# ---- param_init_fifo ----
param_init_fifo/layer_met1.png
Scale bar: 10 um. Supply wires on this layer in gray.
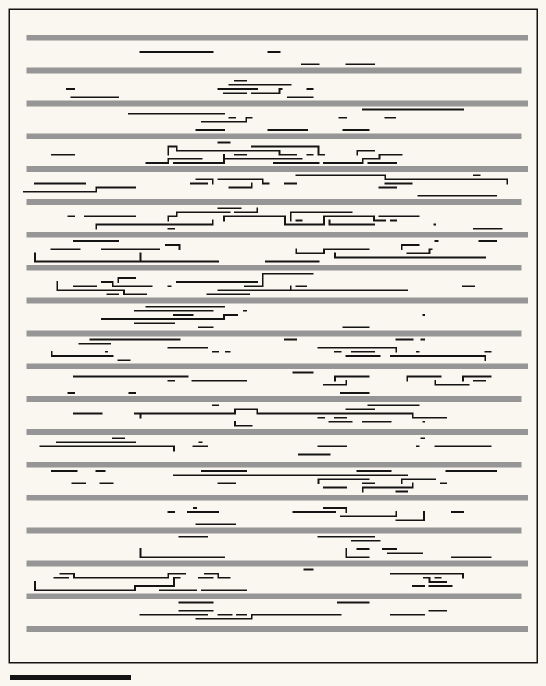
param_init_fifo/layer_met2.png
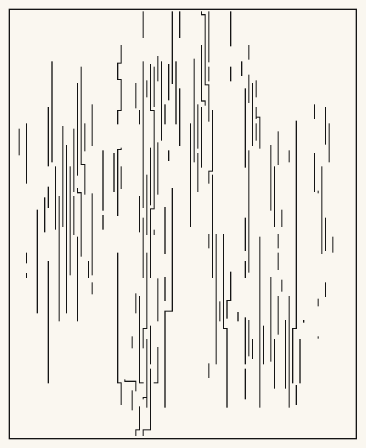
===== src/rtl/param_fifo_pkg.sv =====
// Shared helpers for the parametrised FIFO: constant log2 plus the
// pointer-width / count-width relationship (PW = clog2(DEPTH), CW = PW + 1).
package param_fifo_pkg;

    // Ceiling log2 usable in parameter/localparam expressions.
    function automatic int clog2(input int n);
        int r;
        r = 0;
        while ((1 << r) < n) begin
            r++;
        end
        return r;
    endfunction

    // Pointer width: wraps naturally modulo a power-of-two DEPTH.
    function automatic int ptr_w(input int depth);
        return clog2(depth);
    endfunction

    // Count width: one extra bit so the value DEPTH itself is representable.
    function automatic int cnt_w(input int depth);
        return clog2(depth) + 1;
    endfunction

endpackage


===== src/rtl/param_fifo_mem.sv =====
// DEPTH x WIDTH storage with one synchronous write port and one registered
// read port. The read register resets to INIT_W; the array itself is never
// cleared, so a reset only discards entries logically.
module param_fifo_mem
    import param_fifo_pkg::*;
#(
    parameter int               WIDTH  = 4,
    parameter int               DEPTH  = 2,
    parameter logic [WIDTH-1:0] INIT_W = '0
) (
    input  logic                    clk,
    input  logic                    rst,
    input  logic                    i_wr_en,
    input  logic [ptr_w(DEPTH)-1:0] i_wr_addr,
    input  logic [WIDTH-1:0]        i_wr_data,
    input  logic                    i_rd_en,
    input  logic [ptr_w(DEPTH)-1:0] i_rd_addr,
    output logic [WIDTH-1:0]        o_rd_data
);

    logic [WIDTH-1:0] r_mem [DEPTH];
    logic [WIDTH-1:0] r_rd_data;

    // Write port: no reset, contents survive rst.
    always_ff @(posedge clk) begin
        if (i_wr_en) begin
            r_mem[i_wr_addr] <= i_wr_data;
        end
    end

    // Read register: old contents are returned on a same-address write,
    // which is what a full FIFO doing read+write in one cycle needs.
    always_ff @(posedge clk) begin
        if (rst) begin
            r_rd_data <= INIT_W;
        end else if (i_rd_en) begin
            r_rd_data <= r_mem[i_rd_addr];
        end
    end

    assign o_rd_data = r_rd_data;

endmodule


===== src/rtl/param_init_fifo.sv =====
// Synchronous single-clock FIFO. Holds pointers, occupancy count, sticky
// error flags and the read/write accept logic; storage lives in
// param_fifo_mem. Status outputs are decoded from the registered count.
module param_init_fifo
    import param_fifo_pkg::*;
#(
    parameter int WIDTH       = 4,
    parameter int DEPTH       = 2,
    parameter     INIT        = 0,
    parameter int AFULL_LEVEL = DEPTH - 1
) (
    input  logic                   clk,
    input  logic                   rst,
    input  logic                   wr_en,
    input  logic [WIDTH-1:0]       wr_data,
    input  logic                   rd_en,
    input  logic                   clr_err,
    output logic [WIDTH-1:0]       rd_data,
    output logic                   rd_valid,
    output logic                   full,
    output logic                   empty,
    output logic                   almost_full,
    output logic [$clog2(DEPTH):0] count,
    output logic                   overflow,
    output logic                   underflow
);

    localparam int PW = ptr_w(DEPTH);
    localparam int CW = cnt_w(DEPTH);
    // INIT may be any width; fit it to WIDTH by truncation / zero-extension.
    localparam logic [WIDTH-1:0] INIT_W = WIDTH'(INIT);

    logic [PW-1:0] r_wr_ptr;
    logic [PW-1:0] r_rd_ptr;
    logic [CW-1:0] r_count;
    logic          r_rd_valid;
    logic          r_overflow;
    logic          r_underflow;

    logic          w_empty;
    logic          w_full;
    logic          w_rd_acc;
    logic          w_wr_acc;

    // Accept rules. A read frees a slot in the same cycle, so a full FIFO
    // still accepts a write alongside an accepted read. There is no
    // fall-through: a read on an empty FIFO is rejected even if a write
    // arrives in the same cycle. Nothing is accepted while rst is high.
    assign w_empty  = (r_count == '0);
    assign w_full   = (r_count == CW'(DEPTH));
    assign w_rd_acc = rd_en & ~w_empty & ~rst;
    assign w_wr_acc = wr_en & (~w_full | w_rd_acc) & ~rst;

    param_fifo_mem #(
        .WIDTH  (WIDTH),
        .DEPTH  (DEPTH),
        .INIT_W (INIT_W)
    ) u_mem (
        .clk       (clk),
        .rst       (rst),
        .i_wr_en   (w_wr_acc),
        .i_wr_addr (r_wr_ptr),
        .i_wr_data (wr_data),
        .i_rd_en   (w_rd_acc),
        .i_rd_addr (r_rd_ptr),
        .o_rd_data (rd_data)
    );

    // Pointers wrap modulo DEPTH; count moves only when exactly one side is accepted.
    always_ff @(posedge clk) begin
        if (rst) begin
            r_wr_ptr <= '0;
            r_rd_ptr <= '0;
            r_count  <= '0;
        end else begin
            if (w_wr_acc) begin
                r_wr_ptr <= r_wr_ptr + PW'(1);
            end
            if (w_rd_acc) begin
                r_rd_ptr <= r_rd_ptr + PW'(1);
            end
            if (w_wr_acc && !w_rd_acc) begin
                r_count <= r_count + CW'(1);
            end else if (w_rd_acc && !w_wr_acc) begin
                r_count <= r_count - CW'(1);
            end
        end
    end

    // One-cycle valid pulse plus sticky error flags; a set beats clr_err.
    always_ff @(posedge clk) begin
        if (rst) begin
            r_rd_valid  <= 1'b0;
            r_overflow  <= 1'b0;
            r_underflow <= 1'b0;
        end else begin
            r_rd_valid  <= w_rd_acc;
            r_overflow  <= (wr_en & ~w_wr_acc) | (r_overflow & ~clr_err);
            r_underflow <= (rd_en & ~w_rd_acc) | (r_underflow & ~clr_err);
        end
    end

    assign rd_valid    = r_rd_valid;
    assign count       = r_count;
    assign empty       = w_empty;
    assign full        = w_full;
    assign almost_full = (r_count >= CW'(AFULL_LEVEL));
    assign overflow    = r_overflow;
    assign underflow   = r_underflow;

endmodule


===== config.mk =====
export PLATFORM = sky130hd
export DESIGN_NAME = param_init_fifo
export DESIGN_NICKNAME = d
export VERILOG_FILES = /design/src/rtl/param_fifo_pkg.sv /design/src/rtl/param_fifo_mem.sv /design/src/rtl/param_init_fifo.sv
export SDC_FILE = /design/constraint.sdc
export NUM_CORES = 1
export LEC_CHECK = 0
export ABC_AREA = 1
export CAP_MARGIN = 10
export CELL_PAD_IN_SITES_DETAIL_PLACEMENT = 1
export CELL_PAD_IN_SITES_GLOBAL_PLACEMENT = 1
export CORE_ASPECT_RATIO = 1.25
export CORE_UTILIZATION = 37
export CTS_CLUSTER_SIZE = 20
export DETAILED_ROUTE_END_ITERATION = 8
export PLACE_DENSITY = 0.84
export SETUP_SLACK_MARGIN = 0.05
export SLEW_MARGIN = 20
export SYNTH_ARGS = -nofsm -noshare
export SYNTH_HDL_FRONTEND = slang
export SYNTH_HIERARCHICAL = 1
export SYNTH_SLANG_ARGS = --single-unit

===== constraint.sdc =====
create_clock -name clk -period 2.8 [get_ports clk]
set_input_delay 0.56 -clock clk [delete_from_list [all_inputs] [get_ports clk]]
set_output_delay 0.56 -clock clk [all_outputs]
set_load 0.1 [all_outputs]

==> out/results.ini <==
[outcome]
outcome = finished with violations
violations = DRC

[yosys]
yosys.area_share.adder = 0.0626
simple_gate_share = 0.202
ys_sh_xor = 0.0329

[finish]
dominant-cell-class = registers
utilization = 0.509
stdcell_count = 132
seqCellArea_um2 = 463

[routing]
drc = 4
vias = 643

[cts]
cts.repair.resized = 0
cts_buffers = 3
cts-htree-levels = 1

[setup_path]
cpLargestDelayFamily = buffers and inverters

[sta]
setup_viol = 0
setup_ws_ns = 0.732
finalMaxSlewViolations = 0

[power]
seqPwrFrac = 0.386
maxPowerGroup = combinational logic
clockPowerShare = 0.157

[global_route]
overflow = 0
grt_util_all_layers = 0.175

[die]
die_area_um2 = 2350

[hold_path]
whs_path_depth = 2

Notes on param_init_fifo/layer_met1.png above:
The longest straight run is 19.3 um. The layer carries 700 um of wire. 106 nets have wire on it. The wires run mostly horizontal. The layer holds 40% of the routed length.

Notes on param_init_fifo/layer_met2.png above:
The longest straight run is 26.2 um. The layer carries 928 um of wire. The wires run mostly vertical.

[per-layer routing]
| layer | global-route usage | wire, um | vias up | part of all wire |
|---|---|---|---|---|
| met1 | 0.190 | 700 | 302 | 0.40 |
| met2 | 0.313 | 927 | 17 | 0.53 |
| met5 | 0 | 0 | - | 0 |
| met4 | 0.125 | 58 | 0 | 0.033 |
| met3 | 0.0201 | 61 | 6 | 0.035 |
| li1 | - | - | 318 | - |
[sequential cells by signal (all words and copies together), names as in the netlist]
register,flops
count,2
overflow,1
r_rd_ptr,1
r_wr_ptr,1
rd_valid,1
u_mem/o_rd_data,4
u_mem/r_mem,8
underflow,1

# ---- mem_port_arbiter ----
mem_port_arbiter/layer_met1.png
Scale bar: 20 um. Supply wires on this layer in gray.
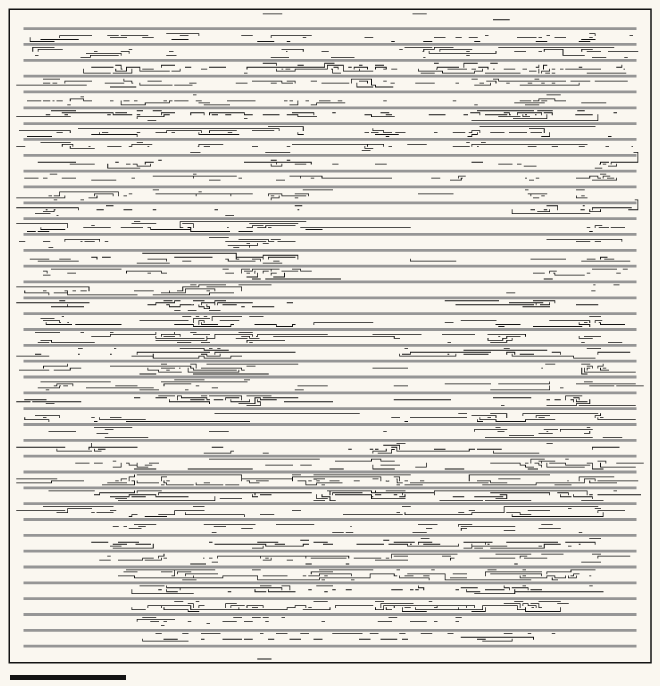
==> src/rtl/mem_port_arbiter.sv <==
`default_nettype none
// ============================================================================
// Module      : mem_port_arbiter
// Description : Round-robin sharing of the main-memory port between ICache and
//               DCache; sequences line-burst beat addresses and word index.
// Revision    : 1.0 - initial release
// ============================================================================
module mem_port_arbiter #(
    parameter int ADDR_W     = 32,
    parameter int DATA_W     = 32,
    parameter int LINE_WORDS = 8,
    localparam int IDX_W     = $clog2(LINE_WORDS),
    localparam int OFF_W     = IDX_W + 2
) (
    input  logic              clk,
    input  logic              rst,
    input  logic              i_req,
    input  logic [ADDR_W-1:0] i_addr,
    output logic              i_rvalid,
    output logic [DATA_W-1:0] i_rdata,
    output logic [IDX_W-1:0]  i_idx,
    output logic              i_done,
    input  logic              d_req,
    input  logic              d_we,
    input  logic [ADDR_W-1:0] d_addr,
    input  logic [DATA_W-1:0] d_wdata,
    output logic              d_rvalid,
    output logic [DATA_W-1:0] d_rdata,
    output logic [IDX_W-1:0]  d_idx,
    output logic              d_done,
    output logic              mem_req,
    output logic              mem_we,
    output logic [ADDR_W-1:0] mem_addr,
    output logic [DATA_W-1:0] mem_wdata,
    input  logic              mem_ack,
    input  logic [DATA_W-1:0] mem_rdata,
    output logic              stall_if,
    output logic              miss
);

    typedef enum logic [2:0] {
        S_IDLE   = 3'd0,
        S_BUSY_I = 3'd1,
        S_BUSY_D = 3'd2,
        S_DONE_I = 3'd3,
        S_DONE_D = 3'd4
    } state_t;

    state_t                  state_q, state_d;
    logic [IDX_W-1:0]        cnt_q, cnt_d;
    logic                    last_q, last_d;
    logic [ADDR_W-OFF_W-1:0] base_q, base_d;
    logic                    we_q, we_d;

    logic                    busy_i;
    logic                    busy_d;
    logic                    last_beat;
    logic                    unused_offset_bits;

    assign busy_i    = (state_q == S_BUSY_I);
    assign busy_d    = (state_q == S_BUSY_D);
    assign last_beat = (cnt_q == IDX_W'(LINE_WORDS - 1));

    // Line offsets of the request addresses are replaced by the beat counter.
    assign unused_offset_bits = ^{i_addr[OFF_W-1:0], d_addr[OFF_W-1:0]};

    always_comb begin
        state_d = state_q;
        cnt_d   = cnt_q;
        last_d  = last_q;
        base_d  = base_q;
        we_d    = we_q;
        case (state_q)
            S_IDLE: begin
                // On contention the requester not served last wins.
                if (d_req && (!i_req || last_q)) begin
                    state_d = S_BUSY_D;
                    base_d  = d_addr[ADDR_W-1:OFF_W];
                    we_d    = d_we;
                    cnt_d   = '0;
                end else if (i_req) begin
                    state_d = S_BUSY_I;
                    base_d  = i_addr[ADDR_W-1:OFF_W];
                    we_d    = 1'b0;
                    cnt_d   = '0;
                end
            end
            S_BUSY_I: begin
                if (mem_ack) begin
                    cnt_d = cnt_q + 1'b1;
                    if (last_beat) begin
                        state_d = S_DONE_I;
                        last_d  = 1'b1;
                    end
                end
            end
            S_BUSY_D: begin
                if (mem_ack) begin
                    cnt_d = cnt_q + 1'b1;
                    if (last_beat) begin
                        state_d = S_DONE_D;
                        last_d  = 1'b0;
                    end
                end
            end
            S_DONE_I, S_DONE_D: state_d = S_IDLE;
            default:            state_d = S_IDLE;
        endcase
    end

    always_ff @(posedge clk or negedge rst) begin
        if (!rst) begin
            state_q <= S_IDLE;
            cnt_q   <= '0;
            last_q  <= 1'b1;
            base_q  <= '0;
            we_q    <= 1'b0;
        end else begin
            state_q <= state_d;
            cnt_q   <= cnt_d;
            last_q  <= last_d;
            base_q  <= base_d;
            we_q    <= we_d;
        end
    end

    assign mem_req   = busy_i | busy_d;
    assign mem_we    = busy_d & we_q;
    assign mem_addr  = mem_req ? {base_q, cnt_q, 2'b00} : '0;
    assign mem_wdata = mem_req ? d_wdata : '0;

    assign i_rvalid  = busy_i & mem_ack & ~we_q;
    assign i_rdata   = busy_i ? mem_rdata : '0;
    assign i_idx     = busy_i ? cnt_q : '0;
    assign i_done    = (state_q == S_DONE_I);

    assign d_rvalid  = busy_d & mem_ack & ~we_q;
    assign d_rdata   = busy_d ? mem_rdata : '0;
    assign d_idx     = busy_d ? cnt_q : '0;
    assign d_done    = (state_q == S_DONE_D);

    assign stall_if  = i_req & ~i_done;
    assign miss      = d_req & ~d_done;

endmodule
`default_nettype wire

==> config.mk <==
export PLATFORM = sky130hd
export DESIGN_NAME = mem_port_arbiter
export DESIGN_NICKNAME = d
export VERILOG_FILES = /design/src/rtl/mem_port_arbiter.sv
export SDC_FILE = /design/constraint.sdc
export NUM_CORES = 1
export LEC_CHECK = 0
export ABC_AREA = 1
export CORE_AREA = 2 2 108 110
export DETAILED_ROUTE_END_ITERATION = 8
export DIE_AREA = 0 0 110 112
export GPL_TIMING_DRIVEN = 0
export PLACE_DENSITY_LB_ADDON = 0.25
export SLEW_MARGIN = 10
export SYNTH_ARGS = -nofsm -noshare
export SYNTH_HDL_FRONTEND = slang
export SYNTH_SLANG_ARGS = --single-unit
==> constraint.sdc <==
create_clock -name clk -period 3 [get_ports clk]
set_clock_uncertainty 0.2 [all_clocks]
set_input_delay 0.9 -clock clk [delete_from_list [all_inputs] [get_ports clk]]
set_output_delay 0.9 -clock clk [all_outputs]
set_load 0.1 [all_outputs]
==> out/results.ini <==
[setup_path]
r2r_cells = 8
cp_slowest_cell = clkdlybuf4s50_1
reg2reg_from = last_q
end_kind = primary output
r2r-end = base_q[2]
critical_path_required_ns = 1.90

[routing]
wl_met1_mm = 4.36
via_per_inst = 4.16
drc = 0
wl_mm = 11.4
vias = 3737
drt_iter0_drc = 119
final_antenna_net_count = 0

[yosys]
avgSynthCellArea_um2 = 5.85
ys_chip_area_um2 = 2830
yosys-top-cells-area = dfrtp_1 (30%), nor2_1 (19%), nand2_1 (17%)
top_cell = nor2_1
ys.flop_type = dfrtp_1
top_area_cell = dfrtp_1

[die]
initial_core_util = 0.253

[finish]
bufAreaShareNonClock = 0.470
dominant-cell-class = buffers
sh_seq_area = 0.145
logic_area_um2 = 1610
fill_cells = 1091
utilization = 0.541
lay_top_cells = nand2_1 (126), clkdlybuf4s50_1 (119), inv_1 (98), buf_6 (92), nor2_2 (79)
layout_top_cell = nand2_1

[sta]
hold_viol_final = 0
worstMarginPinSlew_ns = 0.823
setup_viol = 0
finalClockPeriodUsage = 0.979

[global_route]
grt_max_degree = 36

[placement]
post-place-ws_ns = -1.08

[outcome]
outcome = finished, final reports clean

[cts]
cts-htree-levels = 2
cts-root-buf = clkbuf_16
cts.hold.buffers_added = 0

About mem_port_arbiter/layer_met1.png:
733 nets have wire on it. The wires run mostly horizontal.

## metrics by stage
step,cell area [um^2],hold WS [ns]
2_1_floorplan,3040,0.291
3_3_place_gp,5850,0.304
3_5_place_dp,5850,0.310
4_1_cts,5690,0.323
5_1_grt,6040,0.341
6_report,6040,0.318
## worst max-delay path: cells and delay by family
| family | cells | cell delay (ns) |
|---|---|---|
| simple gates | 1 | 0.10 |
| buf+inv | 3 | 0.83 |

# ---- reset_sequencer ----
reset_sequencer/layer_met1.png
Scale bar: 20 um. Supply wires on this layer in gray.
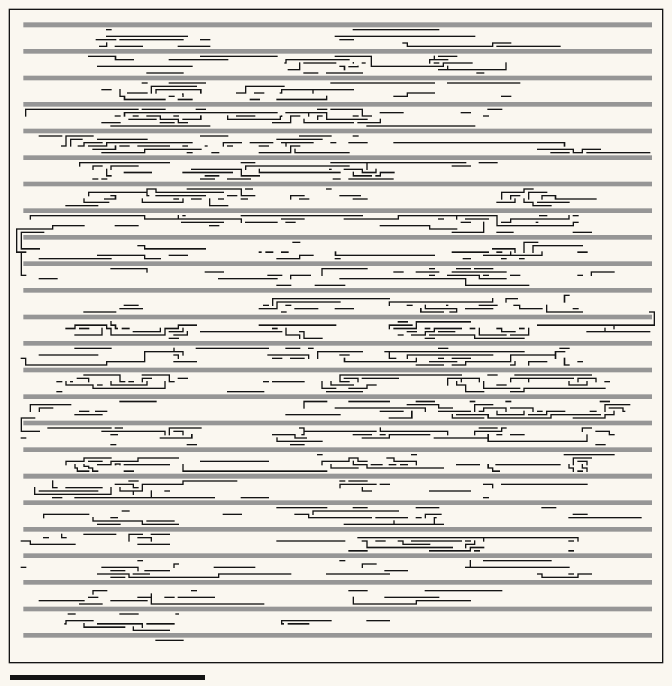
--- config.mk ---
export PLATFORM = sky130hd
export DESIGN_NAME = reset_sequencer
export DESIGN_NICKNAME = d
export VERILOG_FILES = /design/src/rtl/reset_sequencer.sv
export SDC_FILE = /design/constraint.sdc
export NUM_CORES = 1
export LEC_CHECK = 0
export ABC_AREA = 1
export CAP_MARGIN = 20
export CORE_UTILIZATION = 50
export CTS_BUF_LIST = sky130_fd_sc_hd__clkbuf_2 sky130_fd_sc_hd__clkbuf_4 sky130_fd_sc_hd__clkbuf_8
export CTS_CLUSTER_DIAMETER = 200
export CTS_CLUSTER_SIZE = 20
export DETAILED_ROUTE_END_ITERATION = 8
export DONT_BUFFER_PORTS = 1
export GPL_ROUTABILITY_DRIVEN = 0
export HOLD_SLACK_MARGIN = 0.15
export PLACE_DENSITY = 0.65
export SLEW_MARGIN = 5
export SYNTH_ARGS = -nofsm -noshare
export SYNTH_HDL_FRONTEND = slang
export SYNTH_SLANG_ARGS = --single-unit
--- constraint.sdc ---
create_clock -name clk -period 1.7 [get_ports clk]
set_input_delay 0.34 -clock clk [delete_from_list [all_inputs] [get_ports clk]]
set_output_delay 0.34 -clock clk [all_outputs]
set_load 0.02 [all_outputs]
--- src/rtl/reset_sequencer.sv ---
// Staged reset for the prescaled core clock domain: peripherals release first, then the core,
// once lock has held long enough; re-asserts on lock loss, debounced button or software request.
module reset_sequencer #(
    parameter int HOLD_CYCLES = 16,
    parameter int STAGE_GAP   = 4,
    parameter int DEBOUNCE    = 40000
) (
    input  logic       clk,
    input  logic       rst,
    input  logic       locked,
    input  logic       btn_rst,
    input  logic       sw_rst_req,
    output logic       periph_rst,
    output logic       core_rst,
    output logic       ready,
    output logic       lock_lost,
    output logic [7:0] loss_count
);
    localparam int SEQ_MAX = (HOLD_CYCLES > STAGE_GAP) ? HOLD_CYCLES : STAGE_GAP;
    localparam int CW      = $clog2(SEQ_MAX + 1);
    localparam int DW      = $clog2(DEBOUNCE + 1);

    localparam logic [CW-1:0] HOLD_LAST = CW'(HOLD_CYCLES - 1);
    localparam logic [CW-1:0] GAP_LAST  = CW'(STAGE_GAP - 1);
    localparam logic [DW-1:0] DB_LAST   = DW'(DEBOUNCE - 1);

    typedef enum logic [1:0] {
        WAIT_LOCK,
        HOLD,
        PERIPH,
        RUN
    } state_t;

    function automatic logic [7:0] sat_inc8(input logic [7:0] v);
        return (v == 8'hFF) ? v : v + 8'd1;
    endfunction

    logic          btn_meta_q;
    logic          btn_s_q;
    logic          btn_db_q;
    logic          btn_db_d;
    logic [DW-1:0] db_cnt_q;
    logic [DW-1:0] db_cnt_d;
    state_t        state_q;
    logic [CW-1:0] seq_cnt_q;
    logic          periph_rst_q;
    logic          core_rst_q;
    logic          ready_q;
    logic          lock_lost_q;
    logic [7:0]    loss_count_q;
    logic          abort;

    assign abort = !locked || btn_db_q;

    // A mismatch must persist DEBOUNCE consecutive cycles before btn_db follows btn_s.
    always_comb begin
        db_cnt_d = '0;
        btn_db_d = btn_db_q;
        if (btn_s_q != btn_db_q) begin
            if (db_cnt_q == DB_LAST) begin
                btn_db_d = btn_s_q;
            end else begin
                db_cnt_d = db_cnt_q + DW'(1);
            end
        end
    end

    always_ff @(posedge clk or posedge rst) begin
        if (rst) begin
            btn_meta_q <= 1'b0;
            btn_s_q    <= 1'b0;
            btn_db_q   <= 1'b0;
            db_cnt_q   <= '0;
        end else begin
            btn_meta_q <= btn_rst;
            btn_s_q    <= btn_meta_q;
            btn_db_q   <= btn_db_d;
            db_cnt_q   <= db_cnt_d;
        end
    end

    always_ff @(posedge clk or posedge rst) begin
        if (rst) begin
            state_q      <= WAIT_LOCK;
            seq_cnt_q    <= '0;
            periph_rst_q <= 1'b1;
            core_rst_q   <= 1'b1;
            ready_q      <= 1'b0;
        end else if (abort) begin
            state_q      <= WAIT_LOCK;
            seq_cnt_q    <= '0;
            periph_rst_q <= 1'b1;
            core_rst_q   <= 1'b1;
            ready_q      <= 1'b0;
        end else begin
            case (state_q)
                WAIT_LOCK: begin
                    state_q   <= HOLD;
                    seq_cnt_q <= '0;
                end
                HOLD: begin
                    if (seq_cnt_q == HOLD_LAST) begin
                        state_q      <= PERIPH;
                        periph_rst_q <= 1'b0;
                        seq_cnt_q    <= '0;
                    end else begin
                        seq_cnt_q <= seq_cnt_q + CW'(1);
                    end
                end
                PERIPH: begin
                    if (seq_cnt_q == GAP_LAST) begin
                        state_q    <= RUN;
                        core_rst_q <= 1'b0;
                        ready_q    <= 1'b1;
                        seq_cnt_q  <= '0;
                    end else begin
                        seq_cnt_q <= seq_cnt_q + CW'(1);
                    end
                end
                RUN: begin
                    // Lock is known good here, so restart straight from HOLD.
                    if (sw_rst_req) begin
                        state_q      <= HOLD;
                        seq_cnt_q    <= '0;
                        periph_rst_q <= 1'b1;
                        core_rst_q   <= 1'b1;
                        ready_q      <= 1'b0;
                    end
                end
                default: begin
                    state_q <= WAIT_LOCK;
                end
            endcase
        end
    end

    // Only a lock drop observed while running counts; button aborts do not.
    always_ff @(posedge clk or posedge rst) begin
        if (rst) begin
            lock_lost_q  <= 1'b0;
            loss_count_q <= '0;
        end else if (state_q == RUN && !locked) begin
            lock_lost_q  <= 1'b1;
            loss_count_q <= sat_inc8(loss_count_q);
        end
    end

    assign periph_rst = periph_rst_q;
    assign core_rst   = core_rst_q;
    assign ready      = ready_q;
    assign lock_lost  = lock_lost_q;
    assign loss_count = loss_count_q;

endmodule

==> out/results.ini <==
[yosys]
yosys.cell_types.count = 26
synthArstFlopShare = 1.00
top_cell = nand2_1
ys_sh_xor = 0.0417
simple_gate_share = 0.321
syn_area_um2 = 2100

[die]
die_w_um = 66.8
die_area_um2 = 4460

[flow_run]
warning_count = 29

[outcome]
outcome = finished, final reports clean

[finish]
antennaDiodeCount = 0
utilization = 0.580
fin_area_um2 = 2340
regMostFlops = db_cnt_q
n_all_buffers = 8
stdcell_count = 338

[routing]
wl_met3_um = 120

[global_route]
gr-usage-met3 = 0.0479
grt_util_all_layers = 0.212
grt_max_degree = 39

[sta]
fin_crit_ns = 1.63
finalClockPeriodUsage = 0.960

[power]
power_leakage_nw = 1.12
pwr-share-comb = 0.241
p_sw_w = 0.000873

[cts]
post_cts_buffers = 0
cts.repair.resized = 0

[setup_path]
critPathCapture = seq_cnt_q[2]
cp_num_cells = 8
crit_arrival_ns = 1.84

[hold_path]
whs_path_depth = 3

## Picture notes: reset_sequencer/layer_met1.png
The layer carries 1970 um of wire. The wires run mostly horizontal. 281 nets have wire on it. The layer holds 49% of the routed length.

==> layout by cell type (no fill, tap or decap), drive strengths merged, types with 4 or more instances in the layout <==
cell type | Yosys | final
ha | 8 | 8
nor2 | 43 | 43
a21oi | 5 | 5
nor3 | 4 | 4
o21bai | 4 | 4
buf | 1 | 6
inv | 40 | 40
nand4 | 6 | 6
xor2 | 9 | 9
nand3 | 23 | 23
dfrtp | 36 | 36
clkbuf | 0 | 7
nand2 | 72 | 72
o21ai | 14 | 14

# ---- mem_arbiter_flat ----
==> config.mk <==
export PLATFORM = sky130hd
export DESIGN_NAME = mem_arbiter_flat
export DESIGN_NICKNAME = d
export VERILOG_FILES = /design/src/rtl/mem_arb_pkg.sv /design/src/rtl/mem_arbiter_if.sv /design/src/rtl/mem_arb_pick.sv /design/src/rtl/mem_arbiter.sv /design/src/flat_wrapper.sv
export SDC_FILE = /design/constraint.sdc
export NUM_CORES = 1
export LEC_CHECK = 0
export CORE_MARGIN = 3
export CORE_UTILIZATION = 43
export CTS_CLUSTER_DIAMETER = 60
export CTS_CLUSTER_SIZE = 40
export DETAILED_ROUTE_END_ITERATION = 7
export PLACE_DENSITY_LB_ADDON = 0.25
export SLEW_MARGIN = 20
export SYNTH_ARGS = -nofsm -noshare
export SYNTH_HDL_FRONTEND = slang
export SYNTH_SLANG_ARGS = --single-unit
==> constraint.sdc <==
create_clock -name clk -period 3 [get_ports clk]
set_input_delay 0.3 -clock clk [delete_from_list [all_inputs] [get_ports clk]]
set_output_delay 0.3 -clock clk [all_outputs]
set_load 0.005 [all_outputs]
==> src/rtl/mem_arb_pkg.sv <==
`default_nettype none
// ============================================================================
// Module      : mem_arb_pkg
// Description : Shared types and helpers for the two-master data-memory
//               arbiter (master ids, lock states, beat-counter sizing).
//               Optional build macro: MEM_ARB_FIXED_PRIO_EN.
// Revision    : 1.0 - initial release
// ============================================================================
package mem_arb_pkg;

    typedef enum logic {
        MST_CPU = 1'b0,
        MST_EXT = 1'b1
    } mst_id_t;

    typedef enum logic {
        UNLOCKED = 1'b0,
        LOCKED   = 1'b1
    } lock_state_t;

    localparam int unsigned C_MAX_LOCK_DEF = 8;
    localparam int unsigned C_BEAT_W_DEF   = $clog2(C_MAX_LOCK_DEF + 1);

    // Width of a counter that must hold the values 0..max_lock inclusive.
    function automatic int unsigned beat_width(input int unsigned max_lock);
        return $clog2(max_lock + 1);
    endfunction

endpackage
`default_nettype wire

==> src/rtl/mem_arbiter_if.sv <==
`default_nettype none
// ============================================================================
// Module      : mem_arbiter_if
// Description : Master-side request/response bus and memory-side strobe bus
//               of the data-memory arbiter.
// Revision    : 1.0 - initial release
// ============================================================================
interface mem_arbiter_if #(
    parameter int unsigned AW = 32,
    parameter int unsigned DW = 32
) ();

    logic          m0_req;
    logic          m0_we;
    logic [AW-1:0] m0_addr;
    logic [DW-1:0] m0_wdata;
    logic          m0_gnt;
    logic          m0_rvalid;

    logic          m1_req;
    logic          m1_we;
    logic [AW-1:0] m1_addr;
    logic [DW-1:0] m1_wdata;
    logic          m1_lock;
    logic          m1_gnt;
    logic          m1_rvalid;

    logic [DW-1:0] rdata;

    logic          mem_en;
    logic          mem_we;
    logic [AW-1:0] mem_addr;
    logic [DW-1:0] mem_wdata;
    logic [DW-1:0] mem_rdata;

    // Arbiter view
    modport slave (
        input  m0_req, m0_we, m0_addr, m0_wdata,
        input  m1_req, m1_we, m1_addr, m1_wdata, m1_lock,
        input  mem_rdata,
        output m0_gnt, m0_rvalid, m1_gnt, m1_rvalid, rdata,
        output mem_en, mem_we, mem_addr, mem_wdata
    );

    // Requester / memory-model view
    modport master (
        output m0_req, m0_we, m0_addr, m0_wdata,
        output m1_req, m1_we, m1_addr, m1_wdata, m1_lock,
        output mem_rdata,
        input  m0_gnt, m0_rvalid, m1_gnt, m1_rvalid, rdata,
        input  mem_en, mem_we, mem_addr, mem_wdata
    );

endinterface
`default_nettype wire

==> src/rtl/mem_arb_pick.sv <==
`default_nettype none
// ============================================================================
// Module      : mem_arb_pick
// Description : Combinational grant selector: requests, round-robin pointer
//               and lock status in, one-hot-or-zero grants out.
//               Build macro MEM_ARB_FIXED_PRIO_EN: master 0 wins conflicts.
// Revision    : 1.0 - initial release
// ============================================================================
module mem_arb_pick
    import mem_arb_pkg::*;
(
    input  wire logic     i_req0,
    input  wire logic     i_req1,
`ifndef MEM_ARB_FIXED_PRIO_EN
    input  var  mst_id_t  i_rr,
`endif
    input  wire logic     i_lock_active,
    output logic          o_gnt0,
    output logic          o_gnt1
);

    always_comb begin
        o_gnt0 = 1'b0;
        o_gnt1 = 1'b0;
        if (i_lock_active) begin
            o_gnt1 = i_req1;
        end else if (i_req0 && i_req1) begin
`ifdef MEM_ARB_FIXED_PRIO_EN
            o_gnt0 = 1'b1;
`else
            if (i_rr == MST_CPU) begin
                o_gnt0 = 1'b1;
            end else begin
                o_gnt1 = 1'b1;
            end
`endif
        end else begin
            o_gnt0 = i_req0;
            o_gnt1 = i_req1;
        end
    end

endmodule
`default_nettype wire

==> src/rtl/mem_arbiter.sv <==
`default_nettype none
// ============================================================================
// Module      : mem_arbiter
// Description : Two-master pipelined arbiter in front of the single-port data
//               memory; round-robin with optional master-1 burst lock.
//               Build macro MEM_ARB_FIXED_PRIO_EN: fixed master-0 priority.
// Revision    : 1.0 - initial release
// ============================================================================
module mem_arbiter
    import mem_arb_pkg::*;
#(
    parameter int unsigned AW       = 32,
    parameter int unsigned DW       = 32,
    parameter int unsigned MAX_LOCK = 8
) (
    input  wire logic     clk,
    input  wire logic     reset,
    mem_arbiter_if.slave  bus
);

    localparam int unsigned          C_BEAT_W    = beat_width(MAX_LOCK);
    localparam logic [C_BEAT_W-1:0]  C_MAX_BEATS = C_BEAT_W'(MAX_LOCK);
    localparam logic [C_BEAT_W-1:0]  C_ONE_BEAT  = C_BEAT_W'(1);

    lock_state_t          r_lock_state;
    lock_state_t          w_lock_state_nxt;
    logic [C_BEAT_W-1:0]  r_beats;
    logic [C_BEAT_W-1:0]  w_beats_nxt;

    logic w_max_exit;
    logic w_lock_active;
    logic w_pick_gnt0;
    logic w_pick_gnt1;
    logic w_gnt0;
    logic w_gnt1;
    logic w_acc0;
    logic w_acc1;

    logic          r_mem_en;
    logic          r_mem_we;
    logic [AW-1:0] r_mem_addr;
    logic [DW-1:0] r_mem_wdata;
    mst_id_t       r_mst;
    logic          r_rvalid0;
    logic          r_rvalid1;

    // Exit conditions are evaluated in the current cycle so a released lock
    // already arbitrates under normal rules in that same cycle.
    assign w_max_exit    = (r_lock_state == LOCKED) && (r_beats >= C_MAX_BEATS);
    assign w_lock_active = (r_lock_state == LOCKED) && bus.m1_req && bus.m1_lock
                           && !w_max_exit;

`ifndef MEM_ARB_FIXED_PRIO_EN
    mst_id_t r_rr;
    mst_id_t w_rr_eff;
    mst_id_t w_rr_nxt;

    assign w_rr_eff = w_max_exit ? MST_CPU : r_rr;

    always_comb begin
        w_rr_nxt = w_rr_eff;
        if (w_acc0) begin
            w_rr_nxt = MST_EXT;
        end else if (w_acc1) begin
            w_rr_nxt = MST_CPU;
        end
    end

    always_ff @(posedge clk or negedge reset) begin
        if (!reset) begin
            r_rr <= MST_CPU;
        end else begin
            r_rr <= w_rr_nxt;
        end
    end
`endif

    mem_arb_pick u_pick (
        .i_req0        (bus.m0_req),
        .i_req1        (bus.m1_req),
`ifndef MEM_ARB_FIXED_PRIO_EN
        .i_rr          (w_rr_eff),
`endif
        .i_lock_active (w_lock_active),
        .o_gnt0        (w_pick_gnt0),
        .o_gnt1        (w_pick_gnt1)
    );

    assign w_gnt0     = w_pick_gnt0 & reset;
    assign w_gnt1     = w_pick_gnt1 & reset;
    assign w_acc0     = bus.m0_req & w_gnt0;
    assign w_acc1     = bus.m1_req & w_gnt1;
    assign bus.m0_gnt = w_gnt0;
    assign bus.m1_gnt = w_gnt1;

    always_ff @(posedge clk or negedge reset) begin
        if (!reset) begin
            r_lock_state <= UNLOCKED;
            r_beats      <= '0;
        end else begin
            r_lock_state <= w_lock_state_nxt;
            r_beats      <= w_beats_nxt;
        end
    end

    always_comb begin
        w_lock_state_nxt = UNLOCKED;
        w_beats_nxt      = '0;
        if (w_acc1 && bus.m1_lock) begin
            w_lock_state_nxt = LOCKED;
            w_beats_nxt      = w_lock_active ? (r_beats + C_ONE_BEAT) : C_ONE_BEAT;
        end
    end

    always_ff @(posedge clk or negedge reset) begin
        if (!reset) begin
            r_mem_en    <= 1'b0;
            r_mem_we    <= 1'b0;
            r_mem_addr  <= '0;
            r_mem_wdata <= '0;
            r_mst       <= MST_CPU;
            r_rvalid0   <= 1'b0;
            r_rvalid1   <= 1'b0;
        end else begin
            r_mem_en <= w_acc0 | w_acc1;
            r_mem_we <= w_acc0 ? bus.m0_we : (w_acc1 & bus.m1_we);
            if (w_acc0) begin
                r_mem_addr  <= bus.m0_addr;
                r_mem_wdata <= bus.m0_wdata;
                r_mst       <= MST_CPU;
            end else if (w_acc1) begin
                r_mem_addr  <= bus.m1_addr;
                r_mem_wdata <= bus.m1_wdata;
                r_mst       <= MST_EXT;
            end
            r_rvalid0 <= r_mem_en & ~r_mem_we & (r_mst == MST_CPU);
            r_rvalid1 <= r_mem_en & ~r_mem_we & (r_mst == MST_EXT);
        end
    end

    assign bus.mem_en    = r_mem_en;
    assign bus.mem_we    = r_mem_we;
    assign bus.mem_addr  = r_mem_addr;
    assign bus.mem_wdata = r_mem_wdata;
    assign bus.m0_rvalid = r_rvalid0;
    assign bus.m1_rvalid = r_rvalid1;

    // The memory already registers its read port, so its output is valid in the
    // rvalid cycle; gating keeps rdata at zero whenever no response is due.
    assign bus.rdata = (r_rvalid0 | r_rvalid1) ? bus.mem_rdata : '0;

endmodule
`default_nettype wire

==> src/flat_wrapper.sv <==
// flat-port wrapper written by rule: the top's interface ports become plain ports
module mem_arbiter_flat import mem_arb_pkg::*;
#(
    parameter int unsigned AW       = 32,
    parameter int unsigned DW       = 32,
    parameter int unsigned MAX_LOCK = 8
)
  (clk, reset, bus_m0_req, bus_m0_we, bus_m0_addr, bus_m0_wdata, bus_m1_req, bus_m1_we, bus_m1_addr, bus_m1_wdata, bus_m1_lock, bus_mem_rdata, bus_m0_gnt, bus_m0_rvalid, bus_m1_gnt, bus_m1_rvalid, bus_rdata, bus_mem_en, bus_mem_we, bus_mem_addr, bus_mem_wdata);
  mem_arbiter_if #(.AW(AW), .DW(DW)) bus_i ();
  input  wire logic clk;
  input  wire logic reset;
  input wire logic [$bits(bus_i.m0_req)-1:0] bus_m0_req;
  input wire logic [$bits(bus_i.m0_we)-1:0] bus_m0_we;
  input wire logic [$bits(bus_i.m0_addr)-1:0] bus_m0_addr;
  input wire logic [$bits(bus_i.m0_wdata)-1:0] bus_m0_wdata;
  input wire logic [$bits(bus_i.m1_req)-1:0] bus_m1_req;
  input wire logic [$bits(bus_i.m1_we)-1:0] bus_m1_we;
  input wire logic [$bits(bus_i.m1_addr)-1:0] bus_m1_addr;
  input wire logic [$bits(bus_i.m1_wdata)-1:0] bus_m1_wdata;
  input wire logic [$bits(bus_i.m1_lock)-1:0] bus_m1_lock;
  input wire logic [$bits(bus_i.mem_rdata)-1:0] bus_mem_rdata;
  output wire logic [$bits(bus_i.m0_gnt)-1:0] bus_m0_gnt;
  output wire logic [$bits(bus_i.m0_rvalid)-1:0] bus_m0_rvalid;
  output wire logic [$bits(bus_i.m1_gnt)-1:0] bus_m1_gnt;
  output wire logic [$bits(bus_i.m1_rvalid)-1:0] bus_m1_rvalid;
  output wire logic [$bits(bus_i.rdata)-1:0] bus_rdata;
  output wire logic [$bits(bus_i.mem_en)-1:0] bus_mem_en;
  output wire logic [$bits(bus_i.mem_we)-1:0] bus_mem_we;
  output wire logic [$bits(bus_i.mem_addr)-1:0] bus_mem_addr;
  output wire logic [$bits(bus_i.mem_wdata)-1:0] bus_mem_wdata;
  assign bus_i.m0_req = bus_m0_req;
  assign bus_i.m0_we = bus_m0_we;
  assign bus_i.m0_addr = bus_m0_addr;
  assign bus_i.m0_wdata = bus_m0_wdata;
  assign bus_i.m1_req = bus_m1_req;
  assign bus_i.m1_we = bus_m1_we;
  assign bus_i.m1_addr = bus_m1_addr;
  assign bus_i.m1_wdata = bus_m1_wdata;
  assign bus_i.m1_lock = bus_m1_lock;
  assign bus_i.mem_rdata = bus_mem_rdata;
  assign bus_m0_gnt = bus_i.m0_gnt;
  assign bus_m0_rvalid = bus_i.m0_rvalid;
  assign bus_m1_gnt = bus_i.m1_gnt;
  assign bus_m1_rvalid = bus_i.m1_rvalid;
  assign bus_rdata = bus_i.rdata;
  assign bus_mem_en = bus_i.mem_en;
  assign bus_mem_we = bus_i.mem_we;
  assign bus_mem_addr = bus_i.mem_addr;
  assign bus_mem_wdata = bus_i.mem_wdata;
  mem_arbiter #(.AW(AW), .DW(DW), .MAX_LOCK(MAX_LOCK)) u_core (.clk(clk), .reset(reset), .bus(bus_i));
endmodule
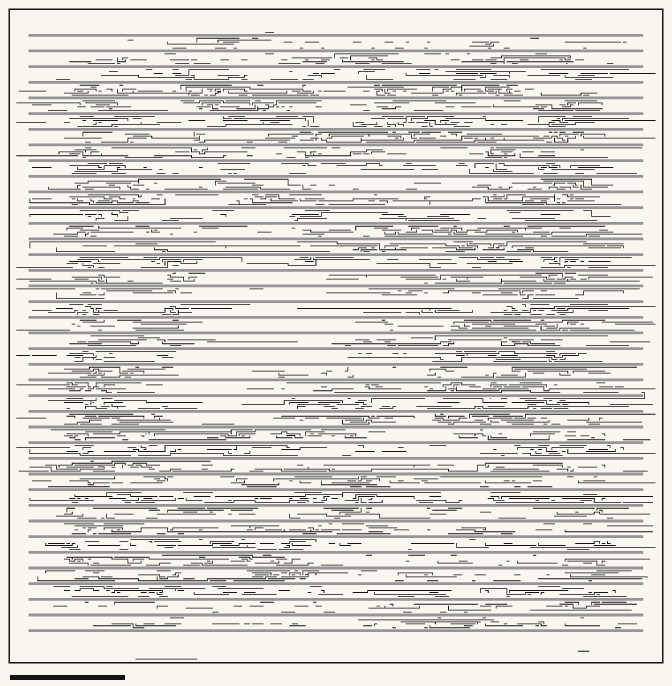
mem_arbiter_flat/layer_met1.png
Scale bar: 20 um. Supply wires on this layer in gray.
The longest straight run is 32.2 um. 796 nets have wire on it. The wires run mostly horizontal. The layer holds 41% of the routed length.

==> out/results.ini <==
[die]
coreArea_um2 = 11000
pin_count = 269

[setup_path]
r2r_cells = 4
critical_path_class = input port to primary output

[cts]
cts.repair.resized = 0

[finish]
clk_share = 0.0336
stdcell_count = 902
n_all_buffers = 287

[outcome]
outcome = finished, final reports clean

[yosys]
fp_nets = 703
ys_chip_area_um2 = 4940
top_area_cell = dfrtp_1

[power]
power_leakage_nw = 2.79
comb_power_w = 0.00117

[sta]
fin_skew_ns = 0.00782
finalClockPeriodUsage = 0.818

[global_route]
grt_util_all_layers = 0.273

## registers in the layout, summed over array words and instances (netlist names)
signal / cells
u_core.bus.m0_rvalid: 1
u_core.r_rr: 1
u_core.bus.mem_en: 1
u_core.bus.mem_we: 1
u_core.r_lock_state: 1
u_core.bus.m1_rvalid: 1
u_core.bus.mem_wdata: 32
u_core.r_mst: 1
u_core.bus.mem_addr: 32
u_core.r_beats: 4
## per-layer routing
layer	global-route usage	share of wire	routed length, um
met5	0	0	0
met4	0.106	0.022	407
met3	0.0588	0.089	1620
met2	0.446	0.48	8730
met1	0.353	0.41	7480

# ---- fifo_ctrl_ratio ----
fifo_ctrl_ratio/layer_met1.png
Scale bar: 10 um. Supply wires on this layer in gray.
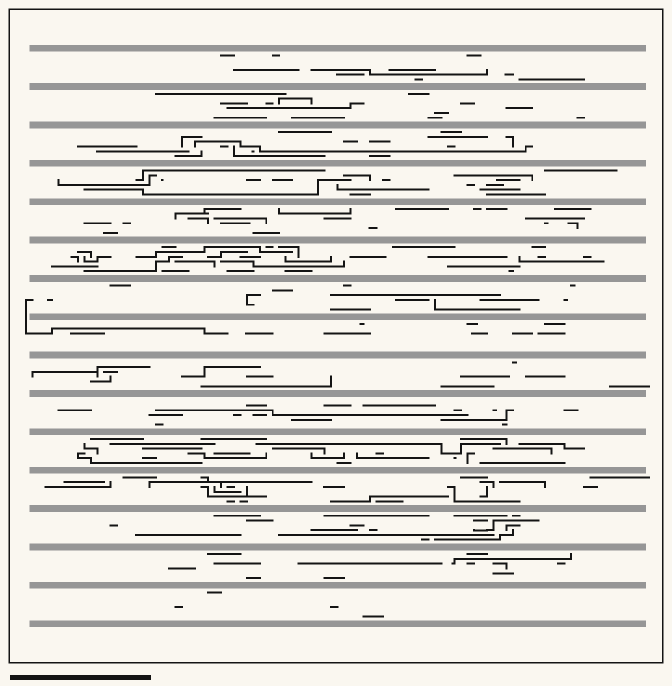
fifo_ctrl_ratio/layer_met2.png
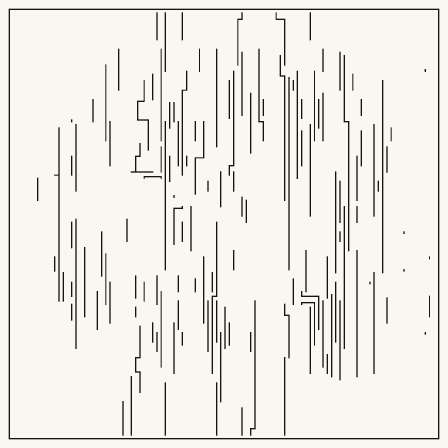
File: src/rtl/fifo_ctrl_ratio.sv
// fifo_ctrl_ratio: pointer/occupancy controller for a FIFO whose writes
// consume RATIO consecutive slots and whose reads release one slot.
// Only the pointers, the occupancy count and the two sticky error flags
// are stored. Every other output is decoded from those registers.
// Because RATIO is a power of two, wr_ptr stays RATIO-aligned. A write's
// lanes therefore never straddle the DEPTH-1 -> 0 wrap.
module fifo_ctrl_ratio #(
    parameter int ADDR_WIDTH = 4,
    parameter int RATIO      = 2,
    parameter int AF_LEVEL   = (2 ** ADDR_WIDTH) - 4
) (
    input  logic                  clk,
    input  logic                  reset,
    input  logic                  clear,
    input  logic                  rd,
    input  logic                  wr,
    output logic [ADDR_WIDTH-1:0] w_addr,
    output logic [ADDR_WIDTH-1:0] r_addr,
    output logic [ADDR_WIDTH:0]   count,
    output logic                  empty,
    output logic                  full,
    output logic                  wr_ready,
    output logic                  almost_full,
    output logic                  overflow,
    output logic                  underflow
);

    localparam int DEPTH = 2 ** ADDR_WIDTH;
    localparam int CW    = ADDR_WIDTH + 1;

    localparam logic [CW-1:0]         C_DEPTH    = CW'(DEPTH);
    localparam logic [CW-1:0]         C_RATIO    = CW'(RATIO);
    localparam logic [CW-1:0]         C_AF_LEVEL = CW'(AF_LEVEL);
    // Highest count at which RATIO free slots remain.
    localparam logic [CW-1:0]         C_WR_MAX   = CW'(DEPTH - RATIO);
    // With RATIO == DEPTH, a write advances the pointer by a full lap,
    // which leaves it unchanged modulo DEPTH.
    localparam logic [ADDR_WIDTH-1:0] C_WR_STEP  = ADDR_WIDTH'(RATIO % DEPTH);
    localparam logic [ADDR_WIDTH-1:0] C_RD_STEP  = ADDR_WIDTH'(1);

    logic [ADDR_WIDTH-1:0] r_wr_ptr;
    logic [ADDR_WIDTH-1:0] r_rd_ptr;
    logic [CW-1:0]         r_count;
    logic                  r_overflow;
    logic                  r_underflow;

    logic                  w_empty;
    logic                  w_full;
    logic                  w_wr_ready;
    logic                  w_almost_full;
    logic                  w_rd_acc;
    logic                  w_wr_acc;
    logic                  w_wr_refused;
    logic                  w_rd_refused;
    logic [ADDR_WIDTH-1:0] w_wr_ptr_next;
    logic [ADDR_WIDTH-1:0] w_rd_ptr_next;
    logic [CW-1:0]         w_count_next;
    logic                  w_overflow_next;
    logic                  w_underflow_next;

    // Status decode from the stored occupancy only.
    always_comb begin
        w_empty       = (r_count == '0);
        w_full        = (r_count == C_DEPTH);
        w_wr_ready    = (r_count <= C_WR_MAX);
        w_almost_full = (r_count >= C_AF_LEVEL);
    end

    // Request acceptance uses pre-edge state. A write never waits on a
    // same-cycle read to make room.
    always_comb begin
        w_rd_acc     = rd & ~w_empty;
        w_wr_acc     = wr & w_wr_ready;
        w_rd_refused = rd & w_empty;
        w_wr_refused = wr & ~w_wr_ready;
    end

    // Next pointer, occupancy and flag values when no reset or clear applies.
    always_comb begin
        w_wr_ptr_next    = r_wr_ptr;
        w_rd_ptr_next    = r_rd_ptr;
        w_count_next     = r_count;
        w_overflow_next  = r_overflow | w_wr_refused;
        w_underflow_next = r_underflow | w_rd_refused;
        if (w_wr_acc) begin
            w_wr_ptr_next = r_wr_ptr + C_WR_STEP;
        end
        if (w_rd_acc) begin
            w_rd_ptr_next = r_rd_ptr + C_RD_STEP;
        end
        // Both terms are gated by acceptance, so the sum stays in 0..DEPTH.
        w_count_next = r_count
                     + (w_wr_acc ? C_RATIO : '0)
                     - (w_rd_acc ? CW'(1) : '0);
    end

    // State register. Reset beats clear, and clear beats any request
    // in the same cycle.
    always_ff @(posedge clk) begin
        if (reset) begin
            r_wr_ptr    <= '0;
            r_rd_ptr    <= '0;
            r_count     <= '0;
            r_overflow  <= 1'b0;
            r_underflow <= 1'b0;
        end else if (clear) begin
            r_wr_ptr    <= '0;
            r_rd_ptr    <= '0;
            r_count     <= '0;
            r_overflow  <= 1'b0;
            r_underflow <= 1'b0;
        end else begin
            r_wr_ptr    <= w_wr_ptr_next;
            r_rd_ptr    <= w_rd_ptr_next;
            r_count     <= w_count_next;
            r_overflow  <= w_overflow_next;
            r_underflow <= w_underflow_next;
        end
    end

    // Output mapping.
    always_comb begin
        w_addr      = r_wr_ptr;
        r_addr      = r_rd_ptr;
        count       = r_count;
        empty       = w_empty;
        full        = w_full;
        wr_ready    = w_wr_ready;
        almost_full = w_almost_full;
        overflow    = r_overflow;
        underflow   = r_underflow;
    end

endmodule
File: config.mk
export PLATFORM = sky130hd
export DESIGN_NAME = fifo_ctrl_ratio
export DESIGN_NICKNAME = d
export VERILOG_FILES = /design/src/rtl/fifo_ctrl_ratio.sv
export SDC_FILE = /design/constraint.sdc
export NUM_CORES = 1
export LEC_CHECK = 0
export ABC_CLOCK_PERIOD_IN_PS = 2400
export CORE_UTILIZATION = 41
export DETAILED_ROUTE_END_ITERATION = 6
export PLACE_DENSITY_LB_ADDON = 0.15
export RECOVER_POWER = 25
export SLEW_MARGIN = 15
export SYNTH_ARGS = -nofsm -noshare
export SYNTH_HDL_FRONTEND = slang
export SYNTH_SLANG_ARGS = --single-unit
File: constraint.sdc
create_clock -name clk -period 2.4 [get_ports clk]
set_input_delay 0.24 -clock clk [delete_from_list [all_inputs] [get_ports clk]]
set_output_delay 0.24 -clock clk [all_outputs]
set_load 0.03 [all_outputs]
==> out/results.ini <==
[yosys]
yosys.cell_types.count = 26
synthArstFlopShare = 0
ys_warn_count = 0
avgSynthCellArea_um2 = 8.72

[placement]
io_buffer_count = 22

[outcome]
outcome = finished, final reports clean

[finish]
seqCellArea_um2 = 289
clkbuf_count = 4
n_sequential_cell = 14
antennaDiodeCount = 0
inverters = 12
logic_area_um2 = 460

[global_route]
overflow = 0

[setup_path]
path_cells = inv_1, ha_1, and3_1, a21oi_2, inv_1, ha_1, inv_1, ha_1, inv_1, fa_1, xnor2_1, nor2_1
worstSetupStartpoint = count[4]
reg2reg_from = count[4]
critical_path_required_ns = 2.56

[cts]
insertion_delay_ns = 0.27
post_cts_buffers = 0

[routing]
final_antenna_net_count = 0
via_per_inst = 4.71

[power]
power_leakage_nw = 0.454

[die]
rows = 15
die_w_um = 46.2

[sta]
finalMaxSlewViolations = 0
fin_skew_ns = 0.00749
max_freq_mhz = 449

[hold_path]
whs_path_depth = 2
hp-start = overflow

Notes on fifo_ctrl_ratio/layer_met1.png above:
The layer carries 738 um of wire. 119 nets have wire on it. The layer holds 48% of the routed length. The longest straight run is 18.9 um. The wires run mostly horizontal.

Notes on fifo_ctrl_ratio/layer_met2.png above:
The layer carries 726 um of wire. The layer holds 48% of the routed length. The longest straight run is 20.7 um. The wires run mostly vertical.

[metrics by stage]
step                total power (W)  instances  setup WS (ns)
finish                      0.00114        143          0.171
global route                0.00125        143        0.00593
CTS                         0.00116        142         0.0690
detailed placement          0.00102        138         0.0802
global placement            0.00101        138          0.137
floorplan                  0.000778         92         0.0144
[power by group]
| part | switching, W | internal [W] |
|---|---|---|
| Combinational | 0.000362 | 0.000316 |
| Sequential | 0.0000511 | 0.000280 |
| Clock | 0.0000705 | 0.0000643 |
[flip-flops by register name (all words and copies together), names as in the netlist]
signal and cells:
count 5, overflow 1, r_addr 4, underflow 1, w_addr 3

# ---- ctrl_pipe_reg ----
ctrl_pipe_reg/layer_met1.png
Scale bar: 20 um. Supply wires on this layer in gray.
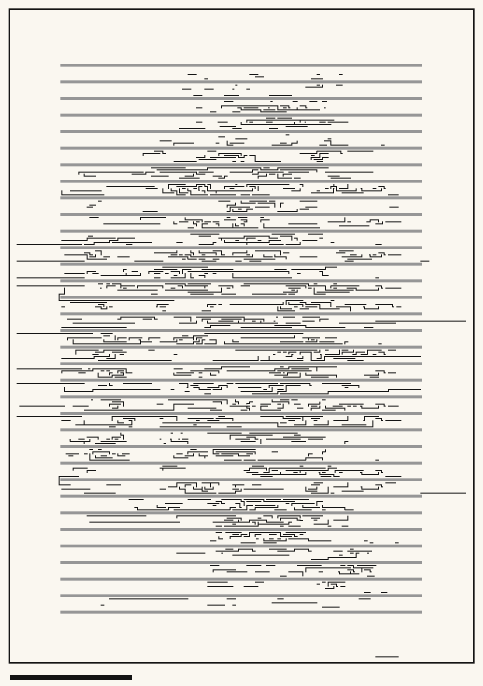
ctrl_pipe_reg/layer_met2.png
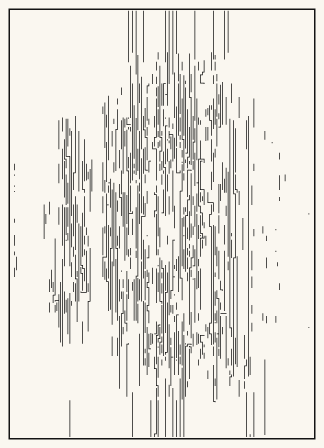
$ cat config.mk
export PLATFORM = sky130hd
export DESIGN_NAME = ctrl_pipe_reg
export DESIGN_NICKNAME = d
export VERILOG_FILES = /design/src/rtl/ctrl_pipe_pkg.sv /design/src/rtl/sat_counter.sv /design/src/rtl/ctrl_pipe_reg.sv
export SDC_FILE = /design/constraint.sdc
export NUM_CORES = 1
export LEC_CHECK = 0
export ABC_AREA = 1
export CAP_MARGIN = 30
export CORE_AREA = 8 8 68 99
export DETAILED_ROUTE_END_ITERATION = 10
export DIE_AREA = 0 0 76 107
export HOLD_SLACK_MARGIN = 0.02
export PLACE_DENSITY = 0.92
export SLEW_MARGIN = 20
export SYNTH_ARGS = -nofsm -noshare
export SYNTH_HDL_FRONTEND = slang
export SYNTH_SLANG_ARGS = --single-unit
$ cat constraint.sdc
create_clock -name Clk -period 3.15 [get_ports Clk]
set_clock_uncertainty 0.2 [all_clocks]
set_input_delay 0.63 -clock Clk [delete_from_list [all_inputs] [get_ports Clk]]
set_output_delay 0.63 -clock Clk [all_outputs]
set_load 0.01 [all_outputs]
$ cat src/rtl/ctrl_pipe_pkg.sv
// ---------------------------------------------------------------------------
// ctrl_pipe_pkg
// Shared definitions for the control-bundle pipeline registers:
//   ctrl_bundle_t  decoded control bundle carried between pipeline stages
//   CTRL_W         bundle width in bits
//   CTRL_BUBBLE    safe "do nothing" bundle (all enables low)
//   occ_state_t    occupancy state of a ctrl_pipe_reg (encoding = entry count)
// ---------------------------------------------------------------------------
package ctrl_pipe_pkg;

    typedef struct packed {
        logic [4:0] BrOp;
        logic [2:0] DMCtrl;
        logic [3:0] ALUOp;
        logic [1:0] RUDataWrSrc;
        logic       ALUASrc;
        logic       ALUBSrc;
        logic       RUWr;
        logic       DMWr;
        logic       DMRd;
    } ctrl_bundle_t;

    localparam int           CTRL_W      = $bits(ctrl_bundle_t);
    localparam ctrl_bundle_t CTRL_BUBBLE = '0;

    // Encoding equals the number of held bundles.
    typedef enum logic [1:0] {
        OCC_EMPTY = 2'd0,
        OCC_ONE   = 2'd1,
        OCC_FULL  = 2'd2
    } occ_state_t;

endpackage : ctrl_pipe_pkg

$ cat src/rtl/sat_counter.sv
// ---------------------------------------------------------------------------
// sat_counter
// Up-counter that increments on every clock edge with Inc = 1 and sticks at
// all-ones once it gets there.
// Ports:
//   Clk    in   clock, rising edge
//   Rst_n  in   asynchronous active-low reset, clears Count
//   Inc    in   count this edge
//   Count  out  current count (WIDTH bits)
// ---------------------------------------------------------------------------
module sat_counter #(
    parameter int WIDTH = 8
) (
    input  logic             Clk,
    input  logic             Rst_n,
    input  logic             Inc,
    output logic [WIDTH-1:0] Count
);

    logic [WIDTH-1:0] r_count;
    logic             w_at_max;

    assign w_at_max = &r_count;

    always_ff @(posedge Clk or negedge Rst_n) begin
        if (!Rst_n) begin
            r_count <= '0;
        end else if (Inc && !w_at_max) begin
            r_count <= r_count + 1'b1;
        end
    end

    assign Count = r_count;

endmodule : sat_counter

$ cat src/rtl/ctrl_pipe_reg.sv
// ---------------------------------------------------------------------------
// ctrl_pipe_reg
// Pipeline register for decoded control bundles with a valid/ready handshake
// and a 2-entry skid buffer (main + skid). InReady, OutValid and OutData come
// straight from registers, so a downstream stall never creates a
// combinational ready path back upstream. Flush drops everything in flight.
// When nothing is held, OutData shows BUBBLE so downstream never sees stale
// write enables.
//
// Ports:
//   Clk         in   clock, rising edge
//   Rst_n       in   asynchronous active-low reset
//   InValid     in   upstream bundle valid
//   InReady     out  stage can accept a bundle (registered)
//   InData      in   upstream control bundle [W-1:0]
//   Flush       in   synchronous kill of held bundles and the current input
//   OutValid    out  held bundle valid
//   OutReady    in   downstream accepts
//   OutData     out  held bundle, or BUBBLE when OutValid = 0 [W-1:0]
//   Occupancy   out  bundles held, 0..2
//   FlushCount  out  cycles with Flush = 1, saturating [CNT_W-1:0]
//
// State table
//   state     | meaning
//   OCC_EMPTY | nothing held, outputs show BUBBLE
//   OCC_ONE   | main holds a bundle, skid empty
//   OCC_FULL  | main and skid both hold bundles, InReady = 0
// ---------------------------------------------------------------------------
module ctrl_pipe_reg
    import ctrl_pipe_pkg::*;
#(
    parameter int             W      = CTRL_W,
    parameter logic [W-1:0]   BUBBLE = '0,
    parameter int             CNT_W  = 8
) (
    input  logic             Clk,
    input  logic             Rst_n,
    input  logic             InValid,
    output logic             InReady,
    input  logic [W-1:0]     InData,
    input  logic             Flush,
    output logic             OutValid,
    input  logic             OutReady,
    output logic [W-1:0]     OutData,
    output logic [1:0]       Occupancy,
    output logic [CNT_W-1:0] FlushCount
);

    occ_state_t   r_state;
    occ_state_t   w_state_nxt;
    logic [W-1:0] r_main_d;
    logic [W-1:0] r_skid_d;
    logic [W-1:0] w_main_d_nxt;
    logic [W-1:0] w_skid_d_nxt;

    logic w_main_v;
    logic w_skid_v;
    logic w_in_fire;
    logic w_out_fire;

    // Entry valid bits are decoded from the occupancy state so that the two
    // can never disagree.
    assign w_main_v   = (r_state == OCC_ONE) || (r_state == OCC_FULL);
    assign w_skid_v   = (r_state == OCC_FULL);

    assign w_in_fire  = InValid  && !w_skid_v;
    assign w_out_fire = w_main_v && OutReady;

    always_ff @(posedge Clk or negedge Rst_n) begin
        if (!Rst_n) begin
            r_state  <= OCC_EMPTY;
            r_main_d <= BUBBLE;
            r_skid_d <= BUBBLE;
        end else begin
            r_state  <= w_state_nxt;
            r_main_d <= w_main_d_nxt;
            r_skid_d <= w_skid_d_nxt;
        end
    end

    always_comb begin
        w_state_nxt  = r_state;
        w_main_d_nxt = r_main_d;
        w_skid_d_nxt = r_skid_d;

        if (Flush) begin
            // A concurrent out_fire already completed downstream; a concurrent
            // in_fire is simply not captured.
            w_state_nxt  = OCC_EMPTY;
            w_main_d_nxt = BUBBLE;
            w_skid_d_nxt = BUBBLE;
        end else begin
            case (r_state)
                OCC_EMPTY: begin
                    if (w_in_fire) begin
                        w_main_d_nxt = InData;
                        w_state_nxt  = OCC_ONE;
                    end
                end
                OCC_ONE: begin
                    if (w_out_fire && w_in_fire) begin
                        w_main_d_nxt = InData;
                    end else if (w_out_fire) begin
                        w_state_nxt  = OCC_EMPTY;
                    end else if (w_in_fire) begin
                        w_skid_d_nxt = InData;
                        w_state_nxt  = OCC_FULL;
                    end
                end
                OCC_FULL: begin
                    // InReady is low here, so only the drain side can move.
                    if (w_out_fire) begin
                        w_main_d_nxt = r_skid_d;
                        w_state_nxt  = OCC_ONE;
                    end
                end
                default: begin
                    w_state_nxt = OCC_EMPTY;
                end
            endcase
        end
    end

    assign InReady   = !w_skid_v;
    assign OutValid  = w_main_v;
    assign OutData   = w_main_v ? r_main_d : BUBBLE;
    assign Occupancy = {1'b0, w_main_v} + {1'b0, w_skid_v};

    sat_counter #(
        .WIDTH (CNT_W)
    ) u_flush_cnt (
        .Clk   (Clk),
        .Rst_n (Rst_n),
        .Inc   (Flush),
        .Count (FlushCount)
    );

endmodule : ctrl_pipe_reg

==> out/results.ini <==
[outcome]
outcome = finished, final reports clean

[setup_path]
r2r_slack_ns = 0.66
path_max_fanout = 21
r2r_cells = 10
crit_buf_inv = 4

[yosys]
top_cell = nand2_1
yosys.area_share.adder = 0.0306
edf_count = 0
avgSynthCellArea_um2 = 7.58
ys_sh_xor = 0.00917
ys_chip_area_um2 = 2870
yosys-top-cells-area = dfrtp_1 (42%), nand2_1 (13%), inv_1 (8.5%)

[finish]
fin_nets = 459
inverters = 68
n_sequential_cell = 48
seqCellArea_um2 = 1200

[sta]
setup_viol = 0
rsz0062_at_grt = false
max_freq_mhz = 345

[placement]
post-place-ws_ns = 0.519
io_buffer_count = 54
dpl_cell_area_um2 = 3390

[global_route]
antenna_found_initial = 0
busiest_layer = met2

[routing]
dr.pass1.iters = 5

[die]
die_h_um = 107

## Picture notes: ctrl_pipe_reg/layer_met1.png
The longest straight run is 19.3 um. The layer holds 39% of the routed length. The wires run mostly horizontal. 414 nets have wire on it. The layer carries 2590 um of wire.

## Picture notes: ctrl_pipe_reg/layer_met2.png
The layer holds 54% of the routed length. The layer carries 3570 um of wire.

-- registers in the layout (all words and copies together), names as in the netlist --
name,count
r_skid_d,19
u_flush_cnt.Count,8
r_state,2
r_main_d,19
-- power breakdown --
| group | internal [W] | switching, W |
|---|---|---|
| Clock | 0.000312 | 0.000201 |
| Sequential | 0.000796 | 0.000129 |
| Combinational | 0.000604 | 0.000824 |
| Total | 0.00171 | 0.00115 |

# ---- serial_subtractor ----
--- config.mk ---
export PLATFORM = sky130hd
export DESIGN_NAME = serial_subtractor
export DESIGN_NICKNAME = d
export VERILOG_FILES = /design/src/rtl/serial_subtractor_pkg.sv /design/src/rtl/serial_subtractor_fullsub1bit.sv /design/src/rtl/serial_subtractor.sv
export SDC_FILE = /design/constraint.sdc
export NUM_CORES = 1
export LEC_CHECK = 0
export CORE_ASPECT_RATIO = 1.5
export CORE_UTILIZATION = 45
export DETAILED_ROUTE_END_ITERATION = 16
export PLACE_DENSITY_LB_ADDON = 0.2
export SYNTH_ARGS = -nofsm -noshare
export SYNTH_HDL_FRONTEND = slang
export SYNTH_SLANG_ARGS = --single-unit
--- constraint.sdc ---
create_clock -name clk_i -period 1.5 [get_ports clk_i]
set_input_delay 0.3 -clock clk_i [delete_from_list [all_inputs] [get_ports clk_i]]
set_output_delay 0.3 -clock clk_i [all_outputs]
set_load 0.005 [all_outputs]
--- src/rtl/serial_subtractor_pkg.sv ---
// ============================================================================
// Module : serial_subtractor_pkg
// Brief  : State encodings and default width shared by the serial subtractor.
// Rev    : 1.0
// ============================================================================
`default_nettype none

package serial_subtractor_pkg;

  localparam int unsigned DEFAULT_WIDTH = 8;

  typedef logic [1:0] state_t;

  localparam state_t ST_IDLE = 2'd0;
  localparam state_t ST_RUN  = 2'd1;
  localparam state_t ST_DONE = 2'd2;

endpackage

`default_nettype wire

--- src/rtl/serial_subtractor_fullsub1bit.sv ---
// ============================================================================
// Module : fullsub1bit
// Brief  : One-bit full subtractor cell: d = a - b - bor with borrow out.
// Rev    : 1.0
// ============================================================================
`default_nettype none

module fullsub1bit (
  input  logic a_i,
  input  logic b_i,
  input  logic bor_i,
  output logic d_o,
  output logic bor_o
);

  always_comb begin
    d_o   = a_i ^ b_i ^ bor_i;
    bor_o = (~a_i & b_i) | (~(a_i ^ b_i) & bor_i);
  end

endmodule

`default_nettype wire

--- src/rtl/serial_subtractor.sv ---
// ============================================================================
// Module : serial_subtractor
// Brief  : Bit-serial two's-complement subtractor D = A - B, LSB first, with
//          start/busy/done handshake and registered borrow/overflow flags.
// Rev    : 1.0
// ============================================================================
`default_nettype none

module serial_subtractor
  import serial_subtractor_pkg::*;
#(
  parameter int WIDTH = DEFAULT_WIDTH
) (
  input  logic             clk_i,
  input  logic             rst_i,
  input  logic             start_i,
  input  logic [WIDTH-1:0] a_i,
  input  logic [WIDTH-1:0] b_i,
  output logic             busy_o,
  output logic             done_o,
  output logic [WIDTH-1:0] d_o,
  output logic             borrow_o,
  output logic             ovf_o
);

  localparam int CNT_W = (WIDTH > 1) ? $clog2(WIDTH) : 1;
  localparam logic [CNT_W-1:0] CNT_LAST = CNT_W'(WIDTH - 1);

  state_t state_q, state_d;

  logic [WIDTH-1:0] a_q, a_d;
  logic [WIDTH-1:0] b_q, b_d;
  logic [WIDTH-2:0] res_q, res_d;
  logic             bor_q, bor_d;
  logic [CNT_W-1:0] cnt_q, cnt_d;
  logic             a_msb_q, a_msb_d;
  logic             b_msb_q, b_msb_d;
  logic [WIDTH-1:0] dout_q, dout_d;
  logic             borrow_out_q, borrow_out_d;
  logic             ovf_q, ovf_d;

  logic             cell_d;
  logic             cell_bor;
  logic [WIDTH-1:0] res_shift;

  fullsub1bit u_cell (
    .a_i   (a_q[0]),
    .b_i   (b_q[0]),
    .bor_i (bor_q),
    .d_o   (cell_d),
    .bor_o (cell_bor)
  );

  // The newest bit enters at the MSB; after WIDTH shifts the full result is aligned.
  assign res_shift = {cell_d, res_q};

  always_ff @(posedge clk_i) begin
    if (rst_i) begin
      state_q <= ST_IDLE;
    end else begin
      state_q <= state_d;
    end
  end

  always_comb begin
    state_d = state_q;
    case (state_q)
      ST_IDLE: if (start_i) state_d = ST_RUN;
      ST_RUN:  if (cnt_q == CNT_LAST) state_d = ST_DONE;
      ST_DONE: state_d = ST_IDLE;
      default: state_d = ST_IDLE;
    endcase
  end

  always_comb begin
    busy_o   = (state_q != ST_IDLE);
    done_o   = (state_q == ST_DONE);
    d_o      = dout_q;
    borrow_o = borrow_out_q;
    ovf_o    = ovf_q;
  end

  always_comb begin
    a_d          = a_q;
    b_d          = b_q;
    res_d        = res_q;
    bor_d        = bor_q;
    cnt_d        = cnt_q;
    a_msb_d      = a_msb_q;
    b_msb_d      = b_msb_q;
    dout_d       = dout_q;
    borrow_out_d = borrow_out_q;
    ovf_d        = ovf_q;
    case (state_q)
      ST_IDLE: begin
        if (start_i) begin
          a_d     = a_i;
          b_d     = b_i;
          res_d   = '0;
          bor_d   = 1'b0;
          cnt_d   = '0;
          a_msb_d = a_i[WIDTH-1];
          b_msb_d = b_i[WIDTH-1];
        end
      end
      ST_RUN: begin
        a_d   = a_q >> 1;
        b_d   = b_q >> 1;
        res_d = res_shift[WIDTH-1:1];
        bor_d = cell_bor;
        if (cnt_q == CNT_LAST) begin
          cnt_d        = '0;
          dout_d       = res_shift;
          borrow_out_d = cell_bor;
          ovf_d        = (a_msb_q ^ b_msb_q) & (cell_d ^ a_msb_q);
        end else begin
          cnt_d = cnt_q + CNT_W'(1);
        end
      end
      default: ;
    endcase
  end

  always_ff @(posedge clk_i) begin
    if (rst_i) begin
      a_q          <= '0;
      b_q          <= '0;
      res_q        <= '0;
      bor_q        <= 1'b0;
      cnt_q        <= '0;
      a_msb_q      <= 1'b0;
      b_msb_q      <= 1'b0;
      dout_q       <= '0;
      borrow_out_q <= 1'b0;
      ovf_q        <= 1'b0;
    end else begin
      a_q          <= a_d;
      b_q          <= b_d;
      res_q        <= res_d;
      bor_q        <= bor_d;
      cnt_q        <= cnt_d;
      a_msb_q      <= a_msb_d;
      b_msb_q      <= b_msb_d;
      dout_q       <= dout_d;
      borrow_out_q <= borrow_out_d;
      ovf_q        <= ovf_d;
    end
  end

endmodule

`default_nettype wire
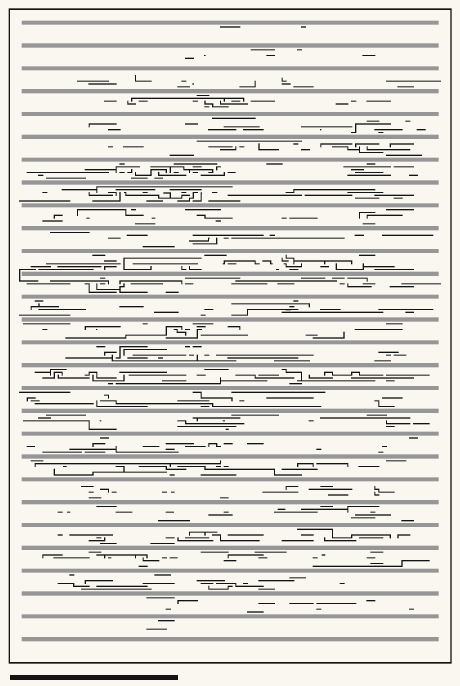
serial_subtractor/layer_met1.png
Scale bar: 20 um. Supply wires on this layer in gray.
The wires run mostly horizontal. 213 nets have wire on it. The layer holds 43% of the routed length.

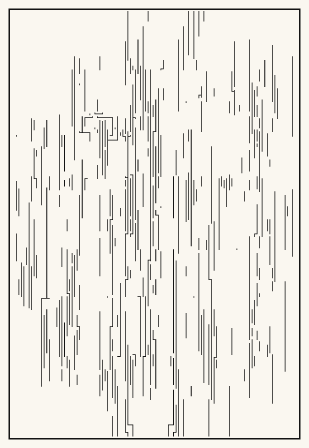
serial_subtractor/layer_met2.png
The layer holds 52% of the routed length. The wires run mostly vertical.

==> out/results.ini <==
[outcome]
outcome = finished, final reports clean

[global_route]
grt_pass1_wl_mm = 5.48

[finish]
syn2layout_area_growth_pct = 27.7
comb_area_frac = 0.367
seqCellArea_um2 = 825
bufAreaShareNonClock = 0.178

[yosys]
yosys-top-cells-area = dfxtp_1 (48%), mux2i_1 (8.7%), nor2_1 (6.8%)
yosys.area_share.adder = 0.0262
ys_sh_aoi = 0.189
ys_seq_elements = 41
ys.flop_type = dfxtp_1

[die]
coreArea_um2 = 3650
die_area_um2 = 4070

[cts]
cts.repair.resized = 6
cts.sinks = 41
cts.hold.buffers_added = 0

[flow_run]
warning_count = 26

[power]
powerClk_w = 0.000842
switching_share = 0.226
power.density_nw_per_um2 = 1040
maxPowerGroup = sequential cells

[placement]
gp_congestion = 0.735

[setup_path]
cpLargestDelayFamily = flip-flops
r2r-end = borrow_o
critPathCapture = busy_o
crit_buf_inv = 1
cp_num_cells = 2

[sta]
slew_headroom = 0.697
setup_viol = 0

[routing]
final_antenna_net_count = 0

[hold_path]
hold_path.class = flop to flop

[metal layers]
metal  share of wire  track usage
met2            0.52        0.318
met4           0.016       0.0711
met1            0.43        0.185
met5               0            0
met3           0.041       0.0549
[stage by stage]
stage	cell area (um^2)	util	setup slack, ns	power (W)	hold slack (ns)
detailed placement	2050	0.562	-0.259	0.00146	0.448
global placement	2050	0.562	-0.241	0.00145	0.446
finish	2190	0.602	0.0558	0.00228	0.459
floorplan	1720	-	0.169	0.00137	0.432
CTS	2160	0.592	0.0301	0.00229	0.459
global route	2190	0.602	-0.00558	0.00237	0.472

# ---- imem_loader ----
imem_loader/layer_met1.png
Scale bar: 20 um. Supply wires on this layer in gray.
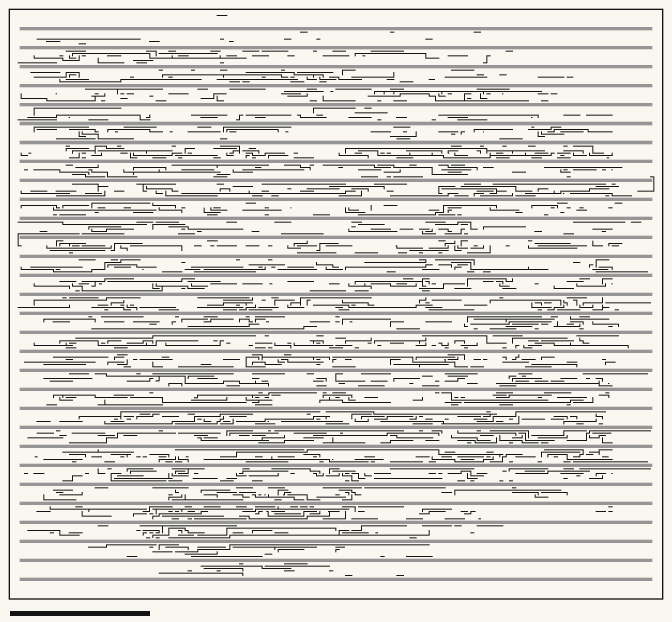
imem_loader/layer_met2.png
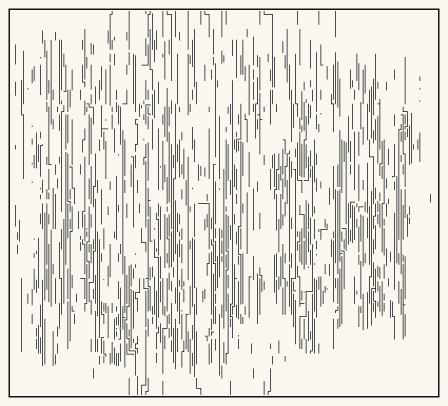
[src/rtl/imem_loader_pkg.sv]
// Shared definitions for the instruction-memory boot loader: FSM states,
// memory write-port bundle and frame constants.
package imem_loader_pkg;

    localparam int unsigned IMEM_ADDR_W = 8;
    localparam int unsigned IMEM_DATA_W = 32;
    localparam int unsigned LEN_W       = 16;

    typedef enum logic [2:0] {
        IDLE,
        LEN_HI,
        LEN_LO,
        DATA,
        CHECK,
        DONE,
        ERROR
    } LoaderState;

    typedef struct packed {
        logic                   we;
        logic [IMEM_ADDR_W-1:0] waddr;
        logic [IMEM_DATA_W-1:0] wdata;
    } Loader_imem_wr;

    // A new load may only begin once the previous one has settled.
    function automatic logic accepts_start(input LoaderState s);
        return s inside {IDLE, DONE, ERROR};
    endfunction

endpackage

[src/rtl/imem_loader_byte_to_word.sv]
// Big-endian byte-to-word assembler: the first byte of a word ends up in the
// top byte, and word_valid pulses for one cycle after the fourth byte.
module imem_loader_byte_to_word
    import imem_loader_pkg::*;
(
    input  logic                   clk_i,
    input  logic                   rst_i,
    input  logic                   clr_i,
    input  logic                   byte_valid_i,
    input  logic [7:0]             byte_i,
    output logic                   last_byte_o,
    output logic                   word_valid_o,
    output logic [IMEM_DATA_W-1:0] word_o
);

    logic [1:0]             cnt_q, cnt_d;
    logic [IMEM_DATA_W-1:0] shift_q, shift_d;
    logic                   valid_q, valid_d;

    always_comb begin
        cnt_d   = cnt_q;
        shift_d = shift_q;
        valid_d = 1'b0;
        if (clr_i) begin
            cnt_d   = '0;
            shift_d = '0;
        end else if (byte_valid_i) begin
            shift_d = {shift_q[IMEM_DATA_W-9:0], byte_i};
            cnt_d   = cnt_q + 2'd1;
            valid_d = (cnt_q == 2'd3);
        end
    end

    always_ff @(posedge clk_i) begin
        if (rst_i) begin
            cnt_q   <= '0;
            shift_q <= '0;
            valid_q <= 1'b0;
        end else begin
            cnt_q   <= cnt_d;
            shift_q <= shift_d;
            valid_q <= valid_d;
        end
    end

    assign last_byte_o  = (cnt_q == 2'd3);
    assign word_valid_o = valid_q;
    assign word_o       = shift_q;

endmodule

[src/rtl/imem_loader.sv]
// Boot loader: parses a length-prefixed, XOR-checksummed byte frame into the
// instruction memory and keeps the core in reset until the image verifies.
module imem_loader
    import imem_loader_pkg::*;
#(
    parameter int unsigned ADDR_W = IMEM_ADDR_W,
    parameter int unsigned DATA_W = IMEM_DATA_W,
    parameter int unsigned DEPTH  = 256
) (
    input  logic              clk,
    input  logic              rst,
    input  logic              start,
    input  logic              in_valid,
    input  logic [7:0]        in_data,
    output logic              in_ready,
    output logic              we,
    output logic [ADDR_W-1:0] waddr,
    output logic [DATA_W-1:0] wdata,
    output logic              core_rst,
    output logic              done,
    output logic              error
);

    localparam logic [LEN_W:0] DepthLim = (LEN_W + 1)'(DEPTH);

    LoaderState        state_q, state_d;
    logic [LEN_W-1:0]  len_q, len_d;
    logic [LEN_W-1:0]  word_cnt_q, word_cnt_d;
    logic [ADDR_W-1:0] waddr_q, waddr_d;
    logic [7:0]        chk_q, chk_d;
    logic              done_q, done_d;
    logic              error_q, error_d;
    logic              core_rst_q, core_rst_d;

    logic                   accept;
    logic                   start_ok;
    logic                   last_byte;
    logic                   word_valid;
    logic [IMEM_DATA_W-1:0] word;
    logic [LEN_W-1:0]       len_full;
    Loader_imem_wr          imem_wr;

    assign accept   = in_valid & in_ready;
    assign start_ok = start & accepts_start(state_q);
    assign len_full = {len_q[LEN_W-1:8], in_data};

    imem_loader_byte_to_word u_b2w (
        .clk_i        (clk),
        .rst_i        (rst),
        .clr_i        (start_ok),
        .byte_valid_i (accept && (state_q == DATA)),
        .byte_i       (in_data),
        .last_byte_o  (last_byte),
        .word_valid_o (word_valid),
        .word_o       (word)
    );

    always_ff @(posedge clk) begin
        if (rst) begin
            state_q    <= IDLE;
            len_q      <= '0;
            word_cnt_q <= '0;
            waddr_q    <= '0;
            chk_q      <= '0;
            done_q     <= 1'b0;
            error_q    <= 1'b0;
            core_rst_q <= 1'b1;
        end else begin
            state_q    <= state_d;
            len_q      <= len_d;
            word_cnt_q <= word_cnt_d;
            waddr_q    <= waddr_d;
            chk_q      <= chk_d;
            done_q     <= done_d;
            error_q    <= error_d;
            core_rst_q <= core_rst_d;
        end
    end

    always_comb begin
        state_d = state_q;
        case (state_q)
            IDLE, DONE, ERROR: if (start) state_d = LEN_HI;
            LEN_HI:            if (accept) state_d = LEN_LO;
            LEN_LO: begin
                if (accept) begin
                    if ({1'b0, len_full} > DepthLim) state_d = ERROR;
                    else if (len_full == '0)         state_d = CHECK;
                    else                             state_d = DATA;
                end
            end
            DATA: begin
                if (accept && last_byte && (word_cnt_q == len_q - 16'd1)) state_d = CHECK;
            end
            CHECK: if (accept) state_d = (in_data == chk_q) ? DONE : ERROR;
            default: state_d = IDLE;
        endcase
    end

    always_comb begin
        len_d      = len_q;
        chk_d      = chk_q;
        word_cnt_d = word_cnt_q;
        waddr_d    = waddr_q;
        if (start_ok) begin
            len_d      = '0;
            chk_d      = '0;
            word_cnt_d = '0;
        end else if (accept) begin
            case (state_q)
                LEN_HI: len_d[LEN_W-1:8] = in_data;
                LEN_LO: len_d[7:0] = in_data;
                DATA: begin
                    chk_d = chk_q ^ in_data;
                    // Latch the address alongside the completing byte so it lines up with we.
                    if (last_byte) begin
                        waddr_d    = word_cnt_q[ADDR_W-1:0];
                        word_cnt_d = word_cnt_q + 16'd1;
                    end
                end
                default: ;
            endcase
        end
    end

    always_comb begin
        in_ready   = state_q inside {LEN_HI, LEN_LO, DATA, CHECK};
        done_d     = (state_d == DONE);
        error_d    = (state_d == ERROR);
        core_rst_d = (state_d != DONE);
    end

    assign imem_wr  = '{we: word_valid, waddr: waddr_q, wdata: word};
    assign we       = imem_wr.we;
    assign waddr    = imem_wr.waddr;
    assign wdata    = imem_wr.wdata;
    assign done     = done_q;
    assign error    = error_q;
    assign core_rst = core_rst_q;

endmodule

[config.mk]
export PLATFORM = sky130hd
export DESIGN_NAME = imem_loader
export DESIGN_NICKNAME = d
export VERILOG_FILES = /design/src/rtl/imem_loader_pkg.sv /design/src/rtl/imem_loader_byte_to_word.sv /design/src/rtl/imem_loader.sv
export SDC_FILE = /design/constraint.sdc
export NUM_CORES = 1
export LEC_CHECK = 0
export ABC_AREA = 0
export CAP_MARGIN = 25
export CORE_ASPECT_RATIO = 0.9
export CORE_UTILIZATION = 55
export CTS_CLUSTER_DIAMETER = 120
export DETAILED_ROUTE_END_ITERATION = 10
export GPL_TIMING_DRIVEN = 0
export HOLD_SLACK_MARGIN = 0.02
export MAX_ROUTING_LAYER = met4
export PLACE_DENSITY = 0.8
export SLEW_MARGIN = 20
export SYNTH_ARGS = -nofsm -noshare
export SYNTH_HDL_FRONTEND = slang
export SYNTH_SLANG_ARGS = --single-unit
[constraint.sdc]
create_clock -name clk -period 2.8 [get_ports clk]
set_clock_uncertainty 0.05 [all_clocks]
set_input_delay 0.7 -clock clk [delete_from_list [all_inputs] [get_ports clk]]
set_output_delay 0.7 -clock clk [all_outputs]
set_load 0.02 [all_outputs]
==> out/results.ini <==
[finish]
fin_area_um2 = 5010
fin_nets = 603
n_all_buffers = 87
drive_gt1_frac = 0.0573
logic_area_um2 = 2220
syn2layout_area_growth_pct = 21.2
layout_top_cell = nand2_1
fill_cells = 581

[routing]
dr.pass1.iters = 4
via_per_inst = 5.50
wl_met1_mm = 4.41
wl_mm = 9.79
final_antenna_net_count = 0

[global_route]
antenna_found_initial = 0
grt_pass1_vias = 3478

[setup_path]
startpoint_type = input port
critical_path_class = input port to flop
worstSetupStartpoint = in_valid
end_kind = flop
r2r-end = state_q[0]
critPathCapture = word_cnt_q[15]
cpPeakStageDelay_ns = 0.62

[sta]
max_freq_mhz = 374
fin_crit_ns = 2.68
fin_tns_setup_ns = 0

[flow_run]
cap_violations = 0

[yosys]
synthArstFlopShare = 0
avgSynthCellArea_um2 = 7.94
edf_count = 0
fp_nets = 536
simple_gate_share = 0.263
top_area_cell = dfxtp_1

[die]
die_h_um = 84.3

[placement]
dp.cells = 670
gp_congestion = 0.914

[cts]
cts-root-buf = clkbuf_8
clock_path_buffers = 2

[outcome]
outcome = finished, final reports clean

[hold_path]
hp-start = u_b2w.word_o[27]

## Picture notes: imem_loader/layer_met1.png
The wires run mostly horizontal. The layer holds 45% of the routed length.

## Picture notes: imem_loader/layer_met2.png
The wires run mostly vertical. 508 nets have wire on it. The layer holds 47% of the routed length. The longest straight run is 48.8 um. The layer carries 4640 um of wire.

==> report_power, final <==
group | switching (W) | total (W) | internal, W
clock network | 0.000490 | 0.000828 | 0.000338
logic | 0.000195 | 0.000311 | 0.000116
registers | 0.0000157 | 0.00129 | 0.00128
==> through the flow <==
stage / util / hold WS, ns
4_1_cts: 0.700 / 0.410
3_5_place_dp: 0.673 / 0.396
3_3_place_gp: 0.673 / 0.393
5_1_grt: 0.701 / 0.434
2_1_floorplan: - / 0.390
6_report: 0.701 / 0.410

# ---- pipe_stage_skid ----
pipe_stage_skid/layer_met1.png
Scale bar: 20 um. Supply wires on this layer in gray.
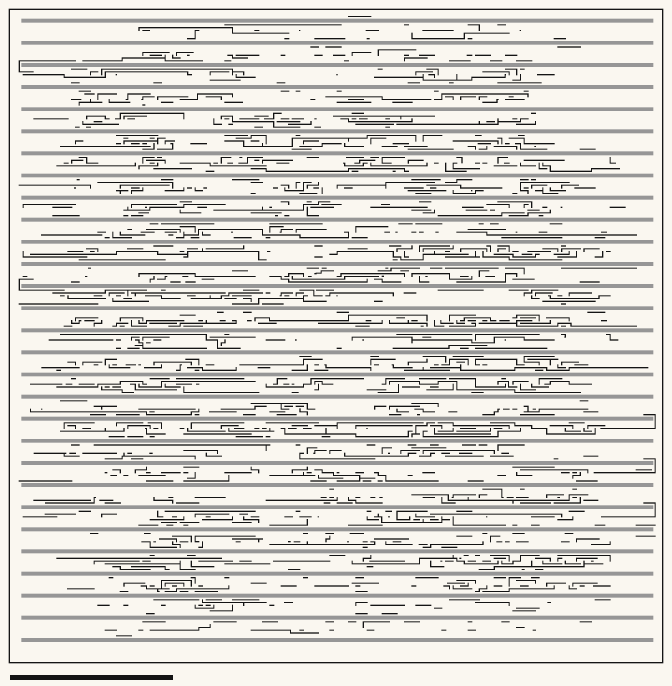
pipe_stage_skid/layer_met2.png
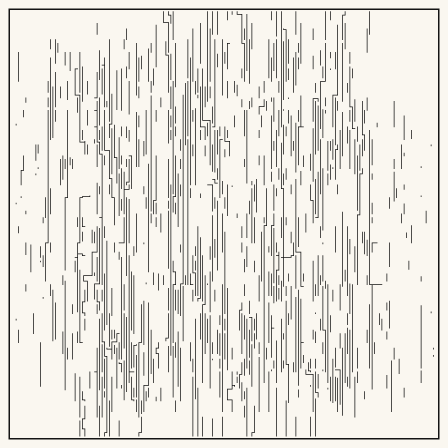
pipe_stage_skid/layer_met3.png
Scale bar: 20 um. Cells faint in the background.
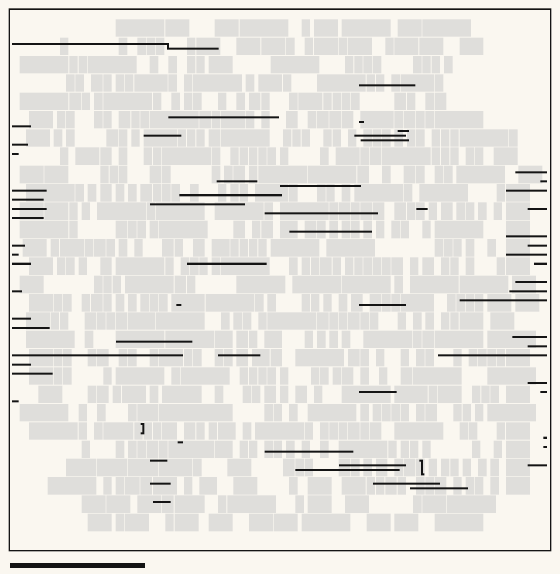
### src/rtl/pipe_pkg.sv
// Shared types and constants for the valid/ready pipeline stage registers.
// Stage code uses the MEM/WB field offsets to pack and unpack its payload.
package pipe_pkg;

    // Encoded as {main_valid, skid_valid}; 2'b01 is unreachable.
    typedef enum logic [1:0] {
        ST_EMPTY = 2'b00,
        ST_ONE   = 2'b10,
        ST_FULL  = 2'b11
    } state_t;

    localparam int unsigned MEM_WB_W = 113;

    localparam int unsigned MW_RD_LSB      = 0;
    localparam int unsigned MW_RD_W        = 5;
    localparam int unsigned MW_FUNC3_LSB   = 5;
    localparam int unsigned MW_FUNC3_W     = 3;
    localparam int unsigned MW_OPCODE_LSB  = 8;
    localparam int unsigned MW_OPCODE_W    = 7;
    localparam int unsigned MW_RESULT_LSB  = 15;
    localparam int unsigned MW_RESULT_W    = 32;
    localparam int unsigned MW_REGWR_BIT   = 47;
    localparam int unsigned MW_MEMRD_BIT   = 48;
    localparam int unsigned MW_PC_LSB      = 49;
    localparam int unsigned MW_PC_W        = 32;
    localparam int unsigned MW_MEMDATA_LSB = 81;
    localparam int unsigned MW_MEMDATA_W   = 32;

    function automatic logic [1:0] state_occupancy(input state_t s);
        return {1'b0, s[1]} + {1'b0, s[0]};
    endfunction

endpackage

### src/rtl/pipe_data_reg.sv
// Payload register with load enable; synchronous clear takes priority over load.
module pipe_data_reg #(
    parameter int unsigned DATA_W = 32
) (
    input  logic              clk,
    input  logic              i_load,
    input  logic              i_clr,
    input  logic [DATA_W-1:0] i_d,
    output logic [DATA_W-1:0] o_q
);

    logic [DATA_W-1:0] r_q;

    always_ff @(posedge clk) begin
        if (i_clr) begin
            r_q <= '0;
        end else if (i_load) begin
            r_q <= i_d;
        end
    end

    assign o_q = r_q;

endmodule

### src/rtl/pipe_stage_skid.sv
// Inter-stage pipeline register with valid/ready handshake, flush and a one-entry
// skid buffer so that in_ready comes from state rather than from out_ready.
module pipe_stage_skid
    import pipe_pkg::*;
#(
    parameter int unsigned DATA_W      = 32,
    parameter bit          ZERO_BUBBLE = 1'b1
) (
    input  logic              clk,
    input  logic              rst,
    input  logic              flush,
    input  logic              in_valid,
    output logic              in_ready,
    input  logic [DATA_W-1:0] in_data,
    output logic              out_valid,
    input  logic              out_ready,
    output logic [DATA_W-1:0] out_data,
    output logic [1:0]        occupancy
);

    state_t r_state;
    state_t w_state_nxt;

    logic              w_main_valid;
    logic              w_skid_valid;
    logic              w_in_fire;
    logic              w_out_fire;
    logic              w_main_load;
    logic              w_main_sel_skid;
    logic              w_skid_load;
    logic              w_main_clr;
    logic              w_skid_clr;
    logic [DATA_W-1:0] w_main_d;
    logic [DATA_W-1:0] w_main_q;
    logic [DATA_W-1:0] w_skid_q;

    assign w_main_valid = r_state[1];
    assign w_skid_valid = r_state[0];

    assign in_ready   = rst & ~w_skid_valid;
    assign w_in_fire  = in_valid & in_ready;
    assign w_out_fire = w_main_valid & out_ready;

    always_comb begin
        w_state_nxt     = r_state;
        w_main_load     = 1'b0;
        w_main_sel_skid = 1'b0;
        w_skid_load     = 1'b0;
        if (flush) begin
            w_state_nxt = ST_EMPTY;
        end else begin
            case (r_state)
                ST_EMPTY: begin
                    if (w_in_fire) begin
                        w_state_nxt = ST_ONE;
                        w_main_load = 1'b1;
                    end
                end
                ST_ONE: begin
                    if (w_in_fire && w_out_fire) begin
                        w_main_load = 1'b1;
                    end else if (w_in_fire) begin
                        w_state_nxt = ST_FULL;
                        w_skid_load = 1'b1;
                    end else if (w_out_fire) begin
                        w_state_nxt = ST_EMPTY;
                    end
                end
                ST_FULL: begin
                    if (w_out_fire) begin
                        w_state_nxt     = ST_ONE;
                        w_main_load     = 1'b1;
                        w_main_sel_skid = 1'b1;
                    end
                end
                default: w_state_nxt = ST_EMPTY;
            endcase
        end
    end

    always_ff @(posedge clk) begin
        if (!rst) begin
            r_state <= ST_EMPTY;
        end else begin
            r_state <= w_state_nxt;
        end
    end

    // A register is cleared whenever its valid bit is 0 next cycle, which covers
    // drain, flush and reset in one term when bubbles are zeroed.
    assign w_main_clr = !rst || (ZERO_BUBBLE && !w_state_nxt[1]);
    assign w_skid_clr = !rst || (ZERO_BUBBLE && !w_state_nxt[0]);
    assign w_main_d   = w_main_sel_skid ? w_skid_q : in_data;

    pipe_data_reg #(.DATA_W(DATA_W)) u_main (
        .clk    (clk),
        .i_load (w_main_load),
        .i_clr  (w_main_clr),
        .i_d    (w_main_d),
        .o_q    (w_main_q)
    );

    pipe_data_reg #(.DATA_W(DATA_W)) u_skid (
        .clk    (clk),
        .i_load (w_skid_load),
        .i_clr  (w_skid_clr),
        .i_d    (in_data),
        .o_q    (w_skid_q)
    );

    assign out_valid = w_main_valid;
    assign out_data  = w_main_q;
    assign occupancy = state_occupancy(r_state);

    assert property (@(posedge clk) {w_main_valid, w_skid_valid} != 2'b01);

endmodule

### config.mk
export PLATFORM = sky130hd
export DESIGN_NAME = pipe_stage_skid
export DESIGN_NICKNAME = d
export VERILOG_FILES = /design/src/rtl/pipe_pkg.sv /design/src/rtl/pipe_data_reg.sv /design/src/rtl/pipe_stage_skid.sv
export SDC_FILE = /design/constraint.sdc
export NUM_CORES = 1
export LEC_CHECK = 0
export ABC_AREA = 1
export CORE_UTILIZATION = 55
export DETAILED_ROUTE_END_ITERATION = 10
export PLACE_DENSITY_LB_ADDON = 0.25
export SYNTH_ARGS = -nofsm -noshare
export SYNTH_HDL_FRONTEND = slang
export SYNTH_SLANG_ARGS = --single-unit
### constraint.sdc
create_clock -name clk -period 2.45 [get_ports clk]
set_input_delay 0.49 -clock clk [delete_from_list [all_inputs] [get_ports clk]]
set_output_delay 0.49 -clock clk [all_outputs]
set_load 0.01 [all_outputs]
==> out/results.ini <==
[outcome]
outcome = finished, final reports clean

[power]
seqPwrFrac = 0.503
p_sw_w = 0.000508
power.density_nw_per_um2 = 503

[setup_path]
cpLargestDelayFamily = buffers and inverters
cp_slowest_cell = clkdlybuf4s50_1
cp_num_cells = 3

[sta]
fin_tns_setup_ns = 0
fin_skew_ns = 0.00178

[routing]
wl_met1_mm = 3.29
highest_layer = met4

[yosys]
synthArstFlopShare = 0
ys_warn_count = 0

[die]
pin_count = 73
n_tap_cell = 75

[global_route]
grt_max_degree = 65

[finish]
sh_seq_area = 0.309
antennaDiodeCount = 0

About pipe_stage_skid/layer_met1.png:
The longest straight run is 21.6 um. The wires run mostly horizontal. The layer carries 3290 um of wire.

About pipe_stage_skid/layer_met2.png:
The wires run mostly vertical. The longest straight run is 35.4 um.

About pipe_stage_skid/layer_met3.png:
The layer holds 5.5% of the routed length. The wires run mostly horizontal. The longest straight run is 25.1 um.

state kept, by name (all words and copies together) (netlist names):
signal / count
u_skid.o_q: 32
r_state: 2
u_main.o_q: 32
metal layers:
layer / GRT usage / up-vias
met5: 0 / -
met2: 0.454 / 95
li1: - / 1722
met1: 0.291 / 1408
met3: 0.0614 / 11
met4: 0.0786 / 0
power groups by stage:
stage                     registers, W   logic, W  clock network (W)
after floorplan                0.00111  0.0000866                  0
after CTS                      0.00108   0.000188           0.000897
after global placement         0.00110   0.000185                  0
after detailed placement       0.00111   0.000186                  0
after global routing           0.00108   0.000208           0.000943
final                          0.00108   0.000187           0.000880

# ---- mem_wb_stage ----
[src/rtl/mem_wb_stage.sv]
// MEM/WB pipeline register with write-back select and misalign detection.
// Optional retire counter enabled by defining MEM_WB_RETIRE_CNT_EN.
module mem_wb_stage #(
  parameter int XLEN  = 32,
  parameter int CNT_W = 32
) (
  input  logic            clk,
  input  logic            rst_n,
  input  logic            EX_MEM_valid,
  input  logic            EX_MEM_RegWrite,
  input  logic            EX_MEM_MemRead,
  input  logic            EX_MEM_MemWrite,
  input  logic [1:0]      EX_MEM_MemtoReg,
  input  logic [2:0]      EX_MEM_funct3,
  input  logic [4:0]      EX_MEM_rd,
  input  logic [XLEN-1:0] EX_MEM_ALU_result,
  input  logic [XLEN-1:0] EX_MEM_PC_plus4,
  input  logic [XLEN-1:0] ReadData,
  input  logic            stall,
  input  logic            flush,
  input  logic            exc_clr,
  output logic            MEM_WB_valid,
  output logic            MEM_WB_RegWrite,
  output logic [4:0]      MEM_WB_rd,
  output logic [XLEN-1:0] MEM_WB_WriteData,
  output logic            misalign_exc,
  output logic [XLEN-1:0] misalign_addr,
  output logic [CNT_W-1:0] retire_cnt
);

  logic            capture;
  logic            mem_acc;
  logic            bad_f3;
  logic            mis;
  logic            wb_we;
  logic [XLEN-1:0] wb_data;

  assign capture = !flush && !stall;

  // Misalign detection on the effective address, plus illegal load sizes
  always_comb begin
    mem_acc = EX_MEM_valid && (EX_MEM_MemRead || EX_MEM_MemWrite);
    bad_f3  = EX_MEM_MemRead &&
              ((EX_MEM_funct3 == 3'b011) ||
               (EX_MEM_funct3 == 3'b110) ||
               (EX_MEM_funct3 == 3'b111));
    mis     = 1'b0;
    unique case (1'b1)
      (EX_MEM_funct3[1:0] == 2'b01):
        mis = EX_MEM_ALU_result[0];
      (EX_MEM_funct3[1:0] == 2'b10):
        mis = (EX_MEM_ALU_result[1:0] != 2'b00);
      default:
        mis = 1'b0;
    endcase
    mis = mem_acc && (mis || bad_f3);
  end

  // Write-back data select and qualified write enable
  always_comb begin
    wb_data = '0;
    unique case (EX_MEM_MemtoReg)
      2'b00:   wb_data = EX_MEM_ALU_result;
      2'b01:   wb_data = ReadData;
      2'b10:   wb_data = EX_MEM_PC_plus4;
      default: wb_data = '0;
    endcase
    wb_we = EX_MEM_valid && EX_MEM_RegWrite &&
            (EX_MEM_rd != 5'd0) && !mis &&
            (EX_MEM_MemtoReg != 2'b11) &&
            !EX_MEM_MemWrite;
  end

  // Pipeline register: flush beats stall beats capture
  always_ff @(posedge clk or negedge rst_n) begin
    if (!rst_n) begin
      MEM_WB_valid     <= 1'b0;
      MEM_WB_RegWrite  <= 1'b0;
      MEM_WB_rd        <= '0;
      MEM_WB_WriteData <= '0;
    end else if (flush) begin
      MEM_WB_valid     <= 1'b0;
      MEM_WB_RegWrite  <= 1'b0;
      MEM_WB_rd        <= '0;
      MEM_WB_WriteData <= '0;
    end else if (!stall) begin
      MEM_WB_valid     <= EX_MEM_valid;
      MEM_WB_RegWrite  <= wb_we;
      MEM_WB_rd        <= EX_MEM_rd;
      MEM_WB_WriteData <= wb_data;
    end
  end

  // Sticky misalign flag; first address kept, new set beats clear
  always_ff @(posedge clk or negedge rst_n) begin
    if (!rst_n) begin
      misalign_exc  <= 1'b0;
      misalign_addr <= '0;
    end else if (capture && mis) begin
      misalign_exc <= 1'b1;
      if (!misalign_exc || exc_clr)
        misalign_addr <= EX_MEM_ALU_result;
    end else if (exc_clr) begin
      misalign_exc  <= 1'b0;
      misalign_addr <= '0;
    end
  end

`ifdef MEM_WB_RETIRE_CNT_EN
  logic [CNT_W-1:0] cnt_q;

  // Count every valid instruction entering WB
  always_ff @(posedge clk or negedge rst_n) begin
    if (!rst_n)
      cnt_q <= '0;
    else if (capture && EX_MEM_valid)
      cnt_q <= cnt_q + 1'b1;
  end

  assign retire_cnt = cnt_q;
`else
  assign retire_cnt = '0;
`endif

endmodule

[config.mk]
export PLATFORM = sky130hd
export DESIGN_NAME = mem_wb_stage
export DESIGN_NICKNAME = d
export VERILOG_FILES = /design/src/rtl/mem_wb_stage.sv
export SDC_FILE = /design/constraint.sdc
export NUM_CORES = 1
export LEC_CHECK = 0
export ABC_AREA = 1
export CORE_ASPECT_RATIO = 0.7
export CORE_MARGIN = 4
export CORE_UTILIZATION = 43
export CTS_BUF_LIST = sky130_fd_sc_hd__clkbuf_8
export DETAILED_ROUTE_END_ITERATION = 7
export PLACE_DENSITY = 0.88
export SETUP_SLACK_MARGIN = 0.05
export SKIP_LAST_GASP = 1
export SYNTH_ARGS = -nofsm -noshare
export SYNTH_HDL_FRONTEND = slang
export SYNTH_SLANG_ARGS = --single-unit
export TNS_END_PERCENT = 1
[constraint.sdc]
create_clock -name clk -period 2.8 [get_ports clk]
set_input_delay 0.56 -clock clk [delete_from_list [all_inputs] [get_ports clk]]
set_output_delay 0.56 -clock clk [all_outputs]
set_load 0.005 [all_outputs]
==> out/results.ini <==
[sta]
fin_crit_ns = 2.22
setup_viol = 0
hold_viol_final = 0

[yosys]
netlist.area_leader.share = 0.456
ys_sh_xor = 0
mux_share = 0
postSynthSeqShare = 0.456
yosysCellCount = 513

[setup_path]
critical_path_required_ns = 3.08
startpoint_type = input port
end_kind = flop
path_cells = clkdlybuf4s50_1, inv_1, ha_1, nor2_1, nand2_1, nand2_2, nand4_4, inv_2, nand2_1, nand2_1
worstSetupStartpoint = EX_MEM_funct3[0]

[finish]
logic_area_um2 = 1770
bufAreaShareNonClock = 0.327
comb_cells = 389
n_sequential_cell = 72
clkbuf_count = 10
fin_nets = 800
comb_area_frac = 0.298
seqCellArea_um2 = 1800
n_all_buffers = 195

[placement]
hpwl_mm = 10.8

[power]
maxPowerGroup = sequential cells
seqPwrFrac = 0.434
peakVddDrop_uv = 236

[outcome]
outcome = finished, final reports clean

[cts]
cts-root-buf = clkbuf_8
cts_buffers = 9

[die]
die_h_um = 88.2

[routing]
wire_per_inst_um = 17.9

[placed cells by master (no fill, tap or decap), types with 3 or more instances in the layout]
| cell type | instances |
|---|---|
| a21oi_1 | 6 |
| buf_4 | 8 |
| clkbuf_8 | 10 |
| clkdlybuf4s50_1 | 184 |
| conb_1 | 32 |
| dfrtp_1 | 72 |
| ha_1 | 3 |
| inv_1 | 11 |
| inv_2 | 4 |
| nand2_1 | 160 |
| nand3_1 | 162 |
| nor2_1 | 4 |
| o21ai_0 | 7 |
| o21ai_1 | 4 |
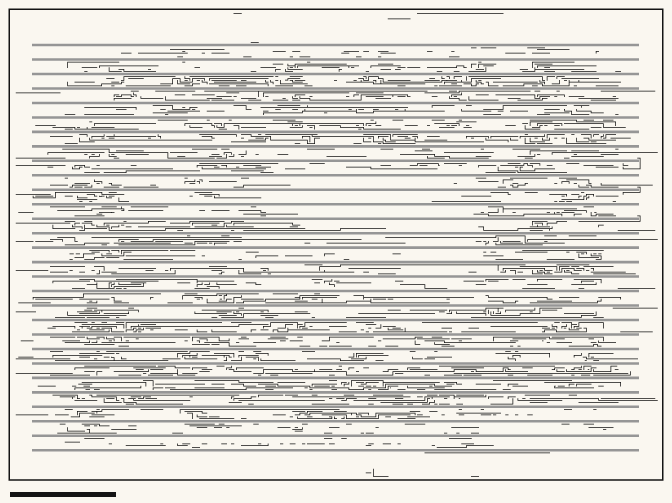
mem_wb_stage/layer_met1.png
Scale bar: 20 um. Supply wires on this layer in gray.
The longest straight run is 41.9 um. The layer carries 5570 um of wire.


# ---- lsu_byte_master ----
`src/rtl/lsu_byte_master.sv`:
```
// Load/store unit master: runs one LB/LH/LW/LBU/LHU/SB/SH/SW as byte transfers on an 8-bit req/ack bus.
// Optional macro LSU_MISALIGN_TRAP_EN aborts misaligned halfword/word accesses without any bus cycle.
module lsu_byte_master #(
  parameter int ADDR_W      = 32,
  parameter int ACK_TIMEOUT = 15
) (
  input  logic              clk,
  input  logic              rst,
  input  logic              start,
  input  logic [2:0]        MemRead,
  input  logic [1:0]        MemWrite,
  input  logic [31:0]       Address,
  input  logic [31:0]       dataToMem,
  output logic              busy,
  output logic              done,
  output logic              err,
  output logic [31:0]       data,
  output logic              bus_req,
  output logic              bus_we,
  output logic [ADDR_W-1:0] bus_addr,
  output logic [7:0]        bus_wdata,
  input  logic [7:0]        bus_rdata,
  input  logic              bus_ack,
  output logic [1:0]        state_dbg
);

  // Bus handshake: bus_req rises with bus_addr/bus_we/bus_wdata already stable and holds them
  // until a posedge sees bus_ack=1; that edge completes the byte and bus_req drops for at least one cycle.

  typedef enum logic [1:0] {IDLE = 2'd0, REQ = 2'd1, GAP = 2'd2, DONE = 2'd3} state_t;

  localparam int TW = $clog2(ACK_TIMEOUT + 1);

  state_t        state;
  logic [31:0]   wdata_q;
  logic [31:0]   asm_q;
  logic          we_q;
  logic          sext_q;
  logic [1:0]    last_q;
  logic [1:0]    idx;
  logic [TW-1:0] tcnt;

  logic          c_we;
  logic          c_none;
  logic          c_sext;
  logic [1:0]    c_last;
  logic [1:0]    nxt_idx;

  assign state_dbg = state;
  assign nxt_idx   = idx + 2'd1;

  always_comb begin
    c_we   = (MemWrite != 2'd0);
    c_none = 1'b0;
    c_sext = 1'b0;
    c_last = 2'd3;
    if (c_we) begin
      case (MemWrite)
        2'd1:    c_last = 2'd0;
        2'd2:    c_last = 2'd1;
        default: c_last = 2'd3;
      endcase
    end else begin
      case (MemRead)
        3'd0:    c_none = 1'b1;
        3'd1:    begin c_last = 2'd0; c_sext = 1'b1; end
        3'd2:    begin c_last = 2'd1; c_sext = 1'b1; end
        3'd4:    c_last = 2'd0;
        3'd5:    c_last = 2'd1;
        default: c_last = 2'd3;
      endcase
    end
  end

`ifdef LSU_MISALIGN_TRAP_EN
  logic c_mis;
  assign c_mis = ((c_last == 2'd1) && Address[0]) || ((c_last == 2'd3) && (Address[1:0] != 2'd0));
`endif

  function automatic logic [31:0] put_lane(input logic [31:0] v, input logic [1:0] i,
                                           input logic [7:0] b);
    logic [31:0] r;
    r = v;
    r[{i, 3'b000} +: 8] = b;
    return r;
  endfunction

  function automatic logic [31:0] extend(input logic [31:0] v, input logic [1:0] last,
                                         input logic sext);
    logic [31:0] r;
    r = v;
    if (last == 2'd0)      r = sext ? {{24{v[7]}}, v[7:0]}   : {24'd0, v[7:0]};
    else if (last == 2'd1) r = sext ? {{16{v[15]}}, v[15:0]} : {16'd0, v[15:0]};
    return r;
  endfunction

  always_ff @(posedge clk or posedge rst) begin
    if (rst) begin
      state     <= IDLE;
      busy      <= 1'b0;
      done      <= 1'b0;
      err       <= 1'b0;
      data      <= 32'd0;
      bus_req   <= 1'b0;
      bus_we    <= 1'b0;
      bus_addr  <= '0;
      bus_wdata <= 8'd0;
      wdata_q   <= 32'd0;
      asm_q     <= 32'd0;
      we_q      <= 1'b0;
      sext_q    <= 1'b0;
      last_q    <= 2'd0;
      idx       <= 2'd0;
      tcnt      <= '0;
    end else begin
      done <= 1'b0;
      err  <= 1'b0;
      case (state)
        IDLE: begin
          if (start) begin
            wdata_q   <= dataToMem;
            we_q      <= c_we;
            sext_q    <= c_sext;
            last_q    <= c_last;
            idx       <= 2'd0;
            asm_q     <= 32'd0;
            tcnt      <= '0;
            bus_addr  <= Address[ADDR_W-1:0];
            bus_wdata <= dataToMem[7:0];
            bus_we    <= c_we;
            busy      <= 1'b1;
            if (c_none) begin
              state <= DONE;
              done  <= 1'b1;
            end
`ifdef LSU_MISALIGN_TRAP_EN
            else if (c_mis) begin
              state <= DONE;
              done  <= 1'b1;
              err   <= 1'b1;
            end
`endif
            else begin
              state   <= REQ;
              bus_req <= 1'b1;
            end
          end
        end
        REQ: begin
          if (bus_ack) begin
            bus_req <= 1'b0;
            if (idx == last_q) begin
              state <= DONE;
              done  <= 1'b1;
              if (!we_q) data <= extend(put_lane(asm_q, idx, bus_rdata), last_q, sext_q);
            end else begin
              state     <= GAP;
              asm_q     <= put_lane(asm_q, idx, bus_rdata);
              idx       <= nxt_idx;
              bus_addr  <= bus_addr + ADDR_W'(1);
              bus_wdata <= wdata_q[{nxt_idx, 3'b000} +: 8];
            end
          end else if (tcnt == TW'(ACK_TIMEOUT - 1)) begin
            // Abort: bytes already written stay written, the load result is cleared.
            bus_req <= 1'b0;
            state   <= DONE;
            done    <= 1'b1;
            err     <= 1'b1;
            data    <= 32'd0;
          end else begin
            tcnt <= tcnt + TW'(1);
          end
        end
        GAP: begin
          state   <= REQ;
          bus_req <= 1'b1;
          tcnt    <= '0;
        end
        default: begin
          state <= IDLE;
          busy  <= 1'b0;
        end
      endcase
    end
  end

endmodule
```
`config.mk`:
```
export PLATFORM = sky130hd
export DESIGN_NAME = lsu_byte_master
export DESIGN_NICKNAME = d
export VERILOG_FILES = /design/src/rtl/lsu_byte_master.sv
export SDC_FILE = /design/constraint.sdc
export NUM_CORES = 1
export LEC_CHECK = 0
export ABC_CLOCK_PERIOD_IN_PS = 5700
export CORE_MARGIN = 10
export CORE_UTILIZATION = 44
export DETAILED_ROUTE_END_ITERATION = 8
export MAX_ROUTING_LAYER = met4
export PLACE_DENSITY = 0.7
export SYNTH_ARGS = -nofsm -noshare
export SYNTH_HDL_FRONTEND = slang
export SYNTH_SLANG_ARGS = --single-unit
```
`constraint.sdc`:
```
create_clock -name clk -period 5.7 [get_ports clk]
set_clock_uncertainty 0.1 [all_clocks]
set_input_delay 1.14 -clock clk [delete_from_list [all_inputs] [get_ports clk]]
set_output_delay 1.14 -clock clk [all_outputs]
set_load 0.01 [all_outputs]
```
==> out/results.ini <==
[outcome]
outcome = finished, final reports clean

[routing]
vias = 6576
final_antenna_net_count = 0

[finish]
syn2layout_area_growth_pct = 29.7
drive_gt1_frac = 0.122

[power]
power_leakage_nw = 4.20

[die]
die_area_um2 = 23500

[global_route]
grt_pass1_vias = 6760
grt.met2_usage = 0.282
grt_max_degree = 92

[setup_path]
critPathCapture = bus_addr[16]
path_max_fanout = 22

[yosys]
fp_nets = 902
edf_count = 0

[hold_path]
whs_path_depth = 2

[Yosys cell counts (all sizes together) (12+ instances only)]
cell,instances
dfrtp,152
a22o,17
nor2,38
mux2i,14
o22ai,12
nand4,12
clkbuf,27
o21ai,83
inv,36
nor3,16
nand2,116
a21oi,36
o31ai,13
ha,14
nor2b,15
buf,30
mux2,36
nand3,43
[flip-flops by register name (all words and copies together), names as in the netlist, 2 cells and up]
name	cells
tcnt	4
last_q	2
asm_q	32
bus_wdata	8
idx	2
bus_addr	32
wdata_q	32
data	32
state_dbg	2
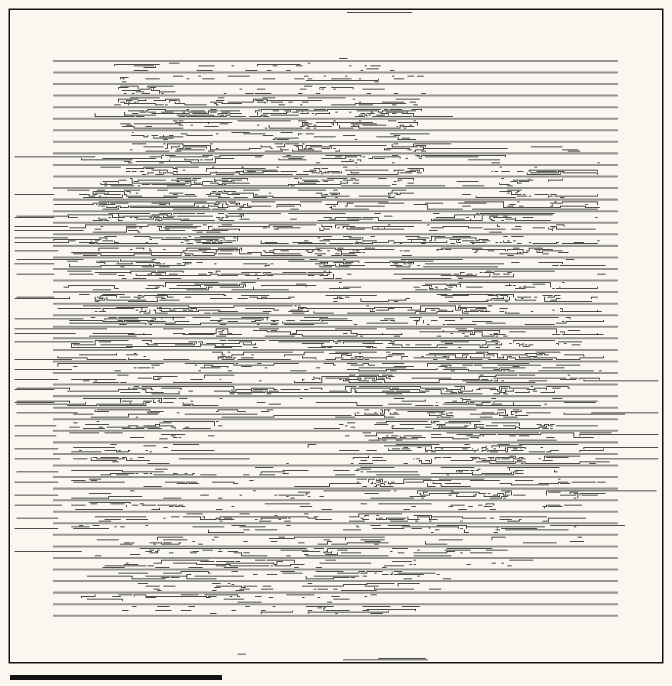
lsu_byte_master/layer_met1.png
Scale bar: 50 um. Supply wires on this layer in gray.
The longest straight run is 39.1 um. The layer carries 9780 um of wire. The layer holds 46% of the routed length. The wires run mostly horizontal.

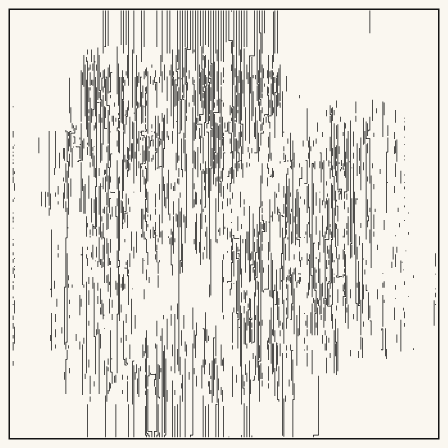
lsu_byte_master/layer_met2.png
850 nets have wire on it. The layer holds 47% of the routed length. The layer carries 10000 um of wire. The longest straight run is 61.9 um. The wires run mostly vertical.


# ---- fir_coeff_loader_flat ----
`config.mk`:
```
export PLATFORM = sky130hd
export DESIGN_NAME = fir_coeff_loader_flat
export DESIGN_NICKNAME = d
export VERILOG_FILES = /design/src/rtl/fir_coeff_loader_pkg.sv /design/src/rtl/fir_coeff_loader_if.sv /design/src/rtl/fir_coeff_bank.sv /design/src/rtl/fir_coeff_loader.sv /design/src/flat_wrapper.sv
export SDC_FILE = /design/constraint.sdc
export NUM_CORES = 1
export LEC_CHECK = 0
export ABC_AREA = 1
export CAP_MARGIN = 20
export CORE_ASPECT_RATIO = 1.2
export CORE_MARGIN = 2
export CORE_UTILIZATION = 54
export DETAILED_ROUTE_END_ITERATION = 10
export GPL_TIMING_DRIVEN = 0
export PLACE_DENSITY_LB_ADDON = 0.3
export SLEW_MARGIN = 30
export SYNTH_ARGS = -nofsm -noshare
export SYNTH_HDL_FRONTEND = slang
export SYNTH_SLANG_ARGS = --single-unit
```
`constraint.sdc`:
```
create_clock -name clk -period 2.2 [get_ports clk]
set_input_delay 0.66 -clock clk [delete_from_list [all_inputs] [get_ports clk]]
set_output_delay 0.66 -clock clk [all_outputs]
set_load 0.02 [all_outputs]
```
`src/rtl/fir_coeff_loader_pkg.sv`:
```
// ---------------------------------------------------------------------------
// fir_pkg
// Shared types and helpers for the FIR coefficient loader.
//   - state_e          : loader FSM states (FILL, PEND, DRAIN)
//   - coeff_t          : signed coefficient at the default coefficient width
//   - coeff_frame_len  : number of beats in a well-formed coefficient frame
// Build option: define FIR_COEFF_SYM_EN for symmetric (half-length) frames.
// ---------------------------------------------------------------------------
package fir_pkg;

    localparam int COEFF_WIDTH = 16;

    typedef logic signed [COEFF_WIDTH-1:0] coeff_t;

    typedef enum logic [1:0] {
        FILL  = 2'd0,
        PEND  = 2'd1,
        DRAIN = 2'd2
    } state_e;

    // With symmetric taps only the first half (centre included) is streamed;
    // the bank mirrors it onto the upper taps at swap time.
    function automatic int coeff_frame_len(input int num_taps);
`ifdef FIR_COEFF_SYM_EN
        return (num_taps + 1) / 2;
`else
        return num_taps;
`endif
    endfunction

endpackage

```
`src/rtl/fir_coeff_loader_if.sv`:
```
// ---------------------------------------------------------------------------
// fir_coeff_loader_if
// Coefficient stream + tap-side outputs of the FIR coefficient loader.
//   coeff_valid/coeff_ready/coeff_data/coeff_last : coefficient beat stream
//   swap_strobe : sample-boundary pulse that lets a pending frame go active
//   h_flat      : packed active coefficients, tap k at [k*DATA_WIDTH +: DATA_WIDTH]
//   pending     : complete frame waiting for swap_strobe
//   commit      : pulse, active bank was just updated
//   frame_err   : pulse, a malformed frame was discarded
// master = config/source side, slave = loader side.
// ---------------------------------------------------------------------------
interface fir_coeff_loader_if #(
    parameter int NUM_TAPS   = 8,
    parameter int DATA_WIDTH = 16
);
    logic                           coeff_valid;
    logic                           coeff_ready;
    logic [DATA_WIDTH-1:0]          coeff_data;
    logic                           coeff_last;
    logic                           swap_strobe;
    logic [NUM_TAPS*DATA_WIDTH-1:0] h_flat;
    logic                           pending;
    logic                           commit;
    logic                           frame_err;

    modport master (
        output coeff_valid, coeff_data, coeff_last, swap_strobe,
        input  coeff_ready, h_flat, pending, commit, frame_err
    );

    modport slave (
        input  coeff_valid, coeff_data, coeff_last, swap_strobe,
        output coeff_ready, h_flat, pending, commit, frame_err
    );
endinterface

```
`src/rtl/fir_coeff_bank.sv`:
```
// ---------------------------------------------------------------------------
// fir_coeff_bank
// Double-buffered coefficient storage: a shadow bank written one beat at a
// time and an active bank that is updated in a single edge on swap.
// Ports:
//   clk, reset_n : clock, asynchronous active-low reset
//   wr_en_i      : write wr_data_i into shadow[wr_idx_i]
//   wr_idx_i     : shadow write index
//   wr_data_i    : coefficient to write
//   swap_i       : copy shadow into active (mirrored when symmetric)
//   h_flat_o     : packed active coefficients
// Build option: FIR_COEFF_SYM_EN mirrors the shadow half onto all taps.
// ---------------------------------------------------------------------------
module fir_coeff_bank
    import fir_pkg::*;
#(
    parameter int NUM_TAPS   = 8,
    parameter int DATA_WIDTH = 16
) (
    input  logic                           clk,
    input  logic                           reset_n,
    input  logic                           wr_en_i,
    input  logic [$clog2(NUM_TAPS)-1:0]    wr_idx_i,
    input  logic [DATA_WIDTH-1:0]          wr_data_i,
    input  logic                           swap_i,
    output logic [NUM_TAPS*DATA_WIDTH-1:0] h_flat_o
);

    localparam int FRAME_LEN = coeff_frame_len(NUM_TAPS);
    localparam int IDX_W     = $clog2(NUM_TAPS);

    // Shadow only needs one entry per streamed beat.
    logic signed [DATA_WIDTH-1:0] shadow_q [FRAME_LEN];
    logic signed [DATA_WIDTH-1:0] active_q [NUM_TAPS];
    // Per-tap source selected from the shadow bank for the swap copy.
    logic signed [DATA_WIDTH-1:0] swap_src [NUM_TAPS];

    always_ff @(posedge clk or negedge reset_n) begin
        if (!reset_n) begin
            for (int k = 0; k < FRAME_LEN; k++) begin
                shadow_q[k] <= '0;
            end
        end else if (wr_en_i) begin
            for (int k = 0; k < FRAME_LEN; k++) begin
                if (wr_idx_i == IDX_W'(k)) begin
                    shadow_q[k] <= wr_data_i;
                end
            end
        end
    end

    genvar gi;
    generate
        for (gi = 0; gi < NUM_TAPS; gi++) begin : g_tap
`ifdef FIR_COEFF_SYM_EN
            // Upper taps reflect the lower half; the centre tap of an odd
            // length filter maps onto itself and is written once.
            localparam int SRC = (gi < FRAME_LEN) ? gi : (NUM_TAPS - 1 - gi);
`else
            localparam int SRC = gi;
`endif
            assign swap_src[gi] = shadow_q[SRC];
            assign h_flat_o[gi*DATA_WIDTH +: DATA_WIDTH] = active_q[gi];
        end
    endgenerate

    // Whole active bank changes in one edge so taps never see a mixed set.
    always_ff @(posedge clk or negedge reset_n) begin
        if (!reset_n) begin
            for (int k = 0; k < NUM_TAPS; k++) begin
                active_q[k] <= '0;
            end
        end else if (swap_i) begin
            for (int k = 0; k < NUM_TAPS; k++) begin
                active_q[k] <= swap_src[k];
            end
        end
    end

endmodule

```
`src/rtl/fir_coeff_loader.sv`:
```
// ---------------------------------------------------------------------------
// fir_coeff_loader
// Accepts a framed coefficient stream into a shadow bank and promotes a
// complete, well-formed frame to the active bank on a sample-boundary strobe.
// Ports:
//   clk     : clock
//   reset_n : asynchronous active-low reset
//   bus     : fir_coeff_loader_if.slave (stream in, h_flat/status out)
// Build option: FIR_COEFF_SYM_EN streams only (NUM_TAPS+1)/2 beats per frame
// and mirrors them onto the upper taps.
// NUM_TAPS must be at least 2.
// ---------------------------------------------------------------------------
module fir_coeff_loader
    import fir_pkg::*;
#(
    parameter int NUM_TAPS   = 8,
    parameter int DATA_WIDTH = 16
) (
    input  logic                 clk,
    input  logic                 reset_n,
    fir_coeff_loader_if.slave    bus
);

    localparam int FRAME_LEN = coeff_frame_len(NUM_TAPS);
    localparam int IDX_W     = $clog2(NUM_TAPS);
    localparam logic [IDX_W-1:0] LAST_IDX = IDX_W'(FRAME_LEN - 1);

    state_e           state_q;
    logic [IDX_W-1:0] idx_q;
    logic             ready_q;
    logic             pending_q;
    logic             commit_q;
    logic             frame_err_q;

    logic             beat_acc;
    logic             shadow_wr;
    logic             swap_go;

    // ready_q is a registered copy of "state != PEND", so acceptance never
    // depends combinationally on coeff_valid.
    assign beat_acc  = bus.coeff_valid && ready_q;
    assign shadow_wr = beat_acc && (state_q == FILL);
    assign swap_go   = (state_q == PEND) && bus.swap_strobe;

    always_ff @(posedge clk or negedge reset_n) begin
        if (!reset_n) begin
            state_q     <= FILL;
            idx_q       <= '0;
            ready_q     <= 1'b1;
            pending_q   <= 1'b0;
            commit_q    <= 1'b0;
            frame_err_q <= 1'b0;
        end else begin
            commit_q    <= 1'b0;
            frame_err_q <= 1'b0;
            case (state_q)
                FILL: begin
                    if (beat_acc) begin
                        if (idx_q == LAST_IDX) begin
                            idx_q <= '0;
                            if (bus.coeff_last) begin
                                state_q   <= PEND;
                                ready_q   <= 1'b0;
                                pending_q <= 1'b1;
                            end else begin
                                // Frame overran: swallow beats up to its last.
                                state_q <= DRAIN;
                            end
                        end else if (bus.coeff_last) begin
                            idx_q       <= '0;
                            frame_err_q <= 1'b1;
                        end else begin
                            idx_q <= idx_q + 1'b1;
                        end
                    end
                end
                DRAIN: begin
                    if (beat_acc && bus.coeff_last) begin
                        state_q     <= FILL;
                        frame_err_q <= 1'b1;
                    end
                end
                PEND: begin
                    if (bus.swap_strobe) begin
                        state_q   <= FILL;
                        ready_q   <= 1'b1;
                        pending_q <= 1'b0;
                        commit_q  <= 1'b1;
                    end
                end
                default: begin
                    state_q   <= FILL;
                    idx_q     <= '0;
                    ready_q   <= 1'b1;
                    pending_q <= 1'b0;
                end
            endcase
        end
    end

    fir_coeff_bank #(
        .NUM_TAPS   (NUM_TAPS),
        .DATA_WIDTH (DATA_WIDTH)
    ) u_bank (
        .clk       (clk),
        .reset_n   (reset_n),
        .wr_en_i   (shadow_wr),
        .wr_idx_i  (idx_q),
        .wr_data_i (bus.coeff_data),
        .swap_i    (swap_go),
        .h_flat_o  (bus.h_flat)
    );

    assign bus.coeff_ready = ready_q;
    assign bus.pending     = pending_q;
    assign bus.commit      = commit_q;
    assign bus.frame_err   = frame_err_q;

endmodule

```
`src/flat_wrapper.sv`:
```
// flat-port wrapper written by rule: the top's interface ports become plain ports
module fir_coeff_loader_flat import fir_pkg::*;
#(
    parameter int NUM_TAPS   = 8,
    parameter int DATA_WIDTH = 16
)
  (clk, reset_n, bus_coeff_valid, bus_coeff_data, bus_coeff_last, bus_swap_strobe, bus_coeff_ready, bus_h_flat, bus_pending, bus_commit, bus_frame_err);
  fir_coeff_loader_if #(.NUM_TAPS(NUM_TAPS), .DATA_WIDTH(DATA_WIDTH)) bus_i ();
  input  logic clk;
  input  logic reset_n;
  input wire logic [$bits(bus_i.coeff_valid)-1:0] bus_coeff_valid;
  input wire logic [$bits(bus_i.coeff_data)-1:0] bus_coeff_data;
  input wire logic [$bits(bus_i.coeff_last)-1:0] bus_coeff_last;
  input wire logic [$bits(bus_i.swap_strobe)-1:0] bus_swap_strobe;
  output wire logic [$bits(bus_i.coeff_ready)-1:0] bus_coeff_ready;
  output wire logic [$bits(bus_i.h_flat)-1:0] bus_h_flat;
  output wire logic [$bits(bus_i.pending)-1:0] bus_pending;
  output wire logic [$bits(bus_i.commit)-1:0] bus_commit;
  output wire logic [$bits(bus_i.frame_err)-1:0] bus_frame_err;
  assign bus_i.coeff_valid = bus_coeff_valid;
  assign bus_i.coeff_data = bus_coeff_data;
  assign bus_i.coeff_last = bus_coeff_last;
  assign bus_i.swap_strobe = bus_swap_strobe;
  assign bus_coeff_ready = bus_i.coeff_ready;
  assign bus_h_flat = bus_i.h_flat;
  assign bus_pending = bus_i.pending;
  assign bus_commit = bus_i.commit;
  assign bus_frame_err = bus_i.frame_err;
  fir_coeff_loader #(.NUM_TAPS(NUM_TAPS), .DATA_WIDTH(DATA_WIDTH)) u_core (.clk(clk), .reset_n(reset_n), .bus(bus_i));
endmodule
```
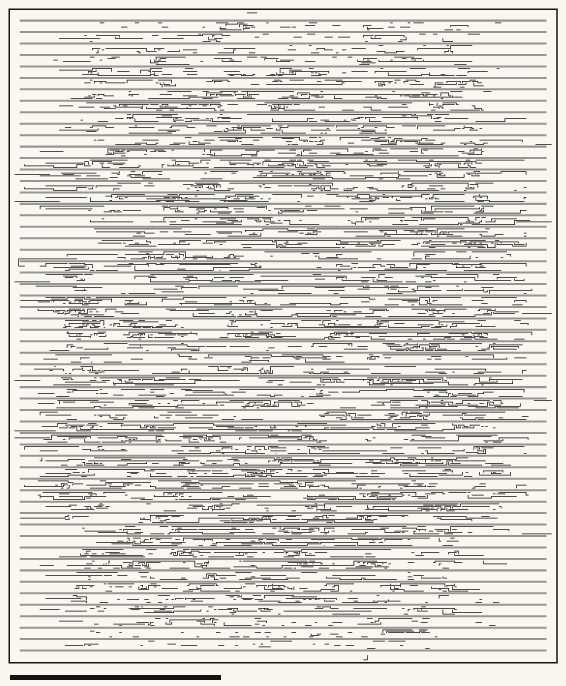
fir_coeff_loader_flat/layer_met1.png
Scale bar: 50 um. Supply wires on this layer in gray.
The longest straight run is 57.0 um. The layer carries 10300 um of wire. The wires run mostly horizontal.

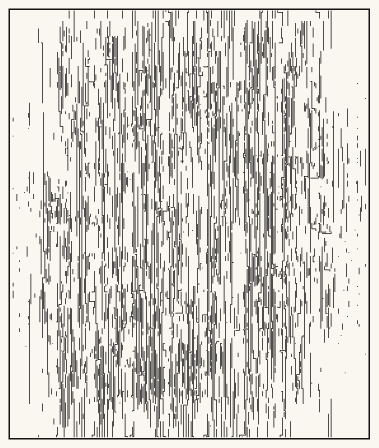
fir_coeff_loader_flat/layer_met2.png
The longest straight run is 83.8 um. The wires run mostly vertical. 1005 nets have wire on it.

metrics by stage:
step,setup WS [ns],cell area (um^2),util,hold slack [ns],std cells
after floorplan,0.605,10200,-,0.364,1045
after global placement,-10.55,12100,0.645,0.451,1453
after detailed placement,-0.517,12200,0.650,0.453,1456
after CTS,0.000857,13000,0.693,0.470,1501
after global routing,0.000943,13000,0.695,0.495,1501
final,0.0230,13000,0.695,0.470,1501
repair_timing:
item                                    CTS  global route
endpoints found under the hold margin    23             0
hold buffers                              1             0
gates resized                             9            20
setup buffers                             0             0
endpoints found under the setup margin   14            40
==> out/results.ini <==
[outcome]
outcome = finished, final reports clean

[yosys]
ys_warn_count = 0
edf_count = 0
ys_sh_xor = 0
mux_share = 0
ys_sh_aoi = 0.0809
netlist.area_leader.share = 0.645
ys_chip_area_um2 = 10200
ys_seq_elements = 265
top_cell = nand2_1
fp_nets = 1075
syn_area_um2 = 10200
top_area_cell = dfrtp_1
syn_inst = 1045

[power]
pwr-share-comb = 0.025
comb_power_w = 0.000235
seqPwrFrac = 0.523

[setup_path]
crit_arrival_ns = 1.52
end_kind = primary output
reg2reg_from = u_core.state_q[1]
cpPeakStageDelay_ns = 0.62
cp_num_cells = 1

[routing]
wl_met1_mm = 10.3
wl_mm = 25.3
drc = 0

[finish]
inverters = 30
fin_nets = 1258
layout_top_cell = nand2_1
syn2layout_area_growth_pct = 27.1
lay_top_cells = nand2_1 (532), dfrtp_1 (264), clkdlybuf4s50_1 (129), o21ai_1 (65), o21ai_2 (42)
clkbuf_count = 42
comb_cells = 698
sh_seq_area = 0.510

[die]
rows = 55
pin_count = 153

[placement]
hpwl_mm = 16.7
io_buffer_count = 152

[flow_run]
warning_count = 32

[global_route]
busiest_layer = met2

[sta]
max_freq_mhz = 459
finalMaxSlewViolations = 0



==> gallery <==
Clock routing.
shot_01.png
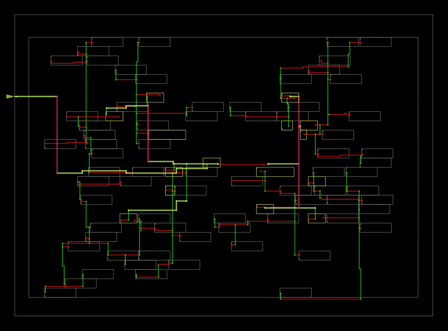
shot_02.png
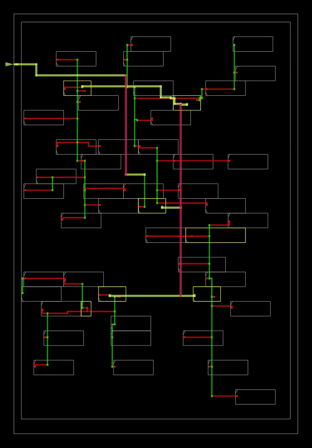
shot_03.png
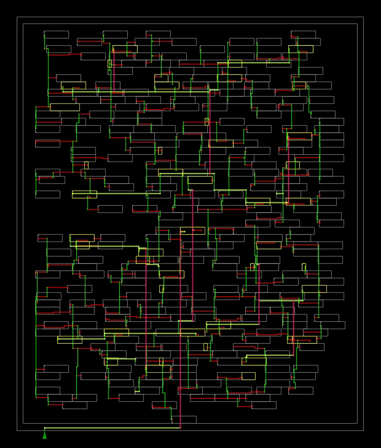
shot_04.png
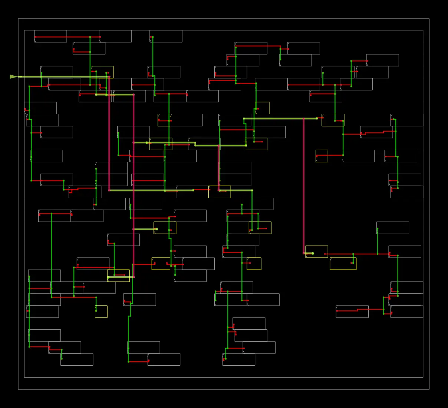
shot_05.png
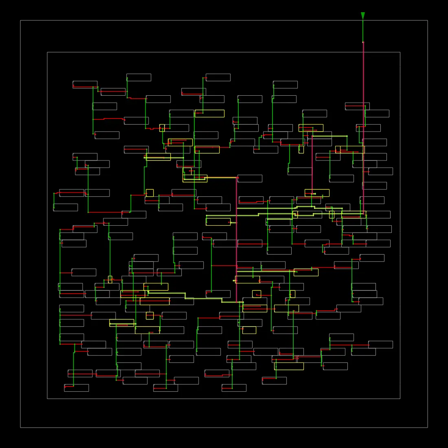
shot_06.png
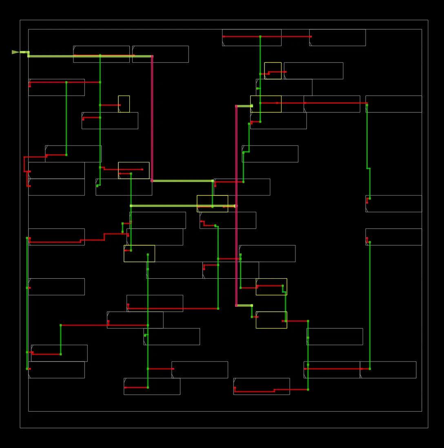
Of these, most sequential cells: shot_03.png
Of these, most clock buffers: shot_03.png
| from | picture |
|---|---|
| fir_coeff_loader_flat | shot_03.png |
| mem_wb_stage | shot_01.png |
| serial_subtractor | shot_02.png |
| reset_sequencer | shot_06.png |
| lsu_byte_master | shot_05.png |
| imem_loader | shot_04.png |


==> gallery <==
Clock routing.
picture 1
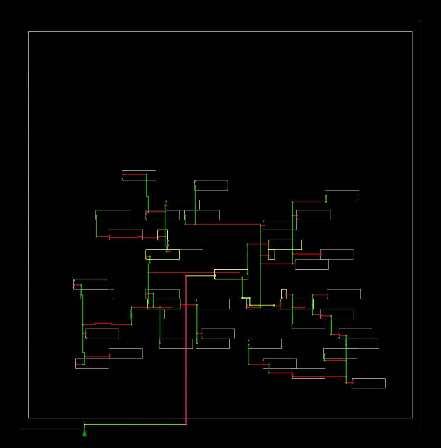
picture 2
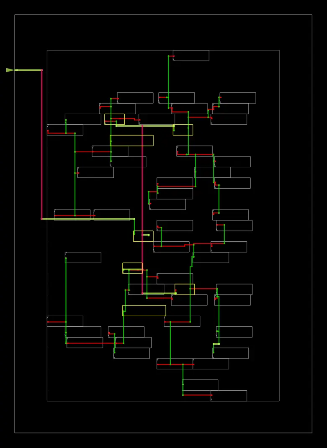
picture 3
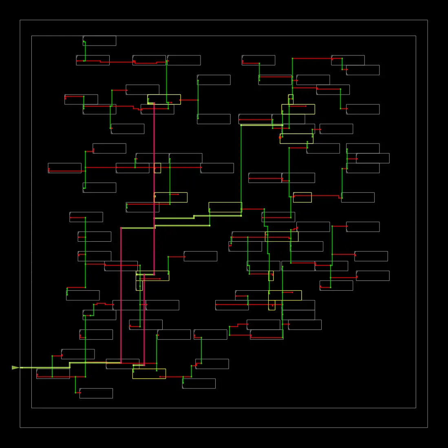
picture 4
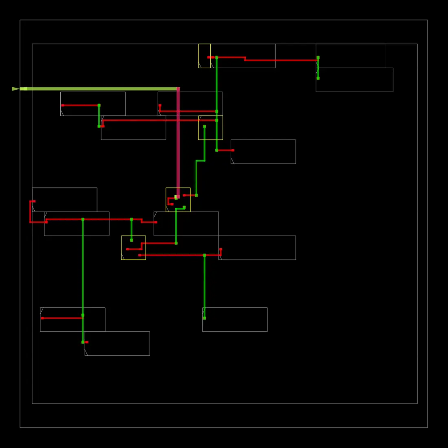
picture 5
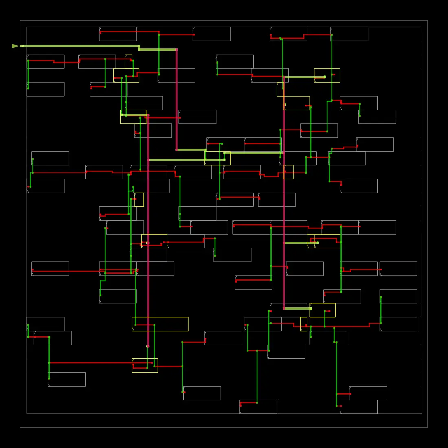
picture 6
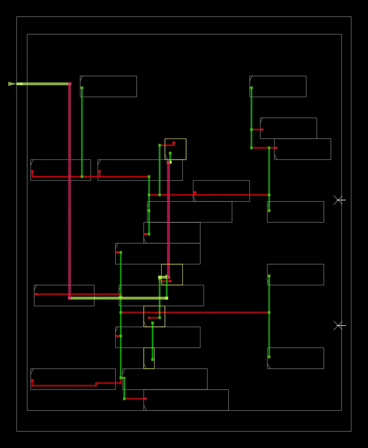
The one with the fewest sequential cells is picture 4.
Picture 2 is ctrl_pipe_reg.
Picture 6 is param_init_fifo.
Picture 4 is fifo_ctrl_ratio.
Picture 1 is mem_port_arbiter.
Picture 3 is mem_arbiter_flat.
Picture 5 is pipe_stage_skid.

No activity file was given, so power comes from the tool's default toggle rates.
